######## design 1 ########
Figure 1. Clock wiring as the flow saved it (design 1).
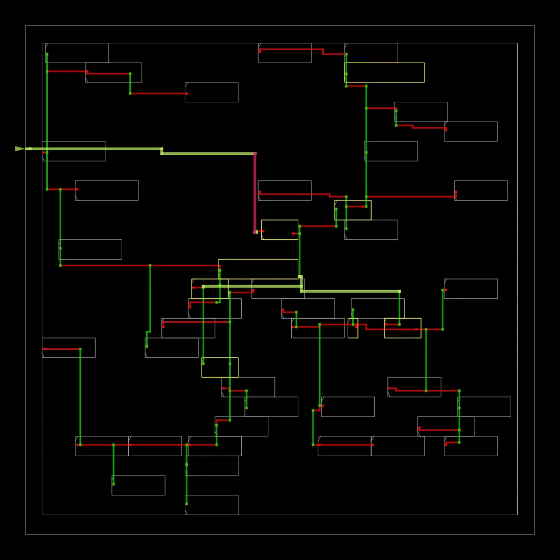
==> src/rtl/fwd_hazard_unit.sv <==
// rtl/fwd_hazard_unit.sv - operand forwarding select and load-use hazard unit
//
// Owns the EX/MEM/WB destination-tag pipeline. It resolves bypass selects for
// NSRC source operands at ID and registers them into EX. It also raises a
// one-cycle load-use stall and counts stall cycles (saturating).
//
// Ports:
//   clk, reset       rising-edge clock, synchronous active-high reset
//   stall_ext        freeze: every register holds
//   flush            kill the instruction in ID (it enters EX as a bubble)
//   id_valid         ID holds a real instruction
//   id_src           NSRC packed source register numbers, operand i = slice i
//   id_src_used      operand i is actually read
//   id_dst, id_wr    destination register and its write enable
//   id_load          the ID instruction is a load
//   stall            combinational load-use hazard: hold PC/IF/ID
//   fwd_sel          registered EX select per operand:
//                      00 = regfile, 10 = MEM result, 11 = WB result
//   wb_dst, wb_wr    register-file write port (WB stage tag)
//   stall_cnt        saturating count of load-use stall cycles

module fwd_hazard_unit #(
  parameter int AW    = 5,
  parameter int NSRC  = 2,
  parameter int CNT_W = 16
) (
  input  logic                clk,
  input  logic                reset,
  input  logic                stall_ext,
  input  logic                flush,
  input  logic                id_valid,
  input  logic [NSRC*AW-1:0]  id_src,
  input  logic [NSRC-1:0]     id_src_used,
  input  logic [AW-1:0]       id_dst,
  input  logic                id_wr,
  input  logic                id_load,
  output logic                stall,
  output logic [2*NSRC-1:0]   fwd_sel,
  output logic [AW-1:0]       wb_dst,
  output logic                wb_wr,
  output logic [CNT_W-1:0]    stall_cnt
);

  localparam logic [1:0] SEL_RF  = 2'b00;
  localparam logic [1:0] SEL_MEM = 2'b10;
  localparam logic [1:0] SEL_WB  = 2'b11;

  logic              ex_wr, ex_load;
  logic [AW-1:0]     ex_dst;
  logic              mem_wr, mem_load;
  logic [AW-1:0]     mem_dst;
  logic              wb_wr_q, wb_load;
  logic [AW-1:0]     wb_dst_q;
  logic [2*NSRC-1:0] fwd_sel_q;
  logic [CNT_W-1:0]  stall_cnt_q;

  logic              ex_prod, mem_prod;
  logic [NSRC-1:0]   hazard;
  logic [2*NSRC-1:0] sel_next;
  logic              bubble;

  // Register 0 is hardwired, so writes to it never produce a forwardable value.
  assign ex_prod  = ex_wr  && (ex_dst  != '0);
  assign mem_prod = mem_wr && (mem_dst != '0);

  always_comb begin
    hazard   = '0;
    sel_next = '0;
    for (int i = 0; i < NSRC; i++) begin
      logic [AW-1:0] src;
      src = id_src[i*AW +: AW];
      hazard[i] = id_valid && id_src_used[i] && !flush &&
                  ex_prod && ex_load && (ex_dst == src);
      // The EX producer is one cycle younger than the MEM one, so it wins.
      // A load in EX has no result yet; that case is covered by the stall.
      if (!id_src_used[i]) begin
        sel_next[2*i +: 2] = SEL_RF;
      end else if (ex_prod && !ex_load && (ex_dst == src)) begin
        sel_next[2*i +: 2] = SEL_MEM;
      end else if (mem_prod && (mem_dst == src)) begin
        sel_next[2*i +: 2] = SEL_WB;
      end else begin
        sel_next[2*i +: 2] = SEL_RF;
      end
    end
  end

  assign stall  = |hazard;
  assign bubble = flush || stall || !id_valid;

  always_ff @(posedge clk) begin
    if (reset) begin
      ex_wr       <= 1'b0;
      ex_load     <= 1'b0;
      ex_dst      <= '0;
      mem_wr      <= 1'b0;
      mem_load    <= 1'b0;
      mem_dst     <= '0;
      wb_wr_q     <= 1'b0;
      wb_load     <= 1'b0;
      wb_dst_q    <= '0;
      fwd_sel_q   <= '0;
      stall_cnt_q <= '0;
    end else if (!stall_ext) begin
      wb_wr_q  <= mem_wr;
      wb_load  <= mem_load;
      wb_dst_q <= mem_dst;
      mem_wr   <= ex_wr;
      mem_load <= ex_load;
      mem_dst  <= ex_dst;
      if (bubble) begin
        ex_wr     <= 1'b0;
        ex_load   <= 1'b0;
        ex_dst    <= '0;
        fwd_sel_q <= '0;
      end else begin
        ex_wr     <= id_wr;
        ex_load   <= id_load;
        ex_dst    <= id_dst;
        fwd_sel_q <= sel_next;
      end
      if (stall && (stall_cnt_q != '1)) begin
        stall_cnt_q <= stall_cnt_q + 1'b1;
      end
    end
  end

  // The load flag only matters while in EX; WB keeps it for a uniform tag.
  logic unused_wb_load;
  assign unused_wb_load = wb_load;

  assign fwd_sel   = fwd_sel_q;
  assign wb_dst    = wb_dst_q;
  assign wb_wr     = wb_wr_q;
  assign stall_cnt = stall_cnt_q;

endmodule

==> config.mk <==
export PLATFORM = sky130hd
export DESIGN_NAME = fwd_hazard_unit
export DESIGN_NICKNAME = d
export VERILOG_FILES = /design/src/rtl/fwd_hazard_unit.sv
export SDC_FILE = /design/constraint.sdc
export NUM_CORES = 1
export LEC_CHECK = 0
export CORE_MARGIN = 2
export CORE_UTILIZATION = 43
export CTS_CLUSTER_SIZE = 16
export DETAILED_ROUTE_END_ITERATION = 8
export PLACE_DENSITY = 0.78
export SYNTH_ARGS = -nofsm -noshare
export SYNTH_HDL_FRONTEND = slang
export SYNTH_SLANG_ARGS = --single-unit
==> constraint.sdc <==
create_clock -name clk -period 1.8 [get_ports clk]
set_input_delay 0.36 -clock clk [delete_from_list [all_inputs] [get_ports clk]]
set_output_delay 0.36 -clock clk [all_outputs]
set_load 0.01 [all_outputs]
==> run_results.csv <==
group,metric,value,unit
status,status,"finished with violations",
status,violations,"negative setup slack",
setup_path,cp.arrival,1.80,ns
timing,tightest_slew,0.425,ns
yosys,yosysWarnings,0,
timing,setup_slack,-0.364,ns
global_routing,grt_max_degree,31,
die,die_area,0.00496,mm²
finish,fin_cells,385,
yosys,ys_cells,204,
yosys,yosysTopAreaCell,"dfxtp_1",
timing,finalSetupViolations,28,
global_routing,antenna_found_initial,0,
placed_design,dp_hpwl,3570,µm
yosys,async_reset_ff_frac,0,
timing,fin_crit_sh,1.20,
global_routing,grt_util_met1,0.280,
finish,final_util,0.814,
power_and_ir_drop,pg_comb,0.281,mW
finish,regArea,798,µm²
cts,ctsLongestPathBuffers,2,
setup_path,worstPathRequired,1.44,ns
setup_path,path_cells,"clkdlybuf4s15_1 -> xnor2_2 -> nand4_1 -> buf_4 -> nor2_4 -> o21a_1 -> and3b_1 -> buf_2",
power_and_ir_drop,irDropWorstVdd,0.340,mV
die,fp_util,0.442,
cts,ctsResizeCount,61,
routing,wl_met2,4170,µm
placed_design,portBuffers,50,
## Picture notes: Figure 1
clkbuf count: 6
CTS Sinks: 39
Power Clock: 0.871 mW
Inserted Clock Buffers: 5

-- worst paths after layout --
path	from	end	slack [ns]	cells after the start
setup reg to reg	ex_dst[4]	stall_cnt[8]	-0.23	9
hold / removal	fwd_sel[1]	fwd_sel[1]	0.49	1
setup / recovery	id_src[4]	stall	-0.36	8
hold reg to reg	fwd_sel[1]	fwd_sel[1]	0.49	1
-- placed cells by master (no fill, tap or decap), drive strengths merged, types with 4 or more instances in the layout --
cell type and instances:
inv 4, clkbuf 7, nand3 7, buf 77, xnor2 20, clkdlybuf4s50 36, a21oi 13, o21ai 6
nand4 5, a22o 9, dfxtp 39, nand2 12, o211ai 4, clkdlybuf4s15 4, or4 9, dlygate4sd2 9
or3 5, mux2i 13, o31ai 8, nor2 21, nor3 4
-- final cells by class --
type,count,area share
multi-input combinational,155,0.380
timing repair buffer,127,0.331
sequential,39,0.228
clock buffer,6,0.0208
tap,52,0.0186
clock inverter,2,0.0172
inverter,4,0.00429
-- worst max-delay path: cells and delay by family --
family	cells	cell delay (ns)
compound gates	1	0.15
simple gates	3	0.45
xor+xnor	1	0.27
buf+inv	3	0.56

######## design 2 ########
Figure 2. Local utilization (design 2).
Drawn at 2 px/µm. The die is cut into 17 by 13 equal tiles; white is low, dark blue is high, 0 to 100% covered.
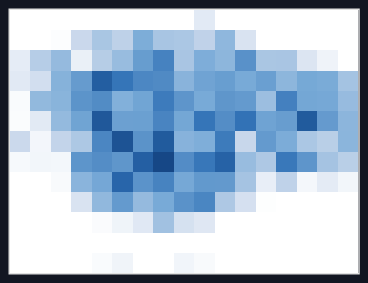
Figure 3. Met3 routing (design 2).
Drawn at 3 px/µm. Cells faint in the background.
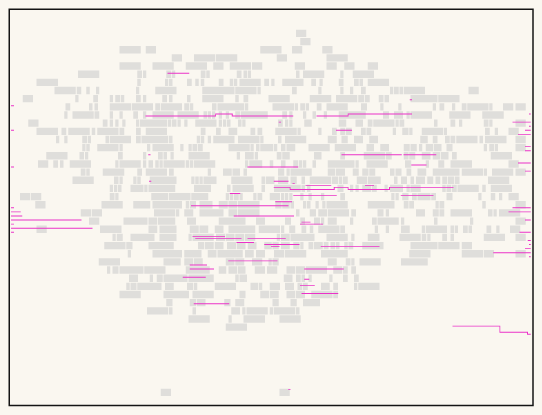
### config.mk
export PLATFORM = sky130hd
export DESIGN_NAME = eth_rx_framer
export DESIGN_NICKNAME = d
export VERILOG_FILES = /design/src/rtl/eth_pkg.sv /design/src/rtl/eth_crc32_byte.sv /design/src/rtl/eth_rx_framer.sv
export SDC_FILE = /design/constraint.sdc
export NUM_CORES = 1
export LEC_CHECK = 0
export ABC_CLOCK_PERIOD_IN_PS = 3000
export CAP_MARGIN = 20
export CORE_ASPECT_RATIO = 0.75
export CORE_MARGIN = 2
export CORE_UTILIZATION = 25
export DETAILED_ROUTE_END_ITERATION = 6
export GPL_TIMING_DRIVEN = 0
export HOLD_SLACK_MARGIN = 0.02
export MAX_ROUTING_LAYER = met4
export SLEW_MARGIN = 10
export SYNTH_ARGS = -nofsm -noshare
export SYNTH_HDL_FRONTEND = slang
export SYNTH_SLANG_ARGS = --single-unit
### constraint.sdc
create_clock -name rx_clk_i -period 3 [get_ports rx_clk_i]
set_clock_uncertainty 0.2 [all_clocks]
set_input_delay 0.45 -clock rx_clk_i [delete_from_list [all_inputs] [get_ports rx_clk_i]]
set_output_delay 0.45 -clock rx_clk_i [all_outputs]
set_load 0.02 [all_outputs]
### src/rtl/eth_pkg.sv
// Shared Ethernet constants, receive FSM states and the per-frame status record.
package eth_pkg;

  localparam logic [7:0]  ETH_PREAMBLE    = 8'h55;
  localparam logic [7:0]  ETH_SFD         = 8'hD5;
  localparam logic [31:0] ETH_CRC_INIT    = 32'hFFFFFFFF;
  localparam logic [31:0] ETH_CRC_RESIDUE = 32'hC704DD7B;

  typedef enum logic [1:0] {
    RX_IDLE,
    RX_PRE,
    RX_DATA,
    RX_DROP
  } rx_state_e;

  typedef struct packed {
    logic        ok;
    logic        crc_ok;
    logic        err;
    logic        runt;
    logic        giant;
    logic [15:0] len;
  } rx_status_t;

endpackage

### src/rtl/eth_crc32_byte.sv
// One-byte CRC-32 step (poly 04C11DB7), bits taken LSB-first as they come off the wire.
module eth_crc32_byte (
  input  logic [31:0] crc_i,
  input  logic [7:0]  data_i,
  output logic [31:0] crc_o
);

  always_comb begin
    crc_o = crc_i;
    for (int i = 0; i < 8; i++) begin
      if (crc_o[31] ^ data_i[i]) crc_o = {crc_o[30:0], 1'b0} ^ 32'h04C11DB7;
      else                       crc_o = {crc_o[30:0], 1'b0};
    end
  end

endmodule

### src/rtl/eth_rx_framer.sv
// RGMII byte-stream receive framer: strips preamble/SFD, forwards frame bytes without
// the FCS, and reports CRC/length/error status one cycle after the frame ends.
module eth_rx_framer
  import eth_pkg::*;
#(
  parameter int MIN_LEN = 64,
  parameter int MAX_LEN = 1518
) (
  input  logic        rx_clk_i,
  input  logic        reset_i,
  input  logic        rx_dv_i,
  input  logic        rx_err_i,
  input  logic [7:0]  rx_data_i,
  output logic        out_valid_o,
  output logic        out_sop_o,
  output logic [7:0]  out_data_o,
  output logic        frame_done_o,
  output logic        frame_ok_o,
  output logic        frame_crc_ok_o,
  output logic        frame_err_o,
  output logic        frame_runt_o,
  output logic        frame_giant_o,
  output logic [15:0] frame_len_o
);

  localparam logic [15:0] MinLen = 16'(MIN_LEN);
  localparam logic [15:0] MaxLen = 16'(MAX_LEN);

  rx_state_e       state_q, state_d;
  logic [31:0]     crc_q, crc_d, crc_upd;
  logic [15:0]     len_q, len_d;
  logic            err_q, err_d;
  logic [3:0][7:0] dl_q, dl_d;
  logic [2:0]      fill_q, fill_d;
  logic            ov_q, ov_d, sop_q, sop_d, done_q, done_d;
  logic [7:0]      od_q, od_d;
  rx_status_t      st_q, st_d;
  logic            rxe, crc_ok;

  eth_crc32_byte u_crc (
    .crc_i  (crc_q),
    .data_i (rx_data_i),
    .crc_o  (crc_upd)
  );

  // rx_err carries DV^ER, so an error is DV high with the falling-edge sample low.
  assign rxe    = rx_dv_i & ~rx_err_i;
  assign crc_ok = (crc_q == ETH_CRC_RESIDUE);

  always_comb begin
    state_d = state_q;
    crc_d   = crc_q;
    len_d   = len_q;
    err_d   = err_q;
    dl_d    = dl_q;
    fill_d  = fill_q;
    ov_d    = 1'b0;
    sop_d   = 1'b0;
    od_d    = od_q;
    done_d  = 1'b0;
    st_d    = st_q;
    case (state_q)
      RX_IDLE: begin
        if (rx_dv_i) state_d = (rx_data_i == ETH_PREAMBLE) ? RX_PRE : RX_DROP;
      end
      RX_PRE: begin
        if (!rx_dv_i) begin
          state_d = RX_IDLE;
        end else if (rx_data_i == ETH_SFD) begin
          state_d = RX_DATA;
          crc_d   = ETH_CRC_INIT;
          len_d   = '0;
          fill_d  = '0;
          err_d   = 1'b0;
        end else if (rx_data_i != ETH_PREAMBLE) begin
          state_d = RX_DROP;
        end
      end
      RX_DATA: begin
        if (rx_dv_i) begin
          crc_d = crc_upd;
          if (len_q != 16'hFFFF) len_d = len_q + 16'd1;
          err_d = err_q | rxe;
          dl_d  = {dl_q[2:0], rx_data_i};
          // Four bytes held back so the FCS is never forwarded.
          if (fill_q == 3'd4) begin
            ov_d  = 1'b1;
            sop_d = (len_q == 16'd4);
            od_d  = dl_q[3];
          end else begin
            fill_d = fill_q + 3'd1;
          end
        end else begin
          state_d      = RX_IDLE;
          done_d       = 1'b1;
          st_d.crc_ok  = crc_ok;
          st_d.err     = err_q;
          st_d.runt    = (len_q < MinLen);
          st_d.giant   = (len_q > MaxLen);
          st_d.len     = len_q;
          st_d.ok      = crc_ok & ~err_q & ~st_d.runt & ~st_d.giant;
        end
      end
      RX_DROP: begin
        if (!rx_dv_i) state_d = RX_IDLE;
      end
      default: state_d = RX_IDLE;
    endcase
  end

  always_ff @(posedge rx_clk_i) begin
    if (reset_i) begin
      state_q <= RX_IDLE;
      crc_q   <= ETH_CRC_INIT;
      len_q   <= '0;
      err_q   <= 1'b0;
      dl_q    <= '0;
      fill_q  <= '0;
      ov_q    <= 1'b0;
      sop_q   <= 1'b0;
      od_q    <= '0;
      done_q  <= 1'b0;
      st_q    <= '0;
    end else begin
      state_q <= state_d;
      crc_q   <= crc_d;
      len_q   <= len_d;
      err_q   <= err_d;
      dl_q    <= dl_d;
      fill_q  <= fill_d;
      ov_q    <= ov_d;
      sop_q   <= sop_d;
      od_q    <= od_d;
      done_q  <= done_d;
      st_q    <= st_d;
    end
  end

  assign out_valid_o    = ov_q;
  assign out_sop_o      = sop_q;
  assign out_data_o     = od_q;
  assign frame_done_o   = done_q;
  assign frame_ok_o     = st_q.ok;
  assign frame_crc_ok_o = st_q.crc_ok;
  assign frame_err_o    = st_q.err;
  assign frame_runt_o   = st_q.runt;
  assign frame_giant_o  = st_q.giant;
  assign frame_len_o    = st_q.len;

endmodule

==> run_results.csv <==
group,metric,value,unit
status,status,"completed",
cts,ctsLongestPathBuffers,2,
setup_path,max_stage_delay,0.73,ns
job,warnings,28,
die,die_height,132,µm
finish,antenna_cells,0,
finish,final_cell_mix,"nand2_1 (159), dfxtp_1 (118), a21oi_1 (78), clkdlybuf4s50_1 (42), xnor2_1 (32)",
timing,finalSetupViolations,0,
global_routing,antenna_found_initial,0,
power_and_ir_drop,p_total,4.20,mW
global_routing,grt_usage,0.135,
cts,hold_buffers,0,
timing,holdWs,0.251,ns
yosys,edf_count,0,
finish,nets,704,
routing,routed_wl,14700,µm
global_routing,grt_pass1_vias,4395,
power_and_ir_drop,irDropWorstVdd,0.399,mV
yosys,synthDistinctLibCells,51,
global_routing,grt_first_pass_wirelength,23800,µm
die,rows,46,
setup_path,end_kind,"register",
placed_design,portBuffers,42,
routing,routed_via_density,4.73,
yosys,synth_chip_area,0.00542,mm²
timing,fmax,371,MHz
job,cap_violations,0,
global_routing,overflow,0,
setup_path,path_delay_family,"XOR/XNOR gates",
cts,root_buffer,"clkbuf_16",
yosys,netlist_area,0.00542,mm²
routing,detail-route-antenna-nets,0,
die,die_w,174,µm
cts,ctsResizeCount,0,
setup_path,crit_slowest_cell,"clkdlybuf4s50_1",
timing,rsz0062_at_grt,"false",
cts,clkLatencyLatePin,0.42,ns
power_and_ir_drop,p_leak,2.33,nW
setup_path,crit_type,"primary input to register",
die,ios,44,
timing,tns,0,ns
die,die_area,0.0229,mm²
## Picture notes: Figure 2
emptiest ninth of the die: south-east
fullest tile: 91%
nearly empty tiles: 34%
mean over tiles: 28%
densest ninth of the die: centre
tiles over 75% full: 4.1%

## Picture notes: Figure 3
main direction: horizontal
share of all routed wire: 4.2%
nets with wire on the layer: 57
longest straight run: 32.2 µm
wire length on this layer: 620 µm

-- power by group --
group	switching (mW)	internal, mW
clock	0.816	1.16
combinational	0.294	0.290
sequential	0.0419	1.60
total	1.15	3.05
-- kinds of logic after synthesis --
family	count (synthesis)	synth area share
simple gates	258	0.222
compound gates	133	0.138
mux	4	0.00738
fa+ha+maj	4	0.00923
flops	118	0.436
buf+inv	46	0.0325
xor+xnor	64	0.155
-- layer usage --
metal / track usage / wire length (µm)
met1: 0.197 / 8010
met2: 0.182 / 5870
met3: 0.0310 / 619
met4: 0.0434 / 203
met5: - / 0
-- worst paths after layout --
check	to	startpoint	depth (start not counted)
min	dl_q[24]	dl_q[16]	2
min reg2reg	dl_q[24]	dl_q[16]	2
max reg2reg	crc_q[30]	state_q[1]	8
max	crc_q[12]	rx_data_i[7]	6
-- area by class of cell --
class / instances / area [µm²] / area share
Tap cell: 288 / 360 / 0.0532
Sequential cell: 118 / 2360 / 0.349
Buffer: 36 / 139 / 0.0205
Inverter: 10 / 37.5 / 0.00554
Timing Repair Buffer: 42 / 420 / 0.0620
Clock inverter: 15 / 148 / 0.0218
Clock buffer: 17 / 425 / 0.0628
Multi-Input combinational cell: 463 / 2890 / 0.426

######## design 3 ########
Figure 4. Clock wiring as the flow saved it (design 3).
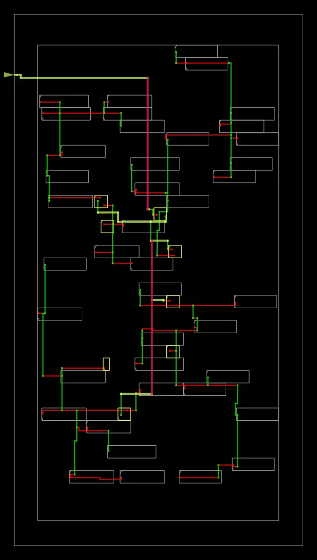
<file path="src/rtl/stopwatch_pkg.sv">
// Shared types and constants for the stopwatch_ascii block.
package stopwatch_pkg;

  typedef enum logic [1:0] {
    IDLE,
    RUN,
    HOLD,
    SAT
  } sw_state_t;

  localparam logic [7:0] ASCII_ZERO  = 8'h30;
  localparam logic [7:0] ASCII_SPACE = 8'h20;
  localparam int         NUM_DIGITS  = 5;

  // BCD digit to its printable ASCII character.
  function automatic logic [7:0] to_ascii(input logic [3:0] d);
    return ASCII_ZERO | {4'h0, d};
  endfunction

endpackage

</file>
<file path="src/rtl/stopwatch_ascii_bcd_digit.sv">
// One decade of the elapsed-time counter: mod-10 counter with ripple carry.
module bcd_digit (
  input  logic       clk,
  input  logic       rst_n,
  input  logic       clr,
  input  logic       inc,
  output logic [3:0] digit,
  output logic       carry
);

  // Carry out is combinational so the whole cascade settles in one cycle.
  assign carry = inc && (digit == 4'd9);

  // Decade counter: clear wins over increment, 9 wraps to 0.
  // NOTE: sequential state uses non-blocking assignments so every flop in
  // the cascade samples the pre-edge values, regardless of block ordering.
  always_ff @(posedge clk or negedge rst_n) begin
    if (!rst_n) begin
      digit <= 4'd0;
    end else if (clr) begin
      digit <= 4'd0;
    end else if (inc) begin
      digit <= (digit == 4'd9) ? 4'd0 : digit + 4'd1;
    end
  end

endmodule

</file>
<file path="src/rtl/stopwatch_ascii.sv">
// Elapsed-time counter for the character LCD: prescaler, run/hold/saturate
// FSM, five-decade BCD cascade and ASCII presentation.
// Optional build macro: STOPWATCH_BLANK_EN (leading-zero blanking).
module stopwatch_ascii
  import stopwatch_pkg::*;
#(
  parameter int TICK_DIV = 50000
) (
  input  logic       clk,
  input  logic       rst_n,
  input  logic       btn_start,
  input  logic       btn_stop,
  input  logic       btn_clear,
  output logic [7:0] time_vec1,
  output logic [7:0] time_vec2,
  output logic [7:0] time_vec3,
  output logic [7:0] time_vec4,
  output logic [7:0] time_vec5,
  output logic       start,
  output logic       running,
  output logic       overflow
);

  localparam int            PW         = $clog2(TICK_DIV);
  localparam logic [PW-1:0] PRESC_LAST = PW'(TICK_DIV - 1);

  sw_state_t             state;
  logic [PW-1:0]         presc;
  logic                  tick;
  logic                  do_stop;
  logic                  do_start;
  logic                  count_tick;
  logic                  at_max;
  logic [3:0]            digit [NUM_DIGITS];
  logic [NUM_DIGITS-1:0] inc;
  logic [NUM_DIGITS-1:0] carry;
  logic                  unused_top_carry;
  logic [7:0]            ascii [NUM_DIGITS];

  // Command decode with clear > stop > start priority; stop and start are
  // only honoured in the states where they mean something.
  assign tick       = (state == RUN) && (presc == PRESC_LAST);
  assign do_stop    = btn_stop && !btn_clear && (state == RUN);
  assign do_start   = btn_start && !btn_clear && !btn_stop &&
                      ((state == IDLE) || (state == HOLD));
  assign count_tick = tick && !btn_clear && !btn_stop;

  // Saturation detect: all decades showing 9.
  always_comb begin
    at_max = 1'b1;
    for (int i = 0; i < NUM_DIGITS; i++) begin
      if (digit[i] != 4'd9) at_max = 1'b0;
    end
  end

  // The cascade is held still on the saturating tick so the count pins at 99999.
  assign inc[0]           = count_tick && !at_max;
  assign unused_top_carry = carry[NUM_DIGITS-1];

  // Digit chain, index 0 = units.
  for (genvar i = 0; i < NUM_DIGITS; i++) begin : g_digit
    if (i > 0) begin : g_link
      assign inc[i] = carry[i-1];
    end
    bcd_digit u_digit (
      .clk   (clk),
      .rst_n (rst_n),
      .clr   (btn_clear),
      .inc   (inc[i]),
      .digit (digit[i]),
      .carry (carry[i])
    );
  end

  // Prescaler: free-runs 0..TICK_DIV-1 in RUN, freezes on stop, restarts on start.
  always_ff @(posedge clk or negedge rst_n) begin
    if (!rst_n) begin
      presc <= '0;
    end else if (btn_clear || do_start) begin
      presc <= '0;
    end else if ((state == RUN) && !btn_stop) begin
      presc <= tick ? '0 : presc + 1'b1;
    end
  end

  // Control FSM with registered status outputs.
  always_ff @(posedge clk or negedge rst_n) begin
    if (!rst_n) begin
      state    <= IDLE;
      start    <= 1'b0;
      running  <= 1'b0;
      overflow <= 1'b0;
    end else if (btn_clear) begin
      state    <= IDLE;
      start    <= 1'b0;
      running  <= 1'b0;
      overflow <= 1'b0;
    end else if (do_stop) begin
      state    <= HOLD;
      running  <= 1'b0;
    end else if (do_start) begin
      state    <= RUN;
      start    <= 1'b1;
      running  <= 1'b1;
    end else if (count_tick && at_max) begin
      state    <= SAT;
      running  <= 1'b0;
      overflow <= 1'b1;
    end
  end

`ifdef STOPWATCH_BLANK_EN
  // ASCII mapping with leading zeros shown as spaces; units always printed.
  // NOTE: every output gets a default before the loop so no path can leave
  // a value unassigned and infer a latch.
  always_comb begin : blank_map
    logic leading;
    ascii   = '{default: ASCII_SPACE};
    leading = 1'b1;
    for (int i = NUM_DIGITS - 1; i >= 0; i--) begin
      if (leading && (digit[i] == 4'd0) && (i != 0)) begin
        ascii[i] = ASCII_SPACE;
      end else begin
        ascii[i] = to_ascii(digit[i]);
        leading  = 1'b0;
      end
    end
  end
`else
  // Plain ASCII mapping of every digit.
  always_comb begin
    for (int i = 0; i < NUM_DIGITS; i++) begin
      ascii[i] = to_ascii(digit[i]);
    end
  end
`endif

  assign time_vec1 = ascii[4];
  assign time_vec2 = ascii[3];
  assign time_vec3 = ascii[2];
  assign time_vec4 = ascii[1];
  assign time_vec5 = ascii[0];

endmodule
</file>
<file path="config.mk">
export PLATFORM = sky130hd
export DESIGN_NAME = stopwatch_ascii
export DESIGN_NICKNAME = d
export VERILOG_FILES = /design/src/rtl/stopwatch_pkg.sv /design/src/rtl/stopwatch_ascii_bcd_digit.sv /design/src/rtl/stopwatch_ascii.sv
export SDC_FILE = /design/constraint.sdc
export NUM_CORES = 1
export LEC_CHECK = 0
export ABC_AREA = 1
export CORE_ASPECT_RATIO = 2
export CORE_MARGIN = 5
export CORE_UTILIZATION = 50
export CTS_BUF_LIST = sky130_fd_sc_hd__clkbuf_4
export CTS_CLUSTER_DIAMETER = 50
export DETAILED_ROUTE_END_ITERATION = 6
export HOLD_SLACK_MARGIN = 0.06
export MAX_ROUTING_LAYER = met4
export PLACE_DENSITY_LB_ADDON = 0.25
export SYNTH_ARGS = -nofsm -noshare
export SYNTH_HDL_FRONTEND = slang
export SYNTH_SLANG_ARGS = --single-unit
</file>
<file path="constraint.sdc">
create_clock -name clk -period 1.5 [get_ports clk]
set_input_delay 0.3 -clock clk [delete_from_list [all_inputs] [get_ports clk]]
set_output_delay 0.3 -clock clk [all_outputs]
set_load 0.1 [all_outputs]
</file>
==> run_results.csv <==
group,metric,value,unit
timing,tns,-5.25,ns
yosys,synth_chip_area,0.00278,mm²
placed_design,portBuffers,27,
timing,rsz0062_at_grt,"true",
global_routing,grt_max_degree,29,
die,rows,38,
cts,ctsResizeCount,75,
routing,routed_via_density,5.42,
cts,root_buffer,"clkbuf_4",
finish,largestClassByArea,"multi-input combinational cells",
yosys,fa_ha_area_frac,0.0405,
timing,fin_crit_sh,1.15,
yosys,async_reset_ff_frac,1.00,
setup_path,path_delay_family,"simple AND/OR/NAND/NOR gates",
cts,cts_sinks,41,
die,ios,48,
finish,clkCellAreaFrac,0.0125,
routing,detail-route-antenna-nets,0,
timing,setup_slack,-0.220,ns
die,tap-cell-count,60,
yosys,edf_count,0,
finish,fin_cells,537,
global_routing,grt_first_pass_wirelength,13300,µm
routing,first_pass_iters,4,
setup_path,path_cells,"ha_2 -> nand2_4 -> inv_4 -> nand2_4 -> nor2_4 -> nand3_4 -> nor2_4 -> nand2_4 -> buf_6 -> nand3_1 -> nand2_1",
hold_path,holdPathStages,2,
yosys,ys_sh_simple,0.370,
global_routing,grtUsageMet3,0.0291,
finish,fillCellCount,297,
yosys,numSynthFlops,41,
setup_path,max_stage_delay,0.38,ns
yosys,flop_cell,"dfrtp_1",
hold_path,worst_hold_path.endpoint,"state[0]",
setup_path,cp.depth,11,
power_and_ir_drop,p_leak,2.12,nW
setup_path,regToRegEndpoint,"g_digit[0].u_digit.digit[2]",
cts,htreeDepth,2,
status,status,"finished with violations",
yosys,ys_sh_xor,0.0315,
status,violations,"negative setup slack",
timing,fin_crit,1.72,ns
cts,hold_buffers,1,
global_routing,overflow,0,
setup_path,reg2reg_depth,11,
routing,routed_wl,9010,µm
die,die_area,0.00725,mm²
job,warnings,33,
setup_path,cp-start-kind,"register",
setup_path,worstPathRequired,1.75,ns
die,core,0.00542,mm²
routing,wl_met2,5340,µm
timing,finalSetupViolations,40,
die,die_w,62.7,µm
yosys,top_logic_kind,"simple AND/OR/NAND/NOR gates",
timing,fmax,581,MHz
placed_design,gp_congestion,0.983,
finish,nNonClkInverters,49,
finish,n_all_buffers,111,
yosys,synthDistinctLibCells,41,
finish,signal_buffer_area_fraction,0.264,
setup_path,crit_start,"presc[0]",
routing,drt_iter0_markers,144,
hold_path,worst_hold_startpoint,"btn_stop",
yosys,yosysWarnings,0,
yosys,mux_share,0,
setup_path,cp_max_fo,4,
routing,met3WireLength,303,µm
routing,m1WireLength,2950,µm
finish,antenna_cells,0,
About Figure 4:
Inserted Clock Buffers: 5
worst setup skew after layout: 0.0107 ns

power by group:
part           internal (mW)  switching [mW]  total [mW]
combinational          0.248           0.629       0.877
sequential              1.14          0.0287        1.17
clock                  0.217           0.380       0.598
total                   1.60            1.04        2.64
synthesized netlist by cell type (all sizes together) (3+ instances only):
cell type | instances | area [µm²]
nand4 | 4 | 37.5
a21oi | 10 | 53.8
nor3 | 16 | 91.3
nand2 | 82 | 369
buf | 23 | 170
nor2 | 45 | 229
dfrtp | 41 | 1030
ha | 9 | 113
nand3 | 45 | 248
o21ai | 11 | 55.1
nor4 | 3 | 18.8
xor2 | 8 | 70.1
inv | 48 | 183
placed cells by master, fill, tap and decap left out, types with 15 or more instances in the layout:
cell type | netlist | routed
dfrtp_2 | 0 | 15
nor2_1 | 33 | 20
buf_12 | 0 | 25
buf_4 | 20 | 72
nand3_1 | 42 | 31
inv_1 | 42 | 34
dfrtp_1 | 41 | 20
conb_1 | 2 | 20
nand2_1 | 71 | 58
nor2_4 | 6 | 16
state kept, by name (all words and copies together) (netlist names):
name                   count
state                      2
running                    1
overflow                   1
start                      1
presc                     16
g_digit.u_digit.digit     20

######## design 4 ########
Figure 5. The metal 1 layer (design 4).
Drawn at 1 px/µm. Supply wires on this layer in grey.
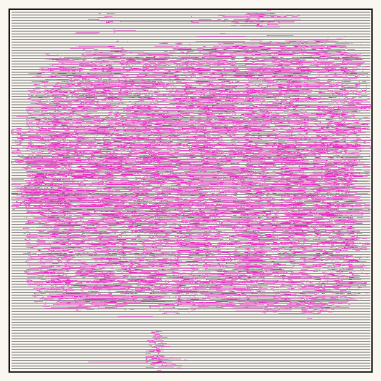
Figure 6. Local utilization (design 4).
Drawn at 1 px/µm. The die is cut into 36 by 36 equal tiles; white is low, dark blue is high, 0 to 100% covered.
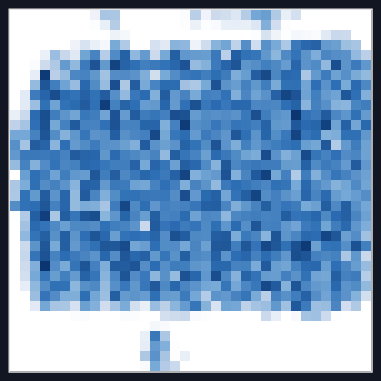
<file path="src/rtl/register_file_pkg.sv">
// Shared constants and types for the 32x32 register file and its write-address decoder.
package reg_file_pkg;

  localparam int unsigned NUM_REGS     = 32;
  localparam int unsigned REG_ADDR_W   = 5;
  localparam logic [4:0]  ZERO_REG     = 5'd0;
  localparam int unsigned WR_COUNT_W   = 8;
  localparam logic [7:0]  WR_COUNT_MAX = 8'd255;

  typedef logic [REG_ADDR_W-1:0] reg_addr_t;

endpackage : reg_file_pkg

</file>
<file path="src/rtl/register_file_decoder.sv">
// Binary-to-one-hot decoder: drives exactly one output bit high for the given index.
module Decoder #(
  parameter int unsigned IN_W  = 5,
  parameter int unsigned OUT_W = 32
) (
  input  logic [IN_W-1:0]  i_addr,
  output logic [OUT_W-1:0] o_onehot
);

  always_comb begin
    o_onehot = '0;
    for (int unsigned i = 0; i < OUT_W; i++) begin
      if (i_addr == IN_W'(i)) o_onehot[i] = 1'b1;
    end
  end

endmodule : Decoder

</file>
<file path="src/rtl/register_file.sv">
// 32-entry register file: two combinational read ports with optional write bypass,
// one synchronous write port fed by a one-hot decoder, r0 hardwired to zero.
module register_file
  import reg_file_pkg::*;
#(
  parameter int unsigned WORD   = 32,
  parameter bit          BYPASS = 1'b1
) (
  input  logic                  clk,
  input  logic                  rst_n,
  input  logic                  we,
  input  logic [REG_ADDR_W-1:0] waddr,
  input  logic [WORD-1:0]       wdata,
  input  logic [REG_ADDR_W-1:0] raddr_a,
  input  logic [REG_ADDR_W-1:0] raddr_b,
  output logic [WORD-1:0]       rdata_a,
  output logic [WORD-1:0]       rdata_b,
  output logic [WR_COUNT_W-1:0] wr_count
);

  logic [NUM_REGS-1:0]   w_dec;
  logic [NUM_REGS-1:0]   w_load;
  logic [WORD-1:0]       r_regs [1:NUM_REGS-1];
  logic [WORD-1:0]       w_view [NUM_REGS];
  logic [WR_COUNT_W-1:0] r_wr_count;

  Decoder #(
    .IN_W  (REG_ADDR_W),
    .OUT_W (NUM_REGS)
  ) u_decoder (
    .i_addr   (waddr),
    .o_onehot (w_dec)
  );

  // Bit 0 is masked so a write to r0 neither stores nor counts.
  assign w_load = w_dec & {NUM_REGS{we}} & ~NUM_REGS'(1);

  always_ff @(posedge clk) begin
    if (!rst_n) begin
      for (int unsigned i = 1; i < NUM_REGS; i++) r_regs[i] <= '0;
      r_wr_count <= '0;
    end else begin
      for (int unsigned i = 1; i < NUM_REGS; i++) begin
        if (w_load[i]) r_regs[i] <= wdata;
      end
      if ((|w_load) && (r_wr_count != WR_COUNT_MAX)) r_wr_count <= r_wr_count + 1'b1;
    end
  end

  always_comb begin
    w_view[0] = '0;
    for (int unsigned i = 1; i < NUM_REGS; i++) w_view[i] = r_regs[i];
  end

  function automatic logic [WORD-1:0] f_read_port(
    input logic [REG_ADDR_W-1:0] raddr,
    input logic [WORD-1:0]       stored,
    input logic                  wr_en,
    input logic [REG_ADDR_W-1:0] wr_addr,
    input logic [WORD-1:0]       wr_data
  );
    logic hit;
    hit = BYPASS && wr_en && (wr_addr != ZERO_REG) && (raddr == wr_addr);
    if (raddr == ZERO_REG) return '0;
    if (hit)               return wr_data;
    return stored;
  endfunction

  assign rdata_a  = f_read_port(raddr_a, w_view[raddr_a], we, waddr, wdata);
  assign rdata_b  = f_read_port(raddr_b, w_view[raddr_b], we, waddr, wdata);
  assign wr_count = r_wr_count;

endmodule : register_file

</file>
<file path="config.mk">
export PLATFORM = sky130hd
export DESIGN_NAME = register_file
export DESIGN_NICKNAME = d
export VERILOG_FILES = /design/src/rtl/register_file_pkg.sv /design/src/rtl/register_file_decoder.sv /design/src/rtl/register_file.sv
export SDC_FILE = /design/constraint.sdc
export NUM_CORES = 2
export LEC_CHECK = 0
export CAP_MARGIN = 20
export CORE_UTILIZATION = 42
export CTS_CLUSTER_SIZE = 10
export DETAILED_ROUTE_END_ITERATION = 6
export PLACE_DENSITY = 0.67
export SYNTH_ARGS = -nofsm -noshare
export SYNTH_HDL_FRONTEND = slang
export SYNTH_SLANG_ARGS = --single-unit
export TNS_END_PERCENT = 20
</file>
<file path="constraint.sdc">
create_clock -name clk -period 5.2 [get_ports clk]
set_input_delay 1.3 -clock clk [delete_from_list [all_inputs] [get_ports clk]]
set_output_delay 1.3 -clock clk [all_outputs]
set_load 0.05 [all_outputs]
</file>
==> run_results.csv <==
group,metric,value,unit
yosys,top_logic_kind,"multiplexers",
timing,rsz0062_at_grt,"false",
finish,nNonClkInverters,18,
setup_path,cp_max_fo,27,
yosys,numSynthFlops,1000,
finish,design_area,0.0630,mm²
timing,hold_viol_final,0,
status,status,"completed",
placed_design,gp_congestion,0.901,
power_and_ir_drop,pg_comb,3.28,mW
die,die_w,361,µm
setup_path,cp-start-kind,"primary input",
finish,fin_cells,5565,
routing,wl_per_cell,33.2,µm
setup_path,regToRegEndpoint,"wr_count[1]",
finish,regArea,0.0299,mm²
yosys,ys_sh_simple,0.144,
placed_design,portBuffers,121,
placed_design,post_dp_cell_area,0.0600,mm²
placed_design,dp_hpwl,114000,µm
power_and_ir_drop,pwr-share-seq,0.480,
setup_path,endpoint,"rdata_b[0]",
power_and_ir_drop,p_seq,9.55,mW
## Picture notes: Figure 5
wire length on this layer: 68.5 mm
main direction: horizontal
longest straight run: 70.1 µm

## Picture notes: Figure 6
emptiest ninth of the die: south-west
tiles over 75% full: 17%
fullest tile: 98%
nearly empty tiles: 23%
Init Core Util: 0.424
Final Core Density: 0.493
core area: 0.128 mm²

flip-flops by register name, indices dropped and copies added, names as in the netlist:
register / cells
r_regs: 992
wr_count: 8
Yosys cell counts (4+ instances only):
library cell    n  area, µm²
nand2b_1       16        100
o221ai_1        6       52.6
a21oi_1        93        465
and3_1          5       31.3
mux2_2         71        800
buf_1           8       30.0
xor2_1          4       35.0
edfxtp_1      992      29800
o31ai_1        16        120
nand2_1        46        173
a31oi_1         5       31.3
nor2b_1        57        357
a22oi_1        45        338
clkbuf_1      281       1050
buf_6           9        101
dfxtp_1         8        160
nor3_1         20        100
inv_1           8       30.0
nand4_1         6       37.5
mux4_2        460      10400
nor2_1        132        495
nand3_1        40        200
o21ai_0        62        310
clkinv_1       10       37.5
o221ai_2       10        150
a211oi_1       16        120
buf_2          92        460
a221oi_1       78        683
a211o_1        15        131
xnor2_1         8       70.1
and2_1        992       6210
mux2i_1        85        851
buf_4          13       97.6
per-layer routing:
layer | GRT usage | part of all wire | routed length [µm]
met1 | 0.371 | 0.37 | 68500
met2 | 0.430 | 0.45 | 83500
met3 | 0.0725 | 0.13 | 23400
met4 | 0.134 | 0.052 | 9640
met5 | 0 | 0.000081 | 15

######## design 5 ########
Figure 7. The metal 1 layer (design 5).
Drawn at 1.5 px/µm. Supply wires on this layer in grey.
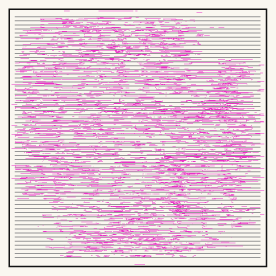
Figure 8. Clock wiring as the flow saved it (design 5).
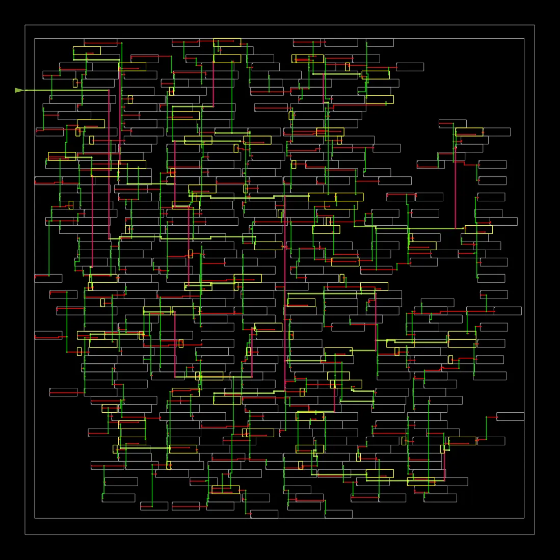
File: src/rtl/branch_resolve_queue_if.sv
// Fetch-allocate / EX-resolve bundle for the branch resolve queue.
// Master drives allocations and resolves; slave returns predictor updates.
interface branch_resolve_queue_if #(
  parameter int DEPTH = 4,
  parameter int CNT_W = 16
);
  logic                       alloc_valid;
  logic                       alloc_pred_taken;
  logic [31:0]                alloc_pred_target;
  logic [31:0]                alloc_fallthru;
  logic                       alloc_choose_G;
  logic [4:0]                 alloc_index;
  logic [4:0]                 alloc_GHR;
  logic                       alloc_ready;
  logic                       resolve_valid;
  logic                       resolve_taken;
  logic [31:0]                resolve_target;
  logic                       upd_valid;
  logic                       upd_taken;
  logic                       upd_choose_G;
  logic [4:0]                 upd_index;
  logic [4:0]                 upd_GHR;
  logic                       mispredict;
  logic [31:0]                redirect_pc;
  logic [CNT_W-1:0]           mispredict_count;
  logic [$clog2(DEPTH):0]     occupancy;
  logic                       underflow_err;

  modport master (
    output alloc_valid, alloc_pred_taken, alloc_pred_target,
    output alloc_fallthru, alloc_choose_G, alloc_index, alloc_GHR,
    output resolve_valid, resolve_taken, resolve_target,
    input  alloc_ready, upd_valid, upd_taken, upd_choose_G,
    input  upd_index, upd_GHR, mispredict, redirect_pc,
    input  mispredict_count, occupancy, underflow_err
  );

  modport slave (
    input  alloc_valid, alloc_pred_taken, alloc_pred_target,
    input  alloc_fallthru, alloc_choose_G, alloc_index, alloc_GHR,
    input  resolve_valid, resolve_taken, resolve_target,
    output alloc_ready, upd_valid, upd_taken, upd_choose_G,
    output upd_index, upd_GHR, mispredict, redirect_pc,
    output mispredict_count, occupancy, underflow_err
  );
endinterface

File: src/rtl/branch_resolve_queue.sv
// In-order queue of predicted branches; resolves the head against EX,
// emits predictor updates and flushes on a misprediction.
module branch_resolve_queue #(
  parameter int DEPTH = 4,
  parameter int CNT_W = 16
) (
  input logic                   clk,
  input logic                   Reset,
  branch_resolve_queue_if.slave bus
);
  localparam int PW = $clog2(DEPTH);
  localparam logic [PW:0] FULL = (PW+1)'(DEPTH);

  typedef struct packed {
    logic        pt;
    logic [31:0] tgt;
    logic [31:0] ft;
    logic        cg;
    logic [4:0]  idx;
    logic [4:0]  ghr;
  } ent_t;

  ent_t             r_mem [DEPTH];
  logic [PW-1:0]    r_wptr;
  logic [PW-1:0]    r_rptr;
  logic [PW:0]      r_occ;
  logic             r_upd_valid;
  logic             r_upd_taken;
  logic             r_upd_cg;
  logic [4:0]       r_upd_idx;
  logic [4:0]       r_upd_ghr;
  logic             r_mis;
  logic [31:0]      r_rpc;
  logic [CNT_W-1:0] r_cnt;
  logic             r_uf;

  ent_t w_head;
  logic w_full;
  logic w_empty;
  logic w_pop;
  logic w_mis;
  logic w_push;

  assign w_head  = r_mem[r_rptr];
  assign w_full  = (r_occ == FULL);
  assign w_empty = (r_occ == '0);
  assign w_pop   = bus.resolve_valid && !w_empty;
  assign w_mis   = w_pop &&
                   ((w_head.pt != bus.resolve_taken) ||
                    (bus.resolve_taken &&
                     (w_head.tgt != bus.resolve_target)));
  // A pop frees the head slot, so a full queue still takes the push
  assign w_push  = bus.alloc_valid && !w_mis && (!w_full || w_pop);

  always_ff @(posedge clk) begin
    if (w_push)
      r_mem[r_wptr] <= '{pt:  bus.alloc_pred_taken,
                         tgt: bus.alloc_pred_target,
                         ft:  bus.alloc_fallthru,
                         cg:  bus.alloc_choose_G,
                         idx: bus.alloc_index,
                         ghr: bus.alloc_GHR};
  end

  always_ff @(posedge clk or posedge Reset) begin
    if (Reset) begin
      r_wptr <= '0;
      r_rptr <= '0;
      r_occ  <= '0;
    end else if (w_mis) begin
      r_rptr <= r_wptr;
      r_occ  <= '0;
    end else begin
      if (w_push)
        r_wptr <= r_wptr + 1'b1;
      if (w_pop)
        r_rptr <= r_rptr + 1'b1;
      if (w_push && !w_pop)
        r_occ <= r_occ + 1'b1;
      else if (!w_push && w_pop)
        r_occ <= r_occ - 1'b1;
    end
  end

  always_ff @(posedge clk or posedge Reset) begin
    if (Reset) begin
      r_upd_valid <= 1'b0;
      r_upd_taken <= 1'b0;
      r_upd_cg    <= 1'b0;
      r_upd_idx   <= '0;
      r_upd_ghr   <= '0;
      r_mis       <= 1'b0;
      r_rpc       <= '0;
      r_cnt       <= '0;
      r_uf        <= 1'b0;
    end else begin
      r_upd_valid <= w_pop;
      r_mis       <= w_mis;
      if (w_pop) begin
        r_upd_taken <= bus.resolve_taken;
        r_upd_cg    <= w_head.cg;
        r_upd_idx   <= w_head.idx;
        r_upd_ghr   <= w_head.ghr;
        r_rpc       <= bus.resolve_taken ? bus.resolve_target
                                         : w_head.ft;
      end
      if (w_mis && !(&r_cnt))
        r_cnt <= r_cnt + 1'b1;
      if (bus.resolve_valid && w_empty)
        r_uf <= 1'b1;
    end
  end

  assign bus.alloc_ready      = !w_full;
  assign bus.occupancy        = r_occ;
  assign bus.upd_valid        = r_upd_valid;
  assign bus.upd_taken        = r_upd_taken;
  assign bus.upd_choose_G     = r_upd_cg;
  assign bus.upd_index        = r_upd_idx;
  assign bus.upd_GHR          = r_upd_ghr;
  assign bus.mispredict       = r_mis;
  assign bus.redirect_pc      = r_rpc;
  assign bus.mispredict_count = r_cnt;
  assign bus.underflow_err    = r_uf;
endmodule
File: src/flat_wrapper.sv
// flat-port wrapper written by rule: the top's interface ports become plain ports
module branch_resolve_queue_flat 
#(
  parameter int DEPTH = 4,
  parameter int CNT_W = 16
)
  (clk, Reset, bus_alloc_valid, bus_alloc_pred_taken, bus_alloc_pred_target, bus_alloc_fallthru, bus_alloc_choose_G, bus_alloc_index, bus_alloc_GHR, bus_resolve_valid, bus_resolve_taken, bus_resolve_target, bus_alloc_ready, bus_upd_valid, bus_upd_taken, bus_upd_choose_G, bus_upd_index, bus_upd_GHR, bus_mispredict, bus_redirect_pc, bus_mispredict_count, bus_occupancy, bus_underflow_err);
  branch_resolve_queue_if #(.DEPTH(DEPTH), .CNT_W(CNT_W)) bus_i ();
  input logic clk;
  input logic Reset;
  input wire logic [$bits(bus_i.alloc_valid)-1:0] bus_alloc_valid;
  input wire logic [$bits(bus_i.alloc_pred_taken)-1:0] bus_alloc_pred_taken;
  input wire logic [$bits(bus_i.alloc_pred_target)-1:0] bus_alloc_pred_target;
  input wire logic [$bits(bus_i.alloc_fallthru)-1:0] bus_alloc_fallthru;
  input wire logic [$bits(bus_i.alloc_choose_G)-1:0] bus_alloc_choose_G;
  input wire logic [$bits(bus_i.alloc_index)-1:0] bus_alloc_index;
  input wire logic [$bits(bus_i.alloc_GHR)-1:0] bus_alloc_GHR;
  input wire logic [$bits(bus_i.resolve_valid)-1:0] bus_resolve_valid;
  input wire logic [$bits(bus_i.resolve_taken)-1:0] bus_resolve_taken;
  input wire logic [$bits(bus_i.resolve_target)-1:0] bus_resolve_target;
  output wire logic [$bits(bus_i.alloc_ready)-1:0] bus_alloc_ready;
  output wire logic [$bits(bus_i.upd_valid)-1:0] bus_upd_valid;
  output wire logic [$bits(bus_i.upd_taken)-1:0] bus_upd_taken;
  output wire logic [$bits(bus_i.upd_choose_G)-1:0] bus_upd_choose_G;
  output wire logic [$bits(bus_i.upd_index)-1:0] bus_upd_index;
  output wire logic [$bits(bus_i.upd_GHR)-1:0] bus_upd_GHR;
  output wire logic [$bits(bus_i.mispredict)-1:0] bus_mispredict;
  output wire logic [$bits(bus_i.redirect_pc)-1:0] bus_redirect_pc;
  output wire logic [$bits(bus_i.mispredict_count)-1:0] bus_mispredict_count;
  output wire logic [$bits(bus_i.occupancy)-1:0] bus_occupancy;
  output wire logic [$bits(bus_i.underflow_err)-1:0] bus_underflow_err;
  assign bus_i.alloc_valid = bus_alloc_valid;
  assign bus_i.alloc_pred_taken = bus_alloc_pred_taken;
  assign bus_i.alloc_pred_target = bus_alloc_pred_target;
  assign bus_i.alloc_fallthru = bus_alloc_fallthru;
  assign bus_i.alloc_choose_G = bus_alloc_choose_G;
  assign bus_i.alloc_index = bus_alloc_index;
  assign bus_i.alloc_GHR = bus_alloc_GHR;
  assign bus_i.resolve_valid = bus_resolve_valid;
  assign bus_i.resolve_taken = bus_resolve_taken;
  assign bus_i.resolve_target = bus_resolve_target;
  assign bus_alloc_ready = bus_i.alloc_ready;
  assign bus_upd_valid = bus_i.upd_valid;
  assign bus_upd_taken = bus_i.upd_taken;
  assign bus_upd_choose_G = bus_i.upd_choose_G;
  assign bus_upd_index = bus_i.upd_index;
  assign bus_upd_GHR = bus_i.upd_GHR;
  assign bus_mispredict = bus_i.mispredict;
  assign bus_redirect_pc = bus_i.redirect_pc;
  assign bus_mispredict_count = bus_i.mispredict_count;
  assign bus_occupancy = bus_i.occupancy;
  assign bus_underflow_err = bus_i.underflow_err;
  branch_resolve_queue #(.DEPTH(DEPTH), .CNT_W(CNT_W)) u_core (.clk(clk), .Reset(Reset), .bus(bus_i));
endmodule
File: config.mk
export PLATFORM = sky130hd
export DESIGN_NAME = branch_resolve_queue_flat
export DESIGN_NICKNAME = d
export VERILOG_FILES = /design/src/rtl/branch_resolve_queue_if.sv /design/src/rtl/branch_resolve_queue.sv /design/src/flat_wrapper.sv
export SDC_FILE = /design/constraint.sdc
export NUM_CORES = 1
export LEC_CHECK = 0
export CAP_MARGIN = 20
export CORE_MARGIN = 3
export CORE_UTILIZATION = 55
export CTS_CLUSTER_SIZE = 8
export DETAILED_ROUTE_END_ITERATION = 16
export HOLD_SLACK_MARGIN = 0.08
export PLACE_DENSITY = 0.82
export REMOVE_ABC_BUFFERS = 1
export SLEW_MARGIN = 20
export SYNTH_ARGS = -nofsm -noshare
export SYNTH_HDL_FRONTEND = slang
export SYNTH_SLANG_ARGS = --single-unit
File: constraint.sdc
create_clock -name clk -period 6.4 [get_ports clk]
set_clock_uncertainty 0.1 [all_clocks]
set_input_delay 1.28 -clock clk [delete_from_list [all_inputs] [get_ports clk]]
set_output_delay 1.28 -clock clk [all_outputs]
set_load 0.01 [all_outputs]
==> run_results.csv <==
group,metric,value,unit
status,status,"completed",
yosys,flop_cell,"edfxtp_1",
power_and_ir_drop,power.density,448,mW/mm²
finish,nNonClkInverters,12,
global_routing,grt_pass1_vias,8463,
finish,fillCellCount,1588,
global_routing,overflow,0,
global_routing,grt_first_pass_wirelength,48400,µm
setup_path,path_cells,"buf_4 -> mux4_2 -> xnor2_1 -> nand4_1 -> nor4_1 -> nand4_1 -> o211ai_2 -> o211a_4 -> and2_4 -> buf_12",
finish,clkCellAreaFrac,0.0830,
setup_path,r2r_setup_slack,1.22,ns
cts,root_buffer,"clkbuf_16",
placed_design,post_dp_cell_area,0.0170,mm²
setup_path,endpoint,"u_core.r_mem[2][2]",
finish,nets,1131,
setup_path,end_kind,"register",
yosys,synthDistinctLibCells,54,
cts,path_clk_slew,0.05,ns
placed_design,portBuffers,179,
yosys,seq_area_frac_synth,0.732,
global_routing,grt_usage,0.221,
die,rows,59,
yosys,ys_sh_xor,0.0247,
setup_path,cp-start-kind,"register",
placed_design,dp_hpwl,19200,µm
finish,regArea,0.0109,mm²
setup_path,regToRegEndpoint,"u_core.r_mem[2][2]",
yosys,ys_sh_simple,0.0468,
timing,final_max_slew_viol_count,0,
global_routing,grt_util_met1,0.311,
finish,area_delta_synth_final,24.7,%
setup_path,crit_start,"u_core.r_rptr[0]",
die,die_height,170,µm
die,die_area,0.0290,mm²
setup_path,cp.arrival,5.32,ns
About Figure 7:
share of all routed wire: 42%
longest straight run: 66.7 µm
Routed WL: 31900 µm
Vias: 8060

About Figure 8:
Power Clock: 2.53 mW
sequential cells: 374
clkbuf count: 94
CTS Sinks: 374

==> metrics by stage <==
step,power [mW],utilization,instances,TNS (ns),setup WS [ns]
2_1_floorplan,4.97,-,765,-455.40,-1.50
3_3_place_gp,5.75,0.647,1292,0,1.36
3_5_place_dp,5.82,0.647,1292,0,1.33
4_1_cts,8.40,0.706,1389,0,1.21
5_1_grt,8.70,0.706,1389,0,0.887
6_report,8.31,0.706,1389,0,1.22
==> flip-flops by register name, summed over array words and instances (netlist names), 2 cells and up <==
name,count
u_core.r_mem,304
u_core.bus.mispredict_count,16
u_core.bus.redirect_pc,32
u_core.r_wptr,2
u_core.bus.occupancy,3
u_core.bus.upd_index,5
u_core.bus.upd_GHR,5
u_core.r_rptr,2
==> critical path: cells and delay by family (launching register included) <==
| family | cells | cell delay (ns) |
|---|---|---|
| AND-OR/OR-AND | 2 | 0.76 |
| buffers and inverters | 2 | 0.78 |
| XOR/XNOR | 1 | 0.23 |
| multiplexers | 1 | 0.56 |
| AND/OR/NAND/NOR | 4 | 1.35 |
| flip-flops | 1 | 0.97 |

######## design 6 ########
Figure 9. Met3 routing (design 6).
Drawn at 1.5 px/µm. Cells faint in the background.
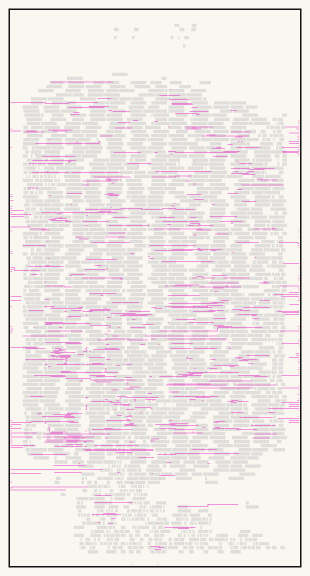
Figure 10. Clock wiring as the flow saved it (design 6).
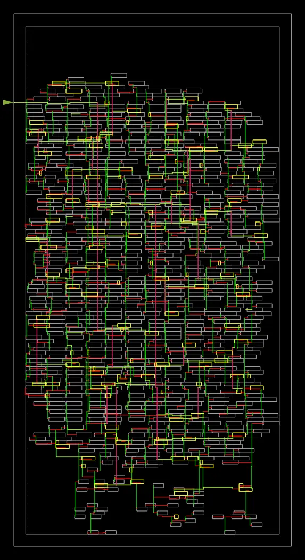
Figure 11. The metal 1 layer (design 6).
Drawn at 1 px/µm. Supply wires on this layer in grey.
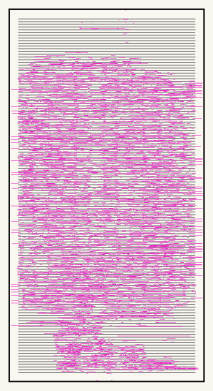
`src/rtl/lc3_trace_buffer_pkg.sv`:
```
// Shared types for the LC-3 trace capture unit: record kinds, overflow modes
// and the kind field width.
package lc3_trace_pkg;

  localparam int KIND_W = 2;

  typedef enum logic [KIND_W-1:0] {
    NONE  = 2'd0,
    INSTR = 2'd1,
    MWR   = 2'd2,
    MRD   = 2'd3
  } trace_kind_e;

  typedef enum logic {
    STOP = 1'b0,
    WRAP = 1'b1
  } trace_mode_e;

endpackage

```
`src/rtl/lc3_trace_buffer_if.sv`:
```
// Record drain stream: the trace buffer is the master, the consumer (debug
// port or testbench) is the slave.
interface lc3_trace_if
  import lc3_trace_pkg::*;
#(
  parameter int DATA_W = 16,
  parameter int TS_W   = 16
);
  logic              out_valid;
  logic              out_ready;
  logic [KIND_W-1:0] out_kind;
  logic [TS_W-1:0]   out_ts;
  logic [DATA_W-1:0] out_addr;
  logic [DATA_W-1:0] out_data;

  modport master (output out_valid, out_kind, out_ts, out_addr, out_data,
                  input  out_ready);
  modport slave  (input  out_valid, out_kind, out_ts, out_addr, out_data,
                  output out_ready);
endinterface

```
`src/rtl/lc3_trace_buffer_ram.sv`:
```
// Record storage: synchronous write, asynchronous read. No reset; validity of
// entries is tracked by the pointers in the top.
module lc3_trace_ram #(
  parameter int DEPTH = 16,
  parameter int REC_W = 50
) (
  input  logic                     clk,
  input  logic                     we,
  input  logic [$clog2(DEPTH)-1:0] waddr,
  input  logic [REC_W-1:0]         wdata,
  input  logic [$clog2(DEPTH)-1:0] raddr,
  output logic [REC_W-1:0]         rdata
);
  logic [REC_W-1:0] mem [DEPTH];

  always_ff @(posedge clk) begin
    if (we) mem[waddr] <= wdata;
  end

  assign rdata = mem[raddr];
endmodule

```
`src/rtl/lc3_trace_buffer.sv`:
```
// LC-3 datapath trace capture: qualifies IR-load and memory events, stores
// time-stamped records in a circular buffer and drains them over a stream.
module lc3_trace_buffer
  import lc3_trace_pkg::*;
#(
  parameter int DATA_W = 16,
  parameter int DEPTH  = 16,
  parameter int TS_W   = 16,
  parameter int CNT_W  = 16
) (
  input  logic                   clk,
  input  logic                   reset,
  input  logic                   clear,
  input  logic                   capture_en,
  input  logic                   mode,
  input  logic [2:0]             event_mask,
  input  logic                   ld_ir,
  input  logic [DATA_W-1:0]      pc_obs,
  input  logic [DATA_W-1:0]      ir_obs,
  input  logic                   mem_we,
  input  logic                   mem_re,
  input  logic                   mem_ready,
  input  logic [DATA_W-1:0]      mem_addr,
  input  logic [DATA_W-1:0]      mem_wdata,
  input  logic [DATA_W-1:0]      mem_rdata,
  lc3_trace_if.master            out_if,
  output logic [$clog2(DEPTH):0] count,
  output logic                   full,
  output logic                   empty,
  output logic [CNT_W-1:0]       drop_cnt,
  output logic [CNT_W-1:0]       ovf_cnt
);
  localparam int AW    = $clog2(DEPTH);
  localparam int REC_W = KIND_W + TS_W + 2 * DATA_W;

  logic [AW-1:0]    wr_ptr_q, wr_ptr_d, rd_ptr_q, rd_ptr_d;
  logic [AW:0]      count_q, count_d;
  logic [TS_W-1:0]  ts_q, ts_d;
  logic [CNT_W-1:0] drop_q, drop_d, ovf_q, ovf_d;

  logic              ev_instr, ev_mwr, ev_mrd, push_req, pop;
  logic              push_ok, wrap_ow, ram_we;
  logic [1:0]        n_ev, n_lost;
  logic [CNT_W:0]    drop_sum;
  trace_kind_e       rec_kind;
  logic [DATA_W-1:0] rec_addr, rec_data;
  logic [REC_W-1:0]  ram_rdata;
  logic [KIND_W-1:0] rd_kind;
  logic [TS_W-1:0]   rd_ts;
  logic [DATA_W-1:0] rd_addr, rd_data;

  assign ev_instr = capture_en & event_mask[0] & ld_ir;
  assign ev_mwr   = capture_en & event_mask[1] & mem_we & mem_ready;
  assign ev_mrd   = capture_en & event_mask[2] & mem_re & mem_ready;
  assign push_req = ev_instr | ev_mwr | ev_mrd;
  assign n_ev     = {1'b0, ev_instr} + {1'b0, ev_mwr} + {1'b0, ev_mrd};
  assign n_lost   = (n_ev == 2'd0) ? 2'd0 : n_ev - 2'd1;

  assign empty = (count_q == '0);
  assign full  = (count_q == (AW + 1)'(DEPTH));
  assign count = count_q;
  assign pop   = ~empty & out_if.out_ready;

  // A full buffer still accepts a push when the same cycle pops.
  assign push_ok = push_req & (~full | pop);
  assign wrap_ow = push_req & full & ~pop & (trace_mode_e'(mode) == WRAP);
  assign ram_we  = ~clear & (push_ok | wrap_ow);

  always_comb begin
    rec_kind = MRD;
    rec_addr = mem_addr;
    rec_data = mem_rdata;
    if (ev_instr) begin
      rec_kind = INSTR;
      rec_addr = pc_obs;
      rec_data = ir_obs;
    end else if (ev_mwr) begin
      rec_kind = MWR;
      rec_data = mem_wdata;
    end
  end

  always_comb begin
    ts_d     = ts_q + TS_W'(1);
    wr_ptr_d = wr_ptr_q;
    rd_ptr_d = rd_ptr_q;
    count_d  = count_q;
    drop_d   = drop_q;
    ovf_d    = ovf_q;
    drop_sum = {1'b0, drop_q} + {{(CNT_W - 1){1'b0}}, n_lost};
    if (clear) begin
      wr_ptr_d = '0;
      rd_ptr_d = '0;
      count_d  = '0;
      drop_d   = '0;
      ovf_d    = '0;
    end else begin
      if (push_ok || wrap_ow) wr_ptr_d = wr_ptr_q + AW'(1);
      if (pop || wrap_ow)     rd_ptr_d = rd_ptr_q + AW'(1);
      if (push_ok && !pop)    count_d  = count_q + (AW + 1)'(1);
      else if (!push_ok && pop) count_d = count_q - (AW + 1)'(1);
      drop_d = drop_sum[CNT_W] ? '1 : drop_sum[CNT_W-1:0];
      if (push_req && full && !pop && ovf_q != '1) ovf_d = ovf_q + CNT_W'(1);
    end
  end

  always_ff @(posedge clk) begin
    if (reset) begin
      wr_ptr_q <= '0;
      rd_ptr_q <= '0;
      count_q  <= '0;
      ts_q     <= '0;
      drop_q   <= '0;
      ovf_q    <= '0;
    end else begin
      wr_ptr_q <= wr_ptr_d;
      rd_ptr_q <= rd_ptr_d;
      count_q  <= count_d;
      ts_q     <= ts_d;
      drop_q   <= drop_d;
      ovf_q    <= ovf_d;
    end
  end

  lc3_trace_ram #(.DEPTH(DEPTH), .REC_W(REC_W)) u_ram (
    .clk   (clk),
    .we    (ram_we),
    .waddr (wr_ptr_q),
    .wdata ({rec_kind, ts_q, rec_addr, rec_data}),
    .raddr (rd_ptr_q),
    .rdata (ram_rdata)
  );

  assign {rd_kind, rd_ts, rd_addr, rd_data} = ram_rdata;

  assign out_if.out_valid = ~empty;
  assign out_if.out_kind  = empty ? '0 : rd_kind;
  assign out_if.out_ts    = empty ? '0 : rd_ts;
  assign out_if.out_addr  = empty ? '0 : rd_addr;
  assign out_if.out_data  = empty ? '0 : rd_data;
  assign drop_cnt = drop_q;
  assign ovf_cnt  = ovf_q;
endmodule
```
`src/flat_wrapper.sv`:
```
// flat-port wrapper written by rule: the top's interface ports become plain ports
module lc3_trace_buffer_flat import lc3_trace_pkg::*;
#(
  parameter int DATA_W = 16,
  parameter int DEPTH  = 16,
  parameter int TS_W   = 16,
  parameter int CNT_W  = 16
)
  (clk, reset, clear, capture_en, mode, event_mask, ld_ir, pc_obs, ir_obs, mem_we, mem_re, mem_ready, mem_addr, mem_wdata, mem_rdata, count, full, empty, drop_cnt, ovf_cnt, out_if_out_valid, out_if_out_kind, out_if_out_ts, out_if_out_addr, out_if_out_data, out_if_out_ready);
  lc3_trace_if #(.DATA_W(DATA_W), .TS_W(TS_W)) out_if_i ();
  input  logic clk;
  input  logic reset;
  input  logic clear;
  input  logic capture_en;
  input  logic mode;
  input  logic [2:0] event_mask;
  input  logic ld_ir;
  input  logic [DATA_W-1:0] pc_obs;
  input  logic [DATA_W-1:0] ir_obs;
  input  logic mem_we;
  input  logic mem_re;
  input  logic mem_ready;
  input  logic [DATA_W-1:0] mem_addr;
  input  logic [DATA_W-1:0] mem_wdata;
  input  logic [DATA_W-1:0] mem_rdata;
  output logic [$clog2(DEPTH):0] count;
  output logic full;
  output logic empty;
  output logic [CNT_W-1:0] drop_cnt;
  output logic [CNT_W-1:0] ovf_cnt;
  output wire logic [$bits(out_if_i.out_valid)-1:0] out_if_out_valid;
  output wire logic [$bits(out_if_i.out_kind)-1:0] out_if_out_kind;
  output wire logic [$bits(out_if_i.out_ts)-1:0] out_if_out_ts;
  output wire logic [$bits(out_if_i.out_addr)-1:0] out_if_out_addr;
  output wire logic [$bits(out_if_i.out_data)-1:0] out_if_out_data;
  input wire logic [$bits(out_if_i.out_ready)-1:0] out_if_out_ready;
  assign out_if_out_valid = out_if_i.out_valid;
  assign out_if_out_kind = out_if_i.out_kind;
  assign out_if_out_ts = out_if_i.out_ts;
  assign out_if_out_addr = out_if_i.out_addr;
  assign out_if_out_data = out_if_i.out_data;
  assign out_if_i.out_ready = out_if_out_ready;
  lc3_trace_buffer #(.DATA_W(DATA_W), .DEPTH(DEPTH), .TS_W(TS_W), .CNT_W(CNT_W)) u_core (.clk(clk), .reset(reset), .clear(clear), .capture_en(capture_en), .mode(mode), .event_mask(event_mask), .ld_ir(ld_ir), .pc_obs(pc_obs), .ir_obs(ir_obs), .mem_we(mem_we), .mem_re(mem_re), .mem_ready(mem_ready), .mem_addr(mem_addr), .mem_wdata(mem_wdata), .mem_rdata(mem_rdata), .out_if(out_if_i), .count(count), .full(full), .empty(empty), .drop_cnt(drop_cnt), .ovf_cnt(ovf_cnt));
endmodule
```
`config.mk`:
```
export PLATFORM = sky130hd
export DESIGN_NAME = lc3_trace_buffer_flat
export DESIGN_NICKNAME = d
export VERILOG_FILES = /design/src/rtl/lc3_trace_buffer_pkg.sv /design/src/rtl/lc3_trace_buffer_if.sv /design/src/rtl/lc3_trace_buffer_ram.sv /design/src/rtl/lc3_trace_buffer.sv /design/src/flat_wrapper.sv
export SDC_FILE = /design/constraint.sdc
export NUM_CORES = 1
export LEC_CHECK = 0
export CAP_MARGIN = 20
export CORE_ASPECT_RATIO = 2
export CORE_MARGIN = 8
export CORE_UTILIZATION = 54
export CTS_CLUSTER_SIZE = 20
export DETAILED_ROUTE_END_ITERATION = 8
export GPL_TIMING_DRIVEN = 1
export PLACE_DENSITY = 0.79
export SETUP_SLACK_MARGIN = 0.4
export SYNTH_ARGS = -nofsm -noshare
export SYNTH_HDL_FRONTEND = slang
export SYNTH_SLANG_ARGS = --single-unit
```
`constraint.sdc`:
```
create_clock -name clk -period 7 [get_ports clk]
set_input_delay 0.7 -clock clk [delete_from_list [all_inputs] [get_ports clk]]
set_output_delay 0.7 -clock clk [all_outputs]
set_load 0.01 [all_outputs]
```
==> run_results.csv <==
group,metric,value,unit
status,status,"completed",
die,core,0.0625,mm²
power_and_ir_drop,pwr-share-clk,0.397,
power_and_ir_drop,comb_power_share,0.075,
die,die_w,193,µm
power_and_ir_drop,pwr-share-seq,0.528,
global_routing,grt_max_degree,96,
finish,lay_top_count,"edfxtp_1",
yosys,ys_sh_xor,0.00799,
setup_path,r2r_start,"u_core.count[0]",
routing,routed_wl,80800,µm
cts,htreeDepth,3,
yosys,syn_avg_cell_area,21.0,µm²
die,rows,130,
cts,hold_buffers,0,
timing,tightest_slew,1.09,ns
setup_path,cp_common_cell,"mux4_2",
finish,final_cell_mix,"edfxtp_1 (800), mux4_2 (250), clkdlybuf4s50_1 (182), clkbuf_16 (75), dfxtp_1 (61)",
routing,wl_per_cell,30.1,µm
power_and_ir_drop,switching_power,2.30,mW
global_routing,grt_usage,0.225,
power_and_ir_drop,p_seq,5.69,mW
global_routing,grt_first_pass_wirelength,120000,µm
die,fp_util,0.544,
timing,fmax,207,MHz
routing,detail-route-antenna-nets,0,
timing,rsz0062_at_grt,"false",
setup_path,end_kind,"output pin",
power_and_ir_drop,irDropWorstVdd,0.334,mV
power_and_ir_drop,p_int,8.49,mW
yosys,mux_share,0.178,
setup_path,cp.buffers_inverters,2,
yosys,ys_sh_simple,0.0375,
timing,tns,0,ns
yosys,aoi_share,0.0126,
placed_design,dp_cells,2543,
About Figure 9:
wire length on this layer: 5520 µm
longest straight run: 60.9 µm
nets with wire on the layer: 362
main direction: horizontal

About Figure 10:
worst setup skew after layout: 0.0324 ns
worst skew pair latency: 0.62 ns
CTS Sinks: 865
Inserted Clock Buffers: 73

About Figure 11:
share of all routed wire: 37%
nets with wire on the layer: 1865

[metal layers]
layer / up-vias / GRT usage / wire length [µm]
met3: 158 / 0.0369 / 5520
met5: - / 0 / 13
li1: 7084 / - / -
met4: 2 / 0.0818 / 2480
met1: 8981 / 0.277 / 30000
met2: 950 / 0.399 / 42800
[synthesized netlist by cell type (15+ instances only)]
cell type / n / area (µm²)
nor2_1: 67 / 251
xor2_1: 15 / 131
mux4_2: 250 / 5630
or3_1: 15 / 93.8
nand2_1: 23 / 86.3
mux2i_1: 22 / 220
dfxtp_1: 65 / 1300
mux2_2: 16 / 180
inv_1: 19 / 71.3
a21oi_1: 48 / 240
buf_1: 21 / 78.8
nand3_1: 19 / 95.1
clkbuf_1: 59 / 221
edfxtp_1: 800 / 24000
nor2b_1: 54 / 338
xnor2_1: 16 / 140
[worst register-to-register path, cell delays in order, from the launching register on]
cell	delay (ns)
dfxtp_1	0.41
or4_1	0.30
nor3_1	0.14
nor2_1	0.39
nand3b_1	0.47
nor2_4	0.92
buf_4	0.52
[final cells by class]
type,count,area [µm²]
clock buffer,92,1960
clock inverter,42,544
fill,4023,23000
inverter,19,71.3
multi-input combinational,648,8360
sequential,865,25300
tap,792,991
timing repair buffer,228,2200

######## design 7 ########
### config.mk
export PLATFORM = sky130hd
export DESIGN_NAME = captura_datos_param_flat
export DESIGN_NICKNAME = d
export VERILOG_FILES = /design/src/rtl/captura_datos_param_pkg.sv /design/src/rtl/captura_datos_param_if.sv /design/src/rtl/captura_datos_param_pixel_pack.sv /design/src/rtl/captura_datos_param.sv /design/src/flat_wrapper.sv
export SDC_FILE = /design/constraint.sdc
export NUM_CORES = 1
export LEC_CHECK = 0
export ABC_AREA = 1
export CAP_MARGIN = 20
export CORE_MARGIN = 2
export CORE_UTILIZATION = 59
export CTS_BUF_LIST = sky130_fd_sc_hd__clkbuf_16
export DETAILED_ROUTE_END_ITERATION = 7
export GPL_TIMING_DRIVEN = 0
export PLACE_DENSITY_LB_ADDON = 0.3
export SYNTH_ARGS = -nofsm -noshare
export SYNTH_HDL_FRONTEND = slang
export SYNTH_SLANG_ARGS = --single-unit
### constraint.sdc
create_clock -name PCLK -period 3.2 [get_ports PCLK]
set_input_delay 0.48 -clock PCLK [delete_from_list [all_inputs] [get_ports PCLK]]
set_output_delay 0.48 -clock PCLK [all_outputs]
set_load 0.1 [all_outputs]
### src/rtl/captura_datos_param_pkg.sv
// Shared types and constants for the OV7670 capture front end: FSM states,
// output-format codes, RGB565 field positions and the colour-bar table.
package cam_pkg;

   typedef enum logic [1:0] {WAIT_VS, WAIT_FS, CAPTURE} cap_state_t;

   localparam int FMT_RGB332 = 0;
   localparam int FMT_RGB565 = 1;

   localparam int R_HI = 15;
   localparam int G_HI = 10;
   localparam int B_HI = 4;

   // white, yellow, cyan, green, magenta, red, blue, black
   localparam logic [0:7][15:0] BAR_TBL = '{16'hFFFF, 16'hFFE0, 16'h07FF, 16'h07E0,
                                           16'hF81F, 16'hF800, 16'h001F, 16'h0000};

   function automatic logic [7:0] pack332(input logic [15:0] p);
      return {p[R_HI -: 3], p[G_HI -: 3], p[B_HI -: 2]};
   endfunction

endpackage

### src/rtl/captura_datos_param_if.sv
// Frame-buffer write bus: data word, linear address and a one-cycle strobe.
interface captura_datos_param_if #(
   parameter int DW = 8,
   parameter int AW = 15
);
   logic [DW-1:0] DATARAMIN;
   logic [AW-1:0] ADDRRAMIN;
   logic          regW;

   modport master (output DATARAMIN, output ADDRRAMIN, output regW);
   modport slave  (input  DATARAMIN, input  ADDRRAMIN, input  regW);
endinterface

### src/rtl/captura_datos_param_pixel_pack.sv
// Registered RGB565 -> RAM word formatter; one cycle from ld to dout.
module pixel_pack import cam_pkg::*; #(
   parameter int OUT_FMT = FMT_RGB332,
   parameter int DW      = 8
) (
   input  logic          clk,
   input  logic          rst,
   input  logic          ld,
   input  logic [15:0]   pix,
   output logic [DW-1:0] dout
);

   logic [DW-1:0] fmt;

   generate
      if (OUT_FMT == FMT_RGB565) begin : g_565
         assign fmt = DW'(pix);
      end else begin : g_332
         assign fmt = DW'(pack332(pix));
      end
   endgenerate

   always_ff @(posedge clk) begin
      if (rst)     dout <= '0;
      else if (ld) dout <= fmt;
   end

endmodule

### src/rtl/captura_datos_param.sv
// OV7670 capture: byte-pair assembly, DEC_X/DEC_Y decimation, linear RAM writes.
// Optional CAPT_TESTPAT_EN adds tp_sel, which swaps camera bytes for 8 colour bars.
module captura_datos_param import cam_pkg::*; #(
   parameter int SRC_W   = 160,
   parameter int SRC_H   = 120,
   parameter int DEC_X   = 1,
   parameter int DEC_Y   = 1,
   parameter int OUT_FMT = FMT_RGB332,
   parameter int DW      = 8,
   parameter int AW      = 15
) (
   input  logic       PCLK,
   input  logic       rst,
   input  logic       VSYNC,
   input  logic       HREF,
   input  logic [7:0] datos,
   input  logic       en,
`ifdef CAPT_TESTPAT_EN
   input  logic       tp_sel,
`endif
   captura_datos_param_if.master ram,
   output logic       frame_done,
   output logic       busy,
   output logic       line_err
);

   localparam int MAXA = (SRC_W / DEC_X) * (SRC_H / DEC_Y) - 1;
   localparam int XW   = $clog2(SRC_W + 1) + 1;
   localparam int YW   = $clog2(SRC_H + 1) + 1;

   cap_state_t    st, st_nx;
   logic          vs_q, hr_q;
   logic [XW-1:0] x;
   logic [YW-1:0] y;
   logic          ph;
   logic [7:0]    hi_byte;
   logic [7:0]    byte_in;
   logic          full;
   logic          vs_fall, hr_fall, take, keep, pix_ld;

`ifdef CAPT_TESTPAT_EN
   logic [2:0]  bar_idx;
   logic [15:0] bar;
   assign bar_idx = 3'((int'(x) * 8) / SRC_W);
   assign bar     = BAR_TBL[bar_idx];
   assign byte_in = tp_sel ? (ph ? bar[7:0] : bar[15:8]) : datos;
`else
   assign byte_in = datos;
`endif

   assign vs_fall = vs_q & ~VSYNC;
   assign hr_fall = hr_q & ~HREF;
   // VSYNC has priority: a byte arriving with the VSYNC rise is dropped
   assign take    = (st == CAPTURE) && !VSYNC && HREF;
   assign keep    = (int'(x) % DEC_X == 0) && (int'(y) % DEC_Y == 0) &&
                    (int'(x) < SRC_W) && (int'(y) < SRC_H);
   assign pix_ld  = take && ph && keep && !full;
   assign busy    = (st == CAPTURE);

   always_comb begin
      st_nx = st;
      case (st)
         WAIT_VS: if (VSYNC)   st_nx = WAIT_FS;
         WAIT_FS: if (vs_fall) st_nx = en ? CAPTURE : WAIT_VS;
         CAPTURE: if (VSYNC)   st_nx = WAIT_FS;
         default:              st_nx = WAIT_VS;
      endcase
   end

   always_ff @(posedge PCLK) begin
      if (rst) begin
         st            <= WAIT_VS;
         vs_q          <= 1'b0;
         hr_q          <= 1'b0;
         x             <= '0;
         y             <= '0;
         ph            <= 1'b0;
         hi_byte       <= '0;
         full          <= 1'b0;
         line_err      <= 1'b0;
         frame_done    <= 1'b0;
         ram.regW      <= 1'b0;
         ram.ADDRRAMIN <= '0;
      end else begin
         st         <= st_nx;
         vs_q       <= VSYNC;
         hr_q       <= HREF;
         ram.regW   <= pix_ld;
         frame_done <= (st == CAPTURE) && VSYNC;

         // address advances after each write and parks at the last slot
         if (ram.regW) begin
            if (ram.ADDRRAMIN == AW'(MAXA)) full <= 1'b1;
            else                            ram.ADDRRAMIN <= ram.ADDRRAMIN + AW'(1);
         end

         case (st)
            WAIT_FS: begin
               x             <= '0;
               y             <= '0;
               ph            <= 1'b0;
               full          <= 1'b0;
               ram.ADDRRAMIN <= '0;
               if (vs_fall) line_err <= 1'b0;
            end
            CAPTURE: begin
               if (take) begin
                  ph <= ~ph;
                  if (!ph)      hi_byte <= byte_in;
                  else if (~&x) x <= x + XW'(1);
               end else if (!VSYNC && hr_fall) begin
                  x  <= '0;
                  ph <= 1'b0;
                  if (~&y) y <= y + YW'(1);
                  if (ph || int'(x) != SRC_W) line_err <= 1'b1;
               end
            end
            default: ;
         endcase
      end
   end

   pixel_pack #(.OUT_FMT(OUT_FMT), .DW(DW)) u_pack (
      .clk  (PCLK),
      .rst  (rst),
      .ld   (pix_ld),
      .pix  ({hi_byte, byte_in}),
      .dout (ram.DATARAMIN)
   );

endmodule

### src/flat_wrapper.sv
// flat-port wrapper written by rule: the top's interface ports become plain ports
module captura_datos_param_flat import cam_pkg::*;
#(
   parameter int SRC_W   = 160,
   parameter int SRC_H   = 120,
   parameter int DEC_X   = 1,
   parameter int DEC_Y   = 1,
   parameter int OUT_FMT = FMT_RGB332,
   parameter int DW      = 8,
   parameter int AW      = 15
)
  (PCLK, rst, VSYNC, HREF, datos, en, frame_done, busy, line_err, ram_DATARAMIN, ram_ADDRRAMIN, ram_regW);
  captura_datos_param_if #(.DW(DW), .AW(AW)) ram_i ();
  input  logic PCLK;
  input  logic rst;
  input  logic VSYNC;
  input  logic HREF;
  input  logic [7:0] datos;
  input  logic en;
  output logic frame_done;
  output logic busy;
  output logic line_err;
  output wire logic [$bits(ram_i.DATARAMIN)-1:0] ram_DATARAMIN;
  output wire logic [$bits(ram_i.ADDRRAMIN)-1:0] ram_ADDRRAMIN;
  output wire logic [$bits(ram_i.regW)-1:0] ram_regW;
  assign ram_DATARAMIN = ram_i.DATARAMIN;
  assign ram_ADDRRAMIN = ram_i.ADDRRAMIN;
  assign ram_regW = ram_i.regW;
  captura_datos_param #(.SRC_W(SRC_W), .SRC_H(SRC_H), .DEC_X(DEC_X), .DEC_Y(DEC_Y), .OUT_FMT(OUT_FMT), .DW(DW), .AW(AW)) u_core (.PCLK(PCLK), .rst(rst), .VSYNC(VSYNC), .HREF(HREF), .datos(datos), .en(en), .ram(ram_i), .frame_done(frame_done), .busy(busy), .line_err(line_err));
endmodule
Figure 12. Clock network drawn from the DEF (design 7).
Drawn at 4 px/µm.
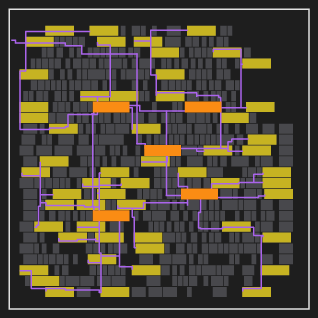
[purple] clock wires | length: 669 µm
[orange] cells driving clock nets | count: 5
[yellow] flip-flops | count: 55
flops lie: all over the die

Figure 13. Met3 routing (design 7).
Drawn at 6 px/µm. Cells faint in the background.
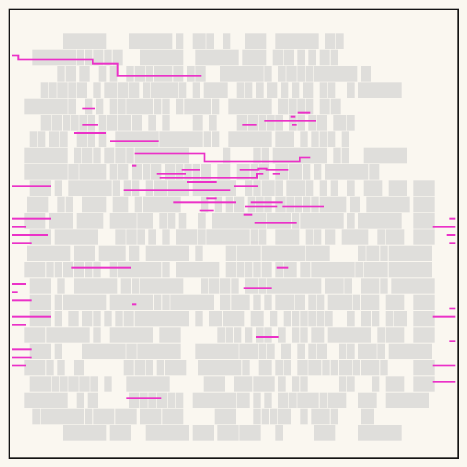
nets with wire on the layer: 47
share of all routed wire: 4.4%
met3 Use GR: 0.0447
Vias: 2823

==> run_results.csv <==
group,metric,value,unit
timing,fin_crit_sh,0.807,
routing,top_layer_used,"met4",
status,status,"completed",
finish,nets,497,
timing,rsz0062_at_grt,"false",
finish,fin_cells,543,
yosys,top_cells_by_count,"nand2_1 (99), nor2_1 (85), dfxtp_1 (55), inv_1 (42), o21ai_0 (28)",
finish,sh_seq_area,0.309,
setup_path,cp.buffers_inverters,2,
die,fp_util,0.618,
cts,cts_sinks,55,
finish,regArea,0.00110,mm²
finish,flops,55,
yosys,synthDistinctLibCells,28,
yosys,netlist_area,0.00294,mm²
global_routing,grt_pass1_vias,2511,
yosys,seq_area_frac_synth,0.375,
cts,root_buffer,"clkbuf_16",
finish,largestClassByArea,"multi-input combinational cells",
## worst register-to-register path, delay by kind of cell (launching register included)
kind / cells / cell delay [ns]
AND-OR/OR-AND: 2 / 0.25
adder cells (fa/ha/maj): 2 / 0.42
buffers and inverters: 2 / 0.23
flip-flops: 1 / 0.41
AND/OR/NAND/NOR: 4 / 0.51
## path summary, 6_finish.rpt
kind / start / cells past startpoint / slack, ns / to
max: u_core.st[0] / 3 / 0.62 / busy
min: u_core.full / 2 / 0.48 / u_core.full
max reg2reg: u_core.x[0] / 10 / 1.25 / u_core.x[1]
min reg2reg: u_core.full / 2 / 0.48 / u_core.full
## power breakdown
part	switching, mW	internal (mW)	total, mW
registers	0.0408	0.732	0.773
clock network	0.274	0.298	0.572
logic	0.449	0.213	0.662
## logic make-up (layout without fill, tap and decap cells)
logic type,after synthesis,count (layout),share of synthesized area
flip-flops,55,55,0.375
adder cells (fa/ha/maj),9,9,0.0383
AND-OR/OR-AND,60,60,0.119
buffers and inverters,52,99,0.0771
XOR/XNOR,6,6,0.0179
AND/OR/NAND/NOR,247,247,0.373

######## design 8 ########
$ cat src/rtl/alu_arbiter_1210606.sv
// Two-requester round-robin front end for a shared combinational ALU.
// Latency: 2 edges from accepting edge to done; min issue interval 3 cycles.
// Backpressure: result held with done=1 until ack; requests ignored while busy.
module alu_arbiter_1210606 #(
   parameter int N = 4
) (
   input  logic                clk,
   input  logic                rst_n,
   input  logic                req0,
   input  logic                req1,
   input  logic signed [N-1:0] x0,
   input  logic signed [N-1:0] y0,
   input  logic signed [N-1:0] x1,
   input  logic signed [N-1:0] y1,
   input  logic [2:0]          op0,
   input  logic [2:0]          op1,
   output logic                gnt0,
   output logic                gnt1,
   output logic signed [N-1:0] alu_x,
   output logic signed [N-1:0] alu_y,
   output logic [2:0]          alu_c,
   input  logic signed [N+1:0] alu_o,
   output logic signed [N+1:0] result,
   output logic                done,
   output logic                done_id,
   input  logic                ack,
   output logic                busy,
   output logic [7:0]          op_cnt
);

   typedef enum logic [1:0] {IDLE, EXEC, WAIT_ACK} state_t;

   state_t state, state_nxt;
   logic   prio;     // requester that wins a tie (the one not granted last)
   logic   owner;    // requester whose operation is in flight
   logic   win;      // arbitration winner for the current cycle
   logic   accept;   // IDLE edge that takes a request
   logic   capture;  // EXEC edge that samples the ALU result
   logic   finish;   // WAIT_ACK edge where the owner acknowledges

   // Round-robin pick: a lone request wins, a tie goes to the priority holder
   assign win = (req0 & req1) ? prio : req1;

   // State register
   always_ff @(posedge clk or negedge rst_n) begin
      if (!rst_n) state <= IDLE;
      else        state <= state_nxt;
   end

   // Next-state decode and state-derived outputs
   always_comb begin
      state_nxt = state;
      accept    = 1'b0;
      capture   = 1'b0;
      finish    = 1'b0;
      busy      = 1'b0;
      done      = 1'b0;
      case (state)
         IDLE: begin
            if (req0 | req1) begin
               accept    = 1'b1;
               state_nxt = EXEC;
            end
         end
         EXEC: begin
            busy      = 1'b1;
            capture   = 1'b1;
            state_nxt = WAIT_ACK;
         end
         WAIT_ACK: begin
            busy = 1'b1;
            done = 1'b1;
            if (ack) begin
               finish    = 1'b1;
               state_nxt = IDLE;
            end
         end
         default: state_nxt = IDLE;
      endcase
   end

   // Grant pulse, operand latch, result capture and completion counter
   always_ff @(posedge clk or negedge rst_n) begin
      if (!rst_n) begin
         gnt0    <= 1'b0;
         gnt1    <= 1'b0;
         alu_x   <= '0;
         alu_y   <= '0;
         alu_c   <= 3'b000;
         owner   <= 1'b0;
         prio    <= 1'b0;
         result  <= '0;
         done_id <= 1'b0;
         op_cnt  <= 8'd0;
      end else begin
         gnt0 <= accept & ~win;
         gnt1 <= accept & win;
         if (accept) begin
            alu_x <= win ? x1  : x0;
            alu_y <= win ? y1  : y0;
            alu_c <= win ? op1 : op0;
            owner <= win;
            prio  <= ~win;
         end
         if (capture) begin
            result  <= alu_o;
            done_id <= owner;
         end
         if (finish) begin
            op_cnt <= op_cnt + 8'd1;
         end
      end
   end

endmodule

$ cat config.mk
export PLATFORM = sky130hd
export DESIGN_NAME = alu_arbiter_1210606
export DESIGN_NICKNAME = d
export VERILOG_FILES = /design/src/rtl/alu_arbiter_1210606.sv
export SDC_FILE = /design/constraint.sdc
export NUM_CORES = 1
export LEC_CHECK = 0
export CORE_ASPECT_RATIO = 0.5
export CORE_MARGIN = 2
export CORE_UTILIZATION = 45
export DETAILED_ROUTE_END_ITERATION = 10
export PLACE_DENSITY = 0.84
export REMOVE_ABC_BUFFERS = 1
export SLEW_MARGIN = 20
export SYNTH_ARGS = -nofsm -noshare
export SYNTH_HDL_FRONTEND = slang
export SYNTH_SLANG_ARGS = --single-unit
$ cat constraint.sdc
create_clock -name clk -period 4.8 [get_ports clk]
set_clock_uncertainty 0.2 [all_clocks]
set_input_delay 0.96 -clock clk [delete_from_list [all_inputs] [get_ports clk]]
set_output_delay 0.96 -clock clk [all_outputs]
set_load 0.03 [all_outputs]
Figure 14. Clock network drawn from the DEF (design 8).
Drawn at 6 px/µm.
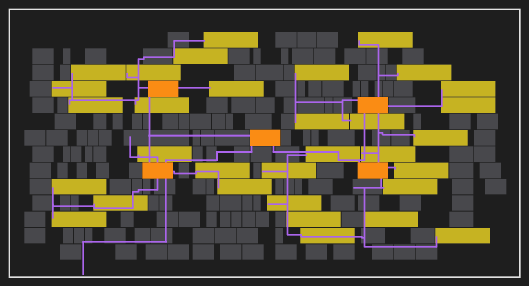
[orange] cells driving clock nets | count: 5
[yellow] flip-flops | count: 32
[purple] clock wires | length: 375 µm
routed clock nets: 6
worst skew pair latency: 0.28 ns
Power Clock: 0.277 mW

==> run_results.csv <==
group,metric,value,unit
routing,met3WireLength,167,µm
global_routing,grt_util_met1,0.231,
yosys,ys_cells,136,
die,ios,63,
job,warnings,28,
setup_path,worstPathRequired,3.64,ns
finish,lay_top_count,"clkdlybuf4s50_1",
setup_path,r2r_setup_slack,3.07,ns
routing,wl_met2,1630,µm
setup_path,reg2reg_depth,5,
finish,final_cell_mix,"clkdlybuf4s50_1 (62), dfrtp_1 (32), nor2_1 (16), a21oi_1 (13), a31oi_1 (11)",
routing,wl_per_cell,13.8,µm
yosys,numSynthFlops,32,
timing,final_max_slew_viol_count,0,
setup_path,crit_start,"state[0]",
setup_path,cp_max_fo,6,
placed_design,portBuffers,62,
yosys,fa_ha_area_frac,0.0426,
yosys,top_logic_kind,"AND-OR/OR-AND gates",
hold_path,worst_hold_startpoint,"op_cnt[7]",
setup_path,crit_type,"register to output pin",
yosys,yosysWarnings,0,
setup_path,cp-start-kind,"register",
routing,drt_iter0_markers,26,
yosys,syn_avg_cell_area,10.8,µm²
cts,cts_sinks,32,
cts,ctsResizeCount,0,
routing,routed_via_density,5.18,
routing,m1WireLength,1480,µm
status,status,"completed",
global_routing,grt_usage,0.189,
power_and_ir_drop,p_total,1.54,mW
[report_power, final]
part,leakage [nW],internal [mW],switching [mW]
clock network,0.0645,0.183,0.0945
logic,0.495,0.346,0.451
registers,0.378,0.390,0.0769
[final cells by class]
class | count | area, µm² | share of cell area
clock buffers | 7 | 96.3 | 0.0434
clock inverters | 1 | 30.0 | 0.0135
well taps | 40 | 50.0 | 0.0225
inverters | 5 | 18.8 | 0.00845
flip-flops and latches | 32 | 801 | 0.360
repair buffers | 63 | 628 | 0.283
multi-input cells | 91 | 598 | 0.269
[stage by stage]
step / hold WS, ns / setup WS (ns) / instance area [µm²]
2_1_floorplan: 0.244 / 2.76 / 1420
6_report: 0.285 / 1.88 / 2220
4_1_cts: 0.289 / 1.87 / 2220
3_5_place_dp: 0.275 / 1.96 / 2100
5_1_grt: 0.298 / 1.81 / 2220
3_3_place_gp: 0.256 / 2.01 / 2100
[worst max-delay path, stage by stage (launching register included)]
cell and delay, ns:
dfrtp_1 0.40, inv_1 0.11, ha_1 0.27, clkdlybuf4s50_1 0.71
[state kept, by name, summed over array words and instances (netlist names)]
name     flops
alu_c        3
result       6
owner        1
alu_x        4
gnt1         1
op_cnt       8
state        2
prio         1
done_id      1
gnt0         1
alu_y        4

######## design 9 ########
[src/rtl/fetch_pkg.sv]
// Shared types and constants for the instruction fetch sequencer.
package fetch_pkg;

  localparam int unsigned INSTR_W = 32;
  localparam logic [INSTR_W-1:0] NOP_INSTR = 32'h0000_0013;
  localparam logic [31:0] RESET_PC_DEFAULT = 32'h0000_0000;

  typedef enum logic [1:0] {
    IDLE = 2'd0,
    REQ  = 2'd1,
    WAIT = 2'd2,
    HOLD = 2'd3
  } fetch_state_e;

  function automatic logic [31:0] word_align(input logic [31:0] addr);
    return {addr[31:2], 2'b00};
  endfunction

endpackage

[src/rtl/instr_fetch_unit.sv]
// Instruction fetch sequencer: owns the fetch PC, runs one outstanding imem read at a
// time and holds each fetched word for decode; redirects discard wrong-path data.
module instr_fetch_unit
  import fetch_pkg::*;
#(
  parameter logic [31:0] RESET_PC = RESET_PC_DEFAULT
) (
  input  logic               clk,
  input  logic               rst_n,
  output logic               imem_req,
  output logic [31:0]        imem_addr,
  input  logic               imem_gnt,
  input  logic               imem_rvalid,
  input  logic [INSTR_W-1:0] imem_rdata,
  output logic [INSTR_W-1:0] instr,
  output logic               instr_valid,
  input  logic               instr_ready,
  output logic [31:0]        pc,
  output logic [31:0]        pc_plus4,
  input  logic               redirect,
  input  logic [31:0]        redirect_target,
  output logic               misalign_err
);

  fetch_state_e state;
  logic [31:0]  fetch_pc;
  logic         kill;
  logic [31:0]  target_aligned;

  assign target_aligned = word_align(redirect_target);

  // Memory-side outputs depend only on registers, never on same-cycle inputs.
  assign imem_req  = (state == REQ);
  assign imem_addr = fetch_pc;
  assign pc_plus4  = pc + 32'd4;

  always_ff @(posedge clk or negedge rst_n) begin
    if (!rst_n) begin
      state        <= IDLE;
      fetch_pc     <= RESET_PC;
      kill         <= 1'b0;
      instr        <= NOP_INSTR;
      instr_valid  <= 1'b0;
      pc           <= RESET_PC;
      misalign_err <= 1'b0;
    end else begin
      misalign_err <= redirect && (redirect_target[1:0] != 2'b00);

      case (state)
        IDLE: begin
          state <= REQ;
          if (redirect) fetch_pc <= target_aligned;
        end

        REQ: begin
          if (redirect) begin
            fetch_pc <= target_aligned;
            // A grant in the redirect cycle belongs to the old path: mark it for discard.
            if (imem_gnt) begin
              state <= WAIT;
              kill  <= 1'b1;
            end
          end else if (imem_gnt) begin
            state <= WAIT;
          end
        end

        WAIT: begin
          if (redirect) begin
            fetch_pc <= target_aligned;
            if (imem_rvalid) begin
              kill  <= 1'b0;
              state <= REQ;
            end else begin
              kill <= 1'b1;
            end
          end else if (imem_rvalid) begin
            if (kill) begin
              kill  <= 1'b0;
              state <= REQ;
            end else begin
              instr       <= imem_rdata;
              pc          <= fetch_pc;
              instr_valid <= 1'b1;
              fetch_pc    <= fetch_pc + 32'd4;
              state       <= HOLD;
            end
          end
        end

        HOLD: begin
          // A redirect flushes the held word even if decode accepts it this cycle.
          if (redirect) begin
            instr_valid <= 1'b0;
            instr       <= NOP_INSTR;
            fetch_pc    <= target_aligned;
            state       <= REQ;
          end else if (instr_ready) begin
            instr_valid <= 1'b0;
            instr       <= NOP_INSTR;
            state       <= REQ;
          end
        end

        default: state <= IDLE;
      endcase
    end
  end

endmodule

[config.mk]
export PLATFORM = sky130hd
export DESIGN_NAME = instr_fetch_unit
export DESIGN_NICKNAME = d
export VERILOG_FILES = /design/src/rtl/fetch_pkg.sv /design/src/rtl/instr_fetch_unit.sv
export SDC_FILE = /design/constraint.sdc
export NUM_CORES = 1
export LEC_CHECK = 0
export ABC_CLOCK_PERIOD_IN_PS = 2900
export CORE_ASPECT_RATIO = 0.8
export CORE_MARGIN = 2
export CORE_UTILIZATION = 35
export CTS_CLUSTER_SIZE = 30
export DETAILED_ROUTE_END_ITERATION = 6
export PLACE_DENSITY_LB_ADDON = 0.25
export SYNTH_ARGS = -nofsm -noshare
export SYNTH_HDL_FRONTEND = slang
export SYNTH_SLANG_ARGS = --single-unit
[constraint.sdc]
create_clock -name clk -period 2.9 [get_ports clk]
set_input_delay 0.29 -clock clk [delete_from_list [all_inputs] [get_ports clk]]
set_output_delay 0.29 -clock clk [all_outputs]
set_load 0.01 [all_outputs]
==> run_results.csv <==
group,metric,value,unit
timing,final_max_slew_viol_count,0,
cts,hold_buffers,0,
cts,path_clk_slew,0.06,ns
yosys,edf_count,0,
routing,remaining_drc_errors,0,
setup_path,reg2reg_depth,7,
timing,hold_viol_final,0,
global_routing,grt_max_degree,71,
power_and_ir_drop,switching_power,1.93,mW
finish,nets,887,
timing,tightest_slew,0.935,ns
global_routing,grt_pass1_vias,4811,
timing,holdWs,0.0862,ns
setup_path,worstPathRequired,2.61,ns
die,ios,201,
power_and_ir_drop,power.density,718,mW/mm²
yosys,synth_chip_area,0.00527,mm²
power_and_ir_drop,sw_frac_of_total,0.343,
finish,design_area,0.00785,mm²
placed_design,pre_cts_slack,0.169,ns
routing,met3WireLength,1070,µm
timing,rsz0062_at_grt,"false",
yosys,yosysTopAreaCell,"dfrtp_1",
placed_design,dp_cells,982,
cts,root_buffer,"clkbuf_16",
global_routing,grt.busiest_layer,"met2",
yosys,synthDistinctLibCells,56,
setup_path,crit_slowest_cell,"clkdlybuf4s50_1",
power_and_ir_drop,comb_power_share,0.402,
yosys,top_cells_by_count,"nand2_1 (184), dfrtp_1 (94), nor2_1 (50), o21ai_0 (31), nand3b_1 (29)",
yosys,yosysWarnings,0,
placed_design,dp_hpwl,12100,µm
routing,wl_met2,7910,µm
die,rows,40,
setup_path,max_stage_delay,0.55,ns
power_and_ir_drop,pwr-share-seq,0.385,
setup_path,cp_common_cell,"buf_4",
yosys,synth_top_cell_by_count,"nand2_1",
status,status,"completed",
finish,area_delta_synth_final,49.0,%
die,die_height,114,µm
cts,cts_inserted_buffers,9,
hold_path,hold_path_class,"primary input to async pin",
setup_path,path_cells,"nand4_1 -> buf_4 -> nor4_4 -> buf_4 -> buf_4 -> and2_1 -> nand4_1 -> xnor2_1 -> clkdlybuf4s50_1",
setup_path,path_delay_family,"buffers and inverters",
setup_path,cp.buffers_inverters,4,
global_routing,grt_first_pass_wirelength,25900,µm
timing,fmax,362,MHz
setup_path,regToRegEndpoint,"imem_addr[28]",
worst reg2reg max path, cell delays in order, from the launching register on:
cell,delay (ns)
dfrtp_1,0.41
inv_1,0.07
ha_1,0.34
nand3b_4,0.24
nor4_4,0.55
nand4_1,0.19
xor2_1,0.18
o21ai_0,0.18
layout make-up:
cell class,instances,area (µm²),area share
multi-input cells,476,2690,0.342
flip-flops and latches,97,2440,0.311
repair buffers,218,2150,0.274
clock buffers,12,246,0.0314
well taps,189,236,0.0301
clock inverters,4,51.3,0.00653
inverters,10,37.5,0.00478
logic make-up (layout without fill, tap and decap cells):
kind of cell	count (synthesis)	after routing	share of synthesized area
and+or+nand+nor	345	345	0.321
DFF	97	97	0.461
AOI/OAI and AO/OA	87	87	0.103
buffers and inverters	48	244	0.0480
xor gates and xnor gates	33	33	0.0548
adders and majority gates	5	5	0.0119
other	1	6	0.000712
flip-flops by register name, indices dropped and copies added, names as in the netlist:
name / cells
state: 2
misalign_err: 1
instr_valid: 1
kill: 1
pc: 30
instr: 32
imem_addr: 30
repair_timing:
item                                    in CTS  in global routing
pin swaps                                    2                  1
setup buffers                                3                  5
resized                                      8                 16
endpoints found under the setup margin      11                 11
Figure 15. Clock wiring as the flow saved it (design 9).
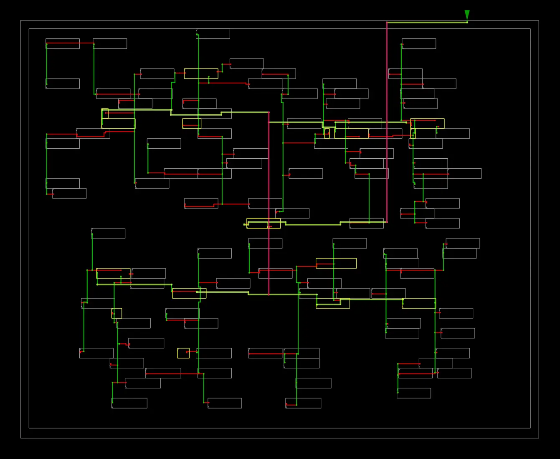
clkbuf count: 12
worst skew pair latency: 0.35 ns
CTS Sinks: 97
Power Clock: 1.20 mW

Figure 16. The metal 1 layer (design 9).
Drawn at 2 px/µm. Supply wires on this layer in grey.
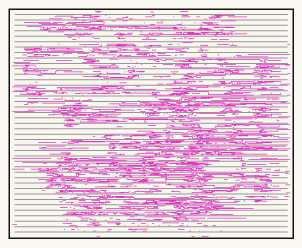
main direction: horizontal
nets with wire on the layer: 779
share of all routed wire: 44%
longest straight run: 37.3 µm
wire length on this layer: 7280 µm

Figure 17. Clock network drawn from the DEF (design 9).
Drawn at 3 px/µm.
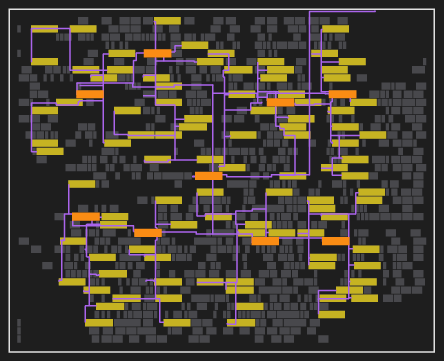
[purple] clock wires | length: 1290 µm
[orange] cells driving clock nets | count: 9
[yellow] flip-flops | count: 97
flops lie: all over the die


######## design 10 ########
**src/rtl/load_store_unit.sv**
```systemverilog
// Memory-stage load/store unit in front of a word-addressed data cache.
// Sub-word stores use read-modify-write; illegal or misaligned requests never touch the cache.
module load_store_unit #(
  parameter int XLEN = 32
) (
  input  logic            i_clk,
  input  logic            i_rst_n,
  input  logic            i_valid,
  output logic            o_ready,
  input  logic            i_is_load,
  input  logic            i_is_store,
  input  logic [2:0]      i_funct3,
  input  logic [XLEN-1:0] i_base,
  input  logic [XLEN-1:0] i_offset,
  input  logic [XLEN-1:0] i_store_data,
  input  logic [4:0]      i_rd,
  output logic            o_done,
  output logic [XLEN-1:0] o_load_data,
  output logic [4:0]      o_rd,
  output logic            o_exc,
  output logic            o_dc_r_en,
  output logic            o_dc_w_en,
  output logic [XLEN-1:0] o_dc_addr,
  output logic [XLEN-1:0] o_dc_wdata,
  input  logic [XLEN-1:0] i_dc_rdata
);

  typedef enum logic [2:0] {IDLE, ACCESS, MERGE_WR, DONE, EXC} state_t;

  state_t          state, state_next;
  logic [XLEN-1:0] ea_q, sdata_q, data_q;
  logic [2:0]      funct3_q;
  logic [4:0]      rd_q;
  logic            load_q;

  logic [XLEN-1:0] ea_in, lane, merged, extended, word_addr;
  logic            accept, bad_req;

  assign ea_in     = i_base + i_offset;
  assign accept    = i_valid && (state == IDLE);
  assign word_addr = {2'b00, ea_q[XLEN-1:2]};
  assign lane      = i_dc_rdata >> {ea_q[1:0], 3'b000};
  assign o_rd      = rd_q;

  // Request legality and alignment are judged on the raw inputs so the accept edge picks ACCESS or EXC.
  always_comb begin
    bad_req = 1'b0;
    if (i_is_load == i_is_store)
      bad_req = 1'b1;
    else if (i_is_load)
      bad_req = (i_funct3 == 3'b011) || (i_funct3[2:1] == 2'b11);
    else
      bad_req = (i_funct3 >= 3'b011);
    case (i_funct3[1:0])
      2'b01:   if (ea_in[0]) bad_req = 1'b1;
      2'b10:   if (ea_in[1:0] != 2'b00) bad_req = 1'b1;
      default: ;
    endcase
  end

  always_comb begin
    merged = i_dc_rdata;
    if (funct3_q[0])
      merged[{ea_q[1], 4'b0000} +: 16] = sdata_q[15:0];
    else
      merged[{ea_q[1:0], 3'b000} +: 8] = sdata_q[7:0];
  end

  always_comb begin
    case (funct3_q)
      3'b000:  extended = {{(XLEN-8){data_q[7]}}, data_q[7:0]};
      3'b001:  extended = {{(XLEN-16){data_q[15]}}, data_q[15:0]};
      3'b100:  extended = {{(XLEN-8){1'b0}}, data_q[7:0]};
      3'b101:  extended = {{(XLEN-16){1'b0}}, data_q[15:0]};
      default: extended = data_q;
    endcase
  end

  // data_q holds the selected load lane, or the merged word for a sub-word store.
  always_ff @(posedge i_clk or negedge i_rst_n) begin
    if (!i_rst_n) begin
      state    <= IDLE;
      ea_q     <= '0;
      sdata_q  <= '0;
      data_q   <= '0;
      funct3_q <= '0;
      rd_q     <= '0;
      load_q   <= 1'b0;
    end else begin
      state <= state_next;
      if (accept) begin
        ea_q     <= ea_in;
        sdata_q  <= i_store_data;
        funct3_q <= i_funct3;
        rd_q     <= i_rd;
        load_q   <= i_is_load;
      end
      if (state == ACCESS)
        data_q <= load_q ? lane : merged;
    end
  end

  always_comb begin
    state_next  = state;
    o_ready     = 1'b0;
    o_done      = 1'b0;
    o_exc       = 1'b0;
    o_load_data = '0;
    o_dc_r_en   = 1'b0;
    o_dc_w_en   = 1'b0;
    o_dc_addr   = '0;
    o_dc_wdata  = '0;
    case (state)
      IDLE: begin
        o_ready = 1'b1;
        if (i_valid)
          state_next = bad_req ? EXC : ACCESS;
      end
      ACCESS: begin
        o_dc_addr = word_addr;
        if (!load_q && funct3_q == 3'b010) begin
          o_dc_w_en  = 1'b1;
          o_dc_wdata = sdata_q;
          state_next = DONE;
        end else begin
          o_dc_r_en  = 1'b1;
          state_next = load_q ? DONE : MERGE_WR;
        end
      end
      MERGE_WR: begin
        o_dc_addr  = word_addr;
        o_dc_w_en  = 1'b1;
        o_dc_wdata = data_q;
        state_next = DONE;
      end
      DONE: begin
        o_done      = 1'b1;
        o_load_data = load_q ? extended : '0;
        state_next  = IDLE;
      end
      EXC: begin
        o_done     = 1'b1;
        o_exc      = 1'b1;
        state_next = IDLE;
      end
      default: state_next = IDLE;
    endcase
  end

endmodule

```
**config.mk**
```make
export PLATFORM = sky130hd
export DESIGN_NAME = load_store_unit
export DESIGN_NICKNAME = d
export VERILOG_FILES = /design/src/rtl/load_store_unit.sv
export SDC_FILE = /design/constraint.sdc
export NUM_CORES = 1
export LEC_CHECK = 0
export CELL_PAD_IN_SITES_DETAIL_PLACEMENT = 0
export CELL_PAD_IN_SITES_GLOBAL_PLACEMENT = 1
export CORE_MARGIN = 4
export CORE_UTILIZATION = 35
export CTS_CLUSTER_DIAMETER = 60
export DETAILED_ROUTE_END_ITERATION = 12
export GPL_ROUTABILITY_DRIVEN = 0
export PLACE_DENSITY = 0.91
export SETUP_SLACK_MARGIN = 0.2
export SLEW_MARGIN = 40
export SYNTH_ARGS = -nofsm -noshare
export SYNTH_HDL_FRONTEND = slang
export SYNTH_SLANG_ARGS = --single-unit
```
**constraint.sdc**
```tcl
create_clock -name i_clk -period 3.4 [get_ports i_clk]
set_input_delay 0.68 -clock i_clk [delete_from_list [all_inputs] [get_ports i_clk]]
set_output_delay 0.68 -clock i_clk [all_outputs]
set_load 0.01 [all_outputs]
```
==> run_results.csv <==
group,metric,value,unit
setup_path,regToRegEndpoint,"data_q[16]",
cts,root_buffer,"clkbuf_16",
yosys,numSynthFlops,108,
cts,ctsResizeCount,4,
timing,hold_viol_final,0,
setup_path,worstPathRequired,3.63,ns
cts,ctsLongestPathBuffers,2,
routing,detail-route-antenna-nets,0,
timing,setup_slack,0.272,ns
setup_path,cp_max_fo,3,
setup_path,cp.arrival,3.35,ns
die,fp_util,0.354,
setup_path,cp.depth,12,
setup_path,r2r_start,"ea_q[1]",
routing,m1WireLength,12500,µm
job,cap_violations,0,
yosys,top_cells_by_area,"dfrtp_1 (33%), nand2_1 (9.5%), mux2i_1 (5.9%)",
hold_path,hold_path_class,"primary input to async pin",
timing,rsz0062_at_grt,"false",
routing,wl_met2,13200,µm
timing,tightest_slew,0.831,ns
setup_path,cp.buffers_inverters,3,
routing,drt_iter0_markers,778,
routing,via_count,8620,
yosys,yosys.area.top_type_share,0.326,
yosys,synthCells,1025,
global_routing,grt.busiest_layer,"met2",
timing,holdWs,0.281,ns
power_and_ir_drop,irDropWorstVdd,0.332,mV
placed_design,post_dp_cell_area,0.0111,mm²
status,status,"completed",
yosys,synth_top_cell_by_count,"nand2_1",
die,die_height,162,µm
setup_path,reg2reg_depth,9,
yosys,flop_cell,"dfrtp_1",
routing,met3WireLength,2590,µm
## power by group
| part | leakage [nW] | internal [mW] | total [mW] | switching [mW] |
|---|---|---|---|---|
| logic | 3.42 | 2.09 | 4.71 | 2.62 |
| clock network | 0.156 | 0.598 | 1.15 | 0.556 |
| registers | 1.31 | 1.91 | 2.46 | 0.551 |
| total | 4.89 | 4.60 | 8.33 | 3.73 |
## registers in the layout, summed over array words and instances, names as in the netlist
signal	count
data_q	32
ea_q	32
funct3_q	3
load_q	1
o_rd	5
sdata_q	32
state	3
## layout make-up
type	count	area, µm²	area share
Antenna cell	1	2.50	0.000217
Clock buffer	9	225	0.0196
Clock inverter	7	106	0.00924
Multi-Input combinational cell	805	5210	0.452
Inverter	32	120	0.0104
Tap cell	319	399	0.0347
Timing Repair Buffer	279	2750	0.239
Sequential cell	108	2710	0.235
## cells by family after synthesis
group,after synthesis,share of synthesized area
other cells,1,0.000452
mux,58,0.0714
buf+inv,113,0.0537
simple gates,333,0.184
xor+xnor,24,0.0253
flops,108,0.326
compound gates,349,0.279
fa+ha+maj,39,0.0597
Figure 18. Clock wiring as the flow saved it (design 10).
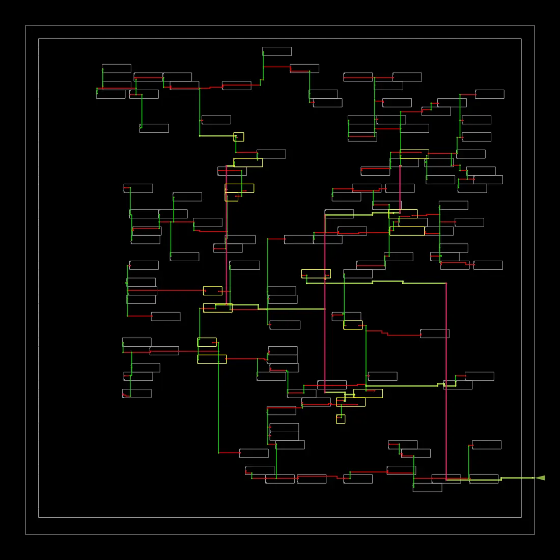
Power Clock: 1.15 mW
sequential cells: 108


######## design 11 ########
Figure 19. Clock network drawn from the DEF (design 11).
Drawn at 4 px/µm.
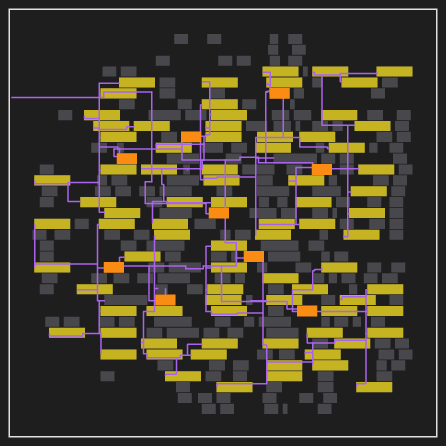
Figure 20. The metal 1 layer (design 11).
Drawn at 2 px/µm. Supply wires on this layer in grey.
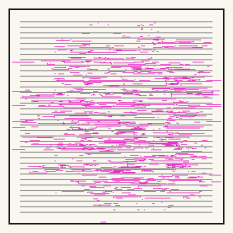
Figure 21. Local utilization (design 11).
Drawn at 4 px/µm. The die is cut into 11 by 11 equal tiles; white is low, dark blue is high, 0 to 100% covered.
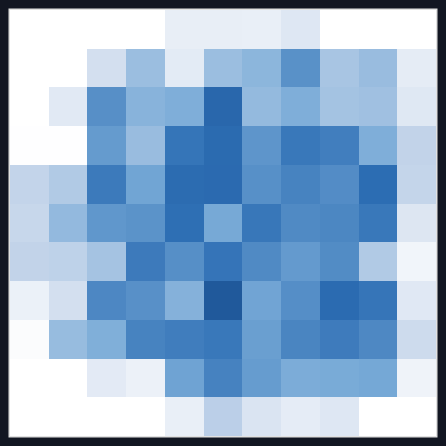
`src/rtl/cpu_pkg.sv`:
```
// Shared types for the execute controller: instruction layout, ALU opcodes, FSM states.
// Optional feature macro used by exec_ctrl: EXEC_CTRL_ZFLAG_EN.
package cpu_pkg;

    localparam int OP_MSB   = 15;
    localparam int OP_LSB   = 13;
    localparam int RD_MSB   = 12;
    localparam int RD_LSB   = 11;
    localparam int RS_MSB   = 10;
    localparam int RS_LSB   = 9;
    localparam int UIMM_BIT = 8;
    localparam int IMM_MSB  = 7;
    localparam int IMM_LSB  = 0;

    typedef enum logic [2:0] {
        ALU_ADD = 3'b000,
        ALU_SUB = 3'b001,
        ALU_MUL = 3'b010,
        ALU_NOT = 3'b011,
        ALU_SHR = 3'b100,
        ALU_AND = 3'b101,
        ALU_OR  = 3'b110,
        ALU_XOR = 3'b111
    } alu_op_e;

    typedef enum logic [1:0] {
        ST_IDLE = 2'd0,
        ST_READ = 2'd1,
        ST_EXEC = 2'd2,
        ST_WB   = 2'd3
    } exec_state_e;

    typedef struct packed {
        alu_op_e    op;
        logic [1:0] rd;
        logic [1:0] rs;
        logic       use_imm;
        logic [7:0] imm;
    } instr_t;

endpackage

```
`src/rtl/exec_regfile.sv`:
```
// Register file: NREG x WIDTH, two async read ports, one sync write port.
// Whole array clears on async active-low reset.
module exec_regfile
    import cpu_pkg::*;
#(
    parameter int WIDTH = 8,
    parameter int NREG  = 4
) (
    input  logic             clk,
    input  logic             rst_n,
    input  logic [1:0]       raddr_a_i,
    input  logic [1:0]       raddr_b_i,
    output logic [WIDTH-1:0] rdata_a_o,
    output logic [WIDTH-1:0] rdata_b_o,
    input  logic             we_i,
    input  logic [1:0]       waddr_i,
    input  logic [WIDTH-1:0] wdata_i
);

    logic [WIDTH-1:0] mem_q [NREG];

    // Storage: clear on reset, write one entry when enabled.
    always_ff @(posedge clk or negedge rst_n) begin
        if (!rst_n) begin
            for (int i = 0; i < NREG; i++) begin
                mem_q[i] <= '0;
            end
        end else if (we_i) begin
            mem_q[waddr_i] <= wdata_i;
        end
    end

    assign rdata_a_o = mem_q[raddr_a_i];
    assign rdata_b_o = mem_q[raddr_b_i];

endmodule

```
`src/rtl/exec_ctrl.sv`:
```
// Execute controller: accepts one instruction, reads operands, drives the ALU, writes back.
// Optional zero flag is built only when EXEC_CTRL_ZFLAG_EN is defined.
module exec_ctrl
    import cpu_pkg::*;
#(
    parameter int WIDTH = 8,
    parameter int NREG  = 4
) (
    input  logic             clk,
    input  logic             rst_n,
    input  logic             instr_valid,
    output logic             instr_ready,
    input  logic [15:0]      instr,
    output logic [WIDTH-1:0] alu_a,
    output logic [WIDTH-1:0] alu_b,
    output logic [2:0]       alu_op,
    input  logic [WIDTH-1:0] alu_result,
    output logic             wb_valid,
    output logic [1:0]       wb_rd,
    output logic [WIDTH-1:0] wb_data,
    output logic             zflag
);

    exec_state_e      state_q, state_d;
    instr_t           instr_q;
    logic             ready_q;
    logic [WIDTH-1:0] alu_a_q, alu_b_q;
    alu_op_e          alu_op_q;
    logic             wb_valid_q;
    logic [1:0]       wb_rd_q;
    logic [WIDTH-1:0] wb_data_q;
    logic [WIDTH-1:0] rdata_a, rdata_b;
    logic             hs;
    logic             rf_we;

    assign hs    = instr_valid & ready_q;
    assign rf_we = (state_q == ST_EXEC);

    exec_regfile #(
        .WIDTH (WIDTH),
        .NREG  (NREG)
    ) u_rf (
        .clk       (clk),
        .rst_n     (rst_n),
        .raddr_a_i (instr_q.rd),
        .raddr_b_i (instr_q.rs),
        .rdata_a_o (rdata_a),
        .rdata_b_o (rdata_b),
        .we_i      (rf_we),
        .waddr_i   (instr_q.rd),
        .wdata_i   (alu_result)
    );

    // Next state: only IDLE waits on the handshake.
    always_comb begin
        state_d = state_q;
        unique case (state_q)
            ST_IDLE: if (hs) state_d = ST_READ;
            ST_READ: state_d = ST_EXEC;
            ST_EXEC: state_d = ST_WB;
            ST_WB:   state_d = ST_IDLE;
            default: state_d = ST_IDLE;
        endcase
    end

    // State register and registered ready (high exactly while in IDLE).
    always_ff @(posedge clk or negedge rst_n) begin
        if (!rst_n) begin
            state_q <= ST_IDLE;
            ready_q <= 1'b0;
        end else begin
            state_q <= state_d;
            ready_q <= (state_d == ST_IDLE);
        end
    end

    // Instruction latch and ALU operand registers (held outside READ).
    always_ff @(posedge clk or negedge rst_n) begin
        if (!rst_n) begin
            instr_q  <= '0;
            alu_a_q  <= '0;
            alu_b_q  <= '0;
            alu_op_q <= ALU_ADD;
        end else begin
            if (hs) begin
                instr_q <= instr_t'(instr);
            end
            if (state_q == ST_READ) begin
                alu_a_q  <= rdata_a;
                alu_b_q  <= instr_q.use_imm ? WIDTH'(instr_q.imm) : rdata_b;
                alu_op_q <= instr_q.op;
            end
        end
    end

    // Writeback registers: captured on the EXEC->WB edge, pulse lasts one cycle.
    always_ff @(posedge clk or negedge rst_n) begin
        if (!rst_n) begin
            wb_valid_q <= 1'b0;
            wb_rd_q    <= '0;
            wb_data_q  <= '0;
        end else begin
            wb_valid_q <= (state_q == ST_EXEC);
            if (state_q == ST_EXEC) begin
                wb_rd_q   <= instr_q.rd;
                wb_data_q <= alu_result;
            end
        end
    end

`ifdef EXEC_CTRL_ZFLAG_EN
    logic zflag_q;

    // Zero flag of the last written result.
    always_ff @(posedge clk or negedge rst_n) begin
        if (!rst_n) begin
            zflag_q <= 1'b0;
        end else if (state_q == ST_EXEC) begin
            zflag_q <= (alu_result == '0);
        end
    end

    assign zflag = zflag_q;
`else
    assign zflag = 1'b0;
`endif

    assign instr_ready = ready_q;
    assign alu_a       = alu_a_q;
    assign alu_b       = alu_b_q;
    assign alu_op      = alu_op_q;
    assign wb_valid    = wb_valid_q;
    assign wb_rd       = wb_rd_q;
    assign wb_data     = wb_data_q;

endmodule

```
`config.mk`:
```
export PLATFORM = sky130hd
export DESIGN_NAME = exec_ctrl
export DESIGN_NICKNAME = d
export VERILOG_FILES = /design/src/rtl/cpu_pkg.sv /design/src/rtl/exec_regfile.sv /design/src/rtl/exec_ctrl.sv
export SDC_FILE = /design/constraint.sdc
export NUM_CORES = 1
export LEC_CHECK = 0
export CELL_PAD_IN_SITES_DETAIL_PLACEMENT = 1
export CELL_PAD_IN_SITES_GLOBAL_PLACEMENT = 2
export CORE_MARGIN = 5
export CORE_UTILIZATION = 38
export DETAILED_ROUTE_END_ITERATION = 7
export PLACE_DENSITY = 0.9
export SKIP_CTS_REPAIR_TIMING = 1
export SYNTH_ARGS = -nofsm -noshare
export SYNTH_HDL_FRONTEND = slang
export SYNTH_SLANG_ARGS = --single-unit
```
`constraint.sdc`:
```
create_clock -name clk -period 2.1 [get_ports clk]
set_input_delay 0.42 -clock clk [delete_from_list [all_inputs] [get_ports clk]]
set_output_delay 0.42 -clock clk [all_outputs]
set_load 0.005 [all_outputs]
```
==> run_results.csv <==
group,metric,value,unit
finish,largestClassByArea,"flip-flops and latches",
yosys,synthDistinctLibCells,23,
power_and_ir_drop,power.density,1630,mW/mm²
timing,final_max_slew_viol_count,0,
routing,remaining_drc_errors,0,
yosys,async_reset_ff_frac,1.00,
finish,comb_share,0.318,
yosys,top_cells_by_count,"dfrtp_1 (81), mux2_2 (65), mux4_2 (13), a221o_1 (8), and3_1 (8)",
cts,root_buffer,"clkbuf_8",
yosys,yosysTopAreaCell,"dfrtp_1",
yosys,netlist_area,0.00354,mm²
timing,fin_crit_sh,0.889,
setup_path,end_kind,"register",
cts,cts_inserted_buffers,9,
global_routing,grt_pass1_vias,2246,
cts,clkLatencyLatePin,0.35,ns
status,status,"completed",
cts,cts_tree,"done",
finish,lay_top_count,"dfrtp_1",
placed_design,gp_congestion,0.754,
timing,tns,0,ns
setup_path,regToRegEndpoint,"alu_a[4]",
placed_design,pre_cts_slack,0.240,ns
global_routing,grtUsageMet2,0.231,
About Figure 19:
[yellow] flip-flops | count: 81
[purple] clock wires | length: 1020 µm
[orange] cells driving clock nets | count: 9
routed clock nets: 10
worst setup skew after layout: 0.00875 ns
Power Clock: 1.21 mW

About Figure 20:
share of all routed wire: 45%
main direction: horizontal
GRT met1 Usage: 0.192
Routed WL: 7660 µm
Vias: 2068

About Figure 21:
densest ninth of the die: centre
nearly empty tiles: 17%
tiles over 75% full: 5.8%
Init Core Util: 0.387
core area: 0.00915 mm²
Final Core Density: 0.486

[metrics by stage]
| stage | std cells | hold slack, ns | utilization | area (µm²) | total power, mW |
|---|---|---|---|---|---|
| 2_1_floorplan | 212 | 0.124 | - | 3540 | 4.86 |
| 3_5_place_dp | 376 | 0.474 | 0.463 | 4240 | 6.11 |
| 5_1_grt | 391 | 0.0976 | 0.486 | 4450 | 7.68 |
| 4_1_cts | 391 | 0.0796 | 0.486 | 4450 | 7.35 |
| 3_3_place_gp | 376 | 0.465 | 0.463 | 4240 | 5.94 |
| 6_report | 391 | 0.0745 | 0.486 | 4450 | 7.22 |
[worst max-delay path by stage]
| stage | to | start | cells after the start |
|---|---|---|---|
| final | alu_a[4] | instr_q[11] | 2 |
| after global routing | alu_a[5] | instr_q[11] | 2 |
| after CTS | alu_a[4] | instr_q[11] | 2 |
| after detailed placement | alu_a[4] | instr_q[11] | 2 |
| after global placement | alu_a[4] | instr_q[11] | 2 |
| after floorplan | u_rf.mem_q[24] | state_q[0] | 5 |
[power by group]
part	internal, mW	switching, mW	leakage, nW
Clock	0.659	0.554	0.109
Sequential	2.37	0.699	0.962
Combinational	2.02	0.925	0.821


==> layout pictures side by side <==
Clock wiring as the flow saved it.
Plate I
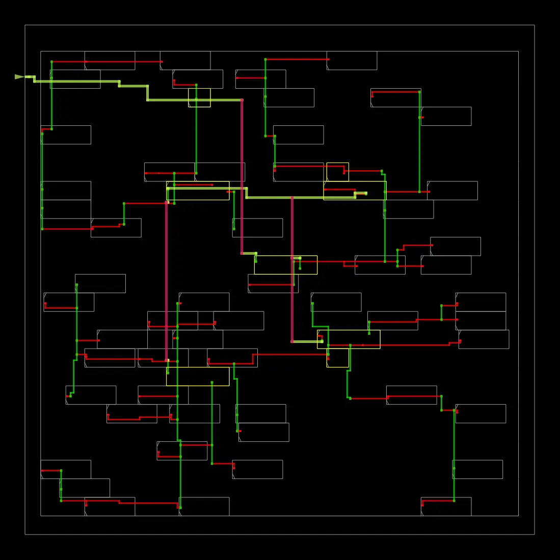
Plate II
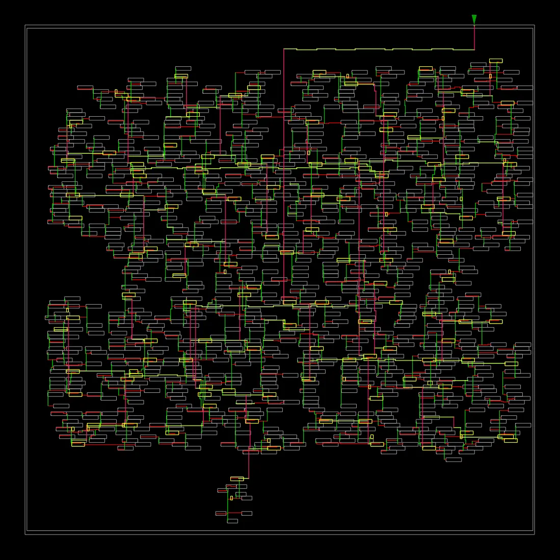
Plate III
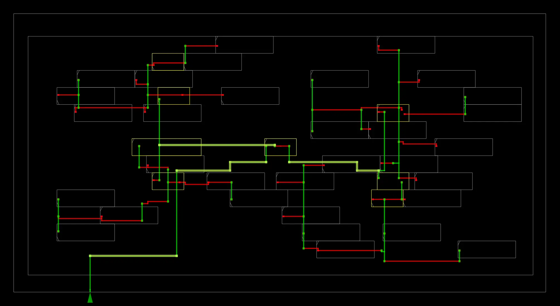
Plate IV
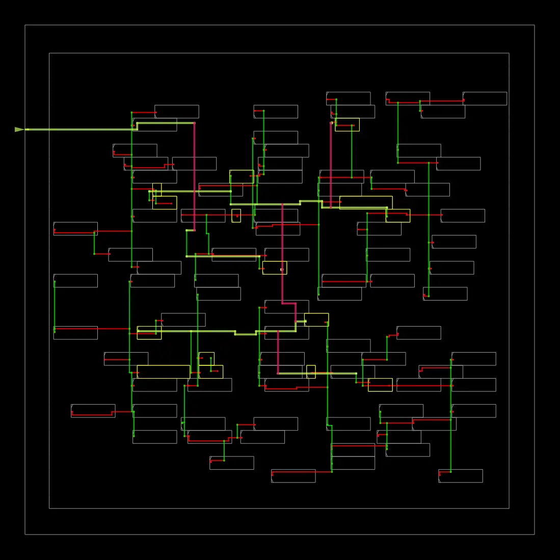
Plate V
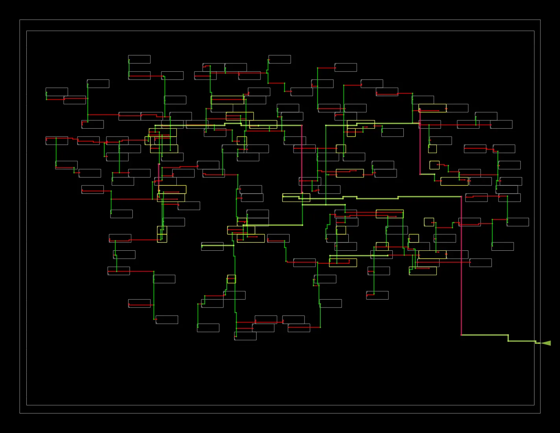
Of these, most clock buffers: Plate II
design 11: Plate IV
design 2: Plate V
design 4: Plate II
design 7: Plate I
design 8: Plate III


==> screenshots <==
Met3 routing.
(a)
Drawn at 8 px/µm. Cells faint in the background.
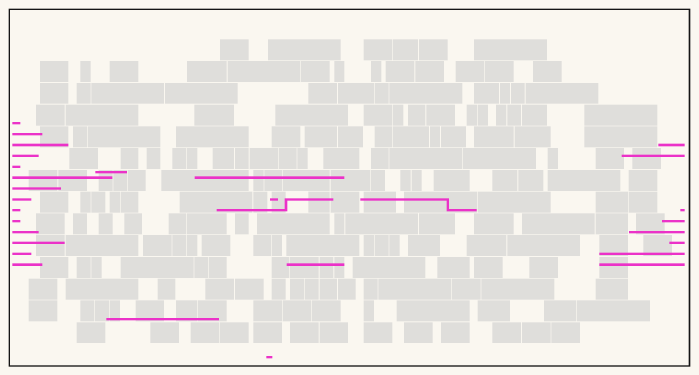
(b)
Drawn at 6 px/µm. Cells faint in the background.
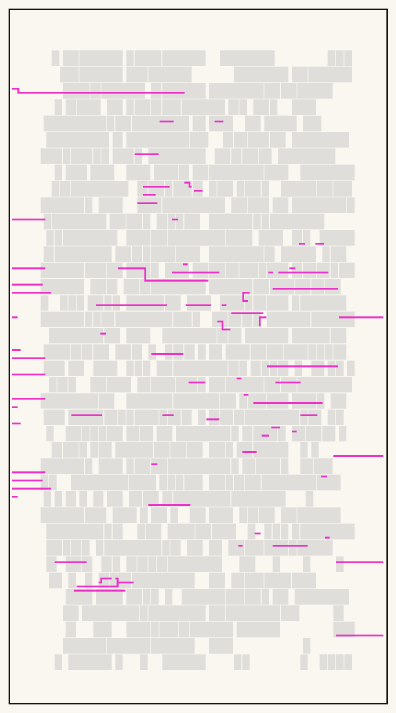
(c)
Drawn at 1 px/µm. Cells faint in the background.
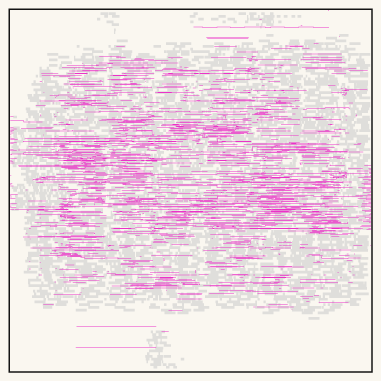
(d)
Drawn at 3 px/µm. Cells faint in the background.
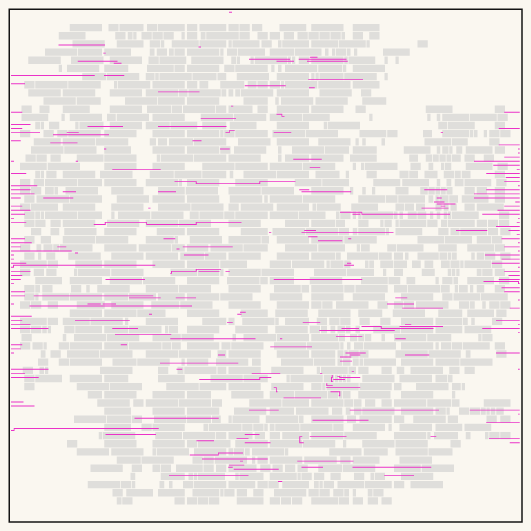
(e)
Drawn at 3 px/µm. Cells faint in the background.
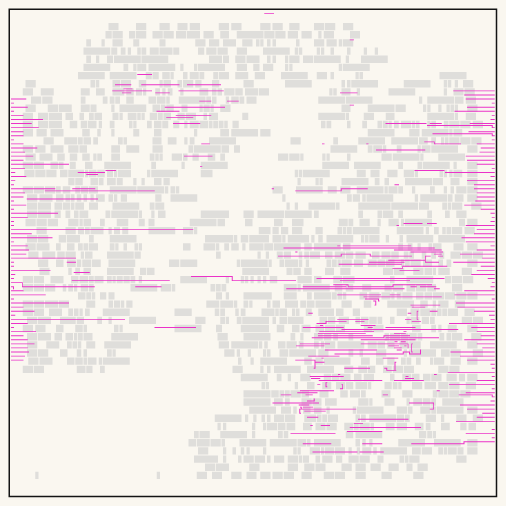
(f)
Drawn at 3 px/µm. Cells faint in the background.
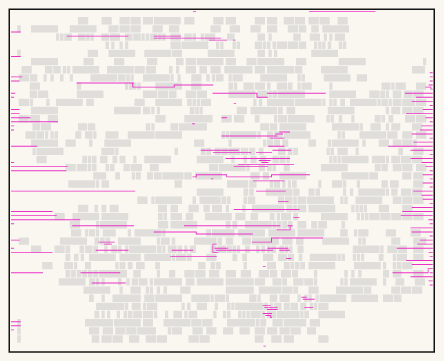
The one with the largest die is (c).
The one with the smallest die is (a).
(e) is design 10.
(b) is design 3.
(a) is design 8.
(c) is design 4.
(f) is design 9.
(d) is design 5.

No activity file was given, so power comes from the tool's default toggle rates.
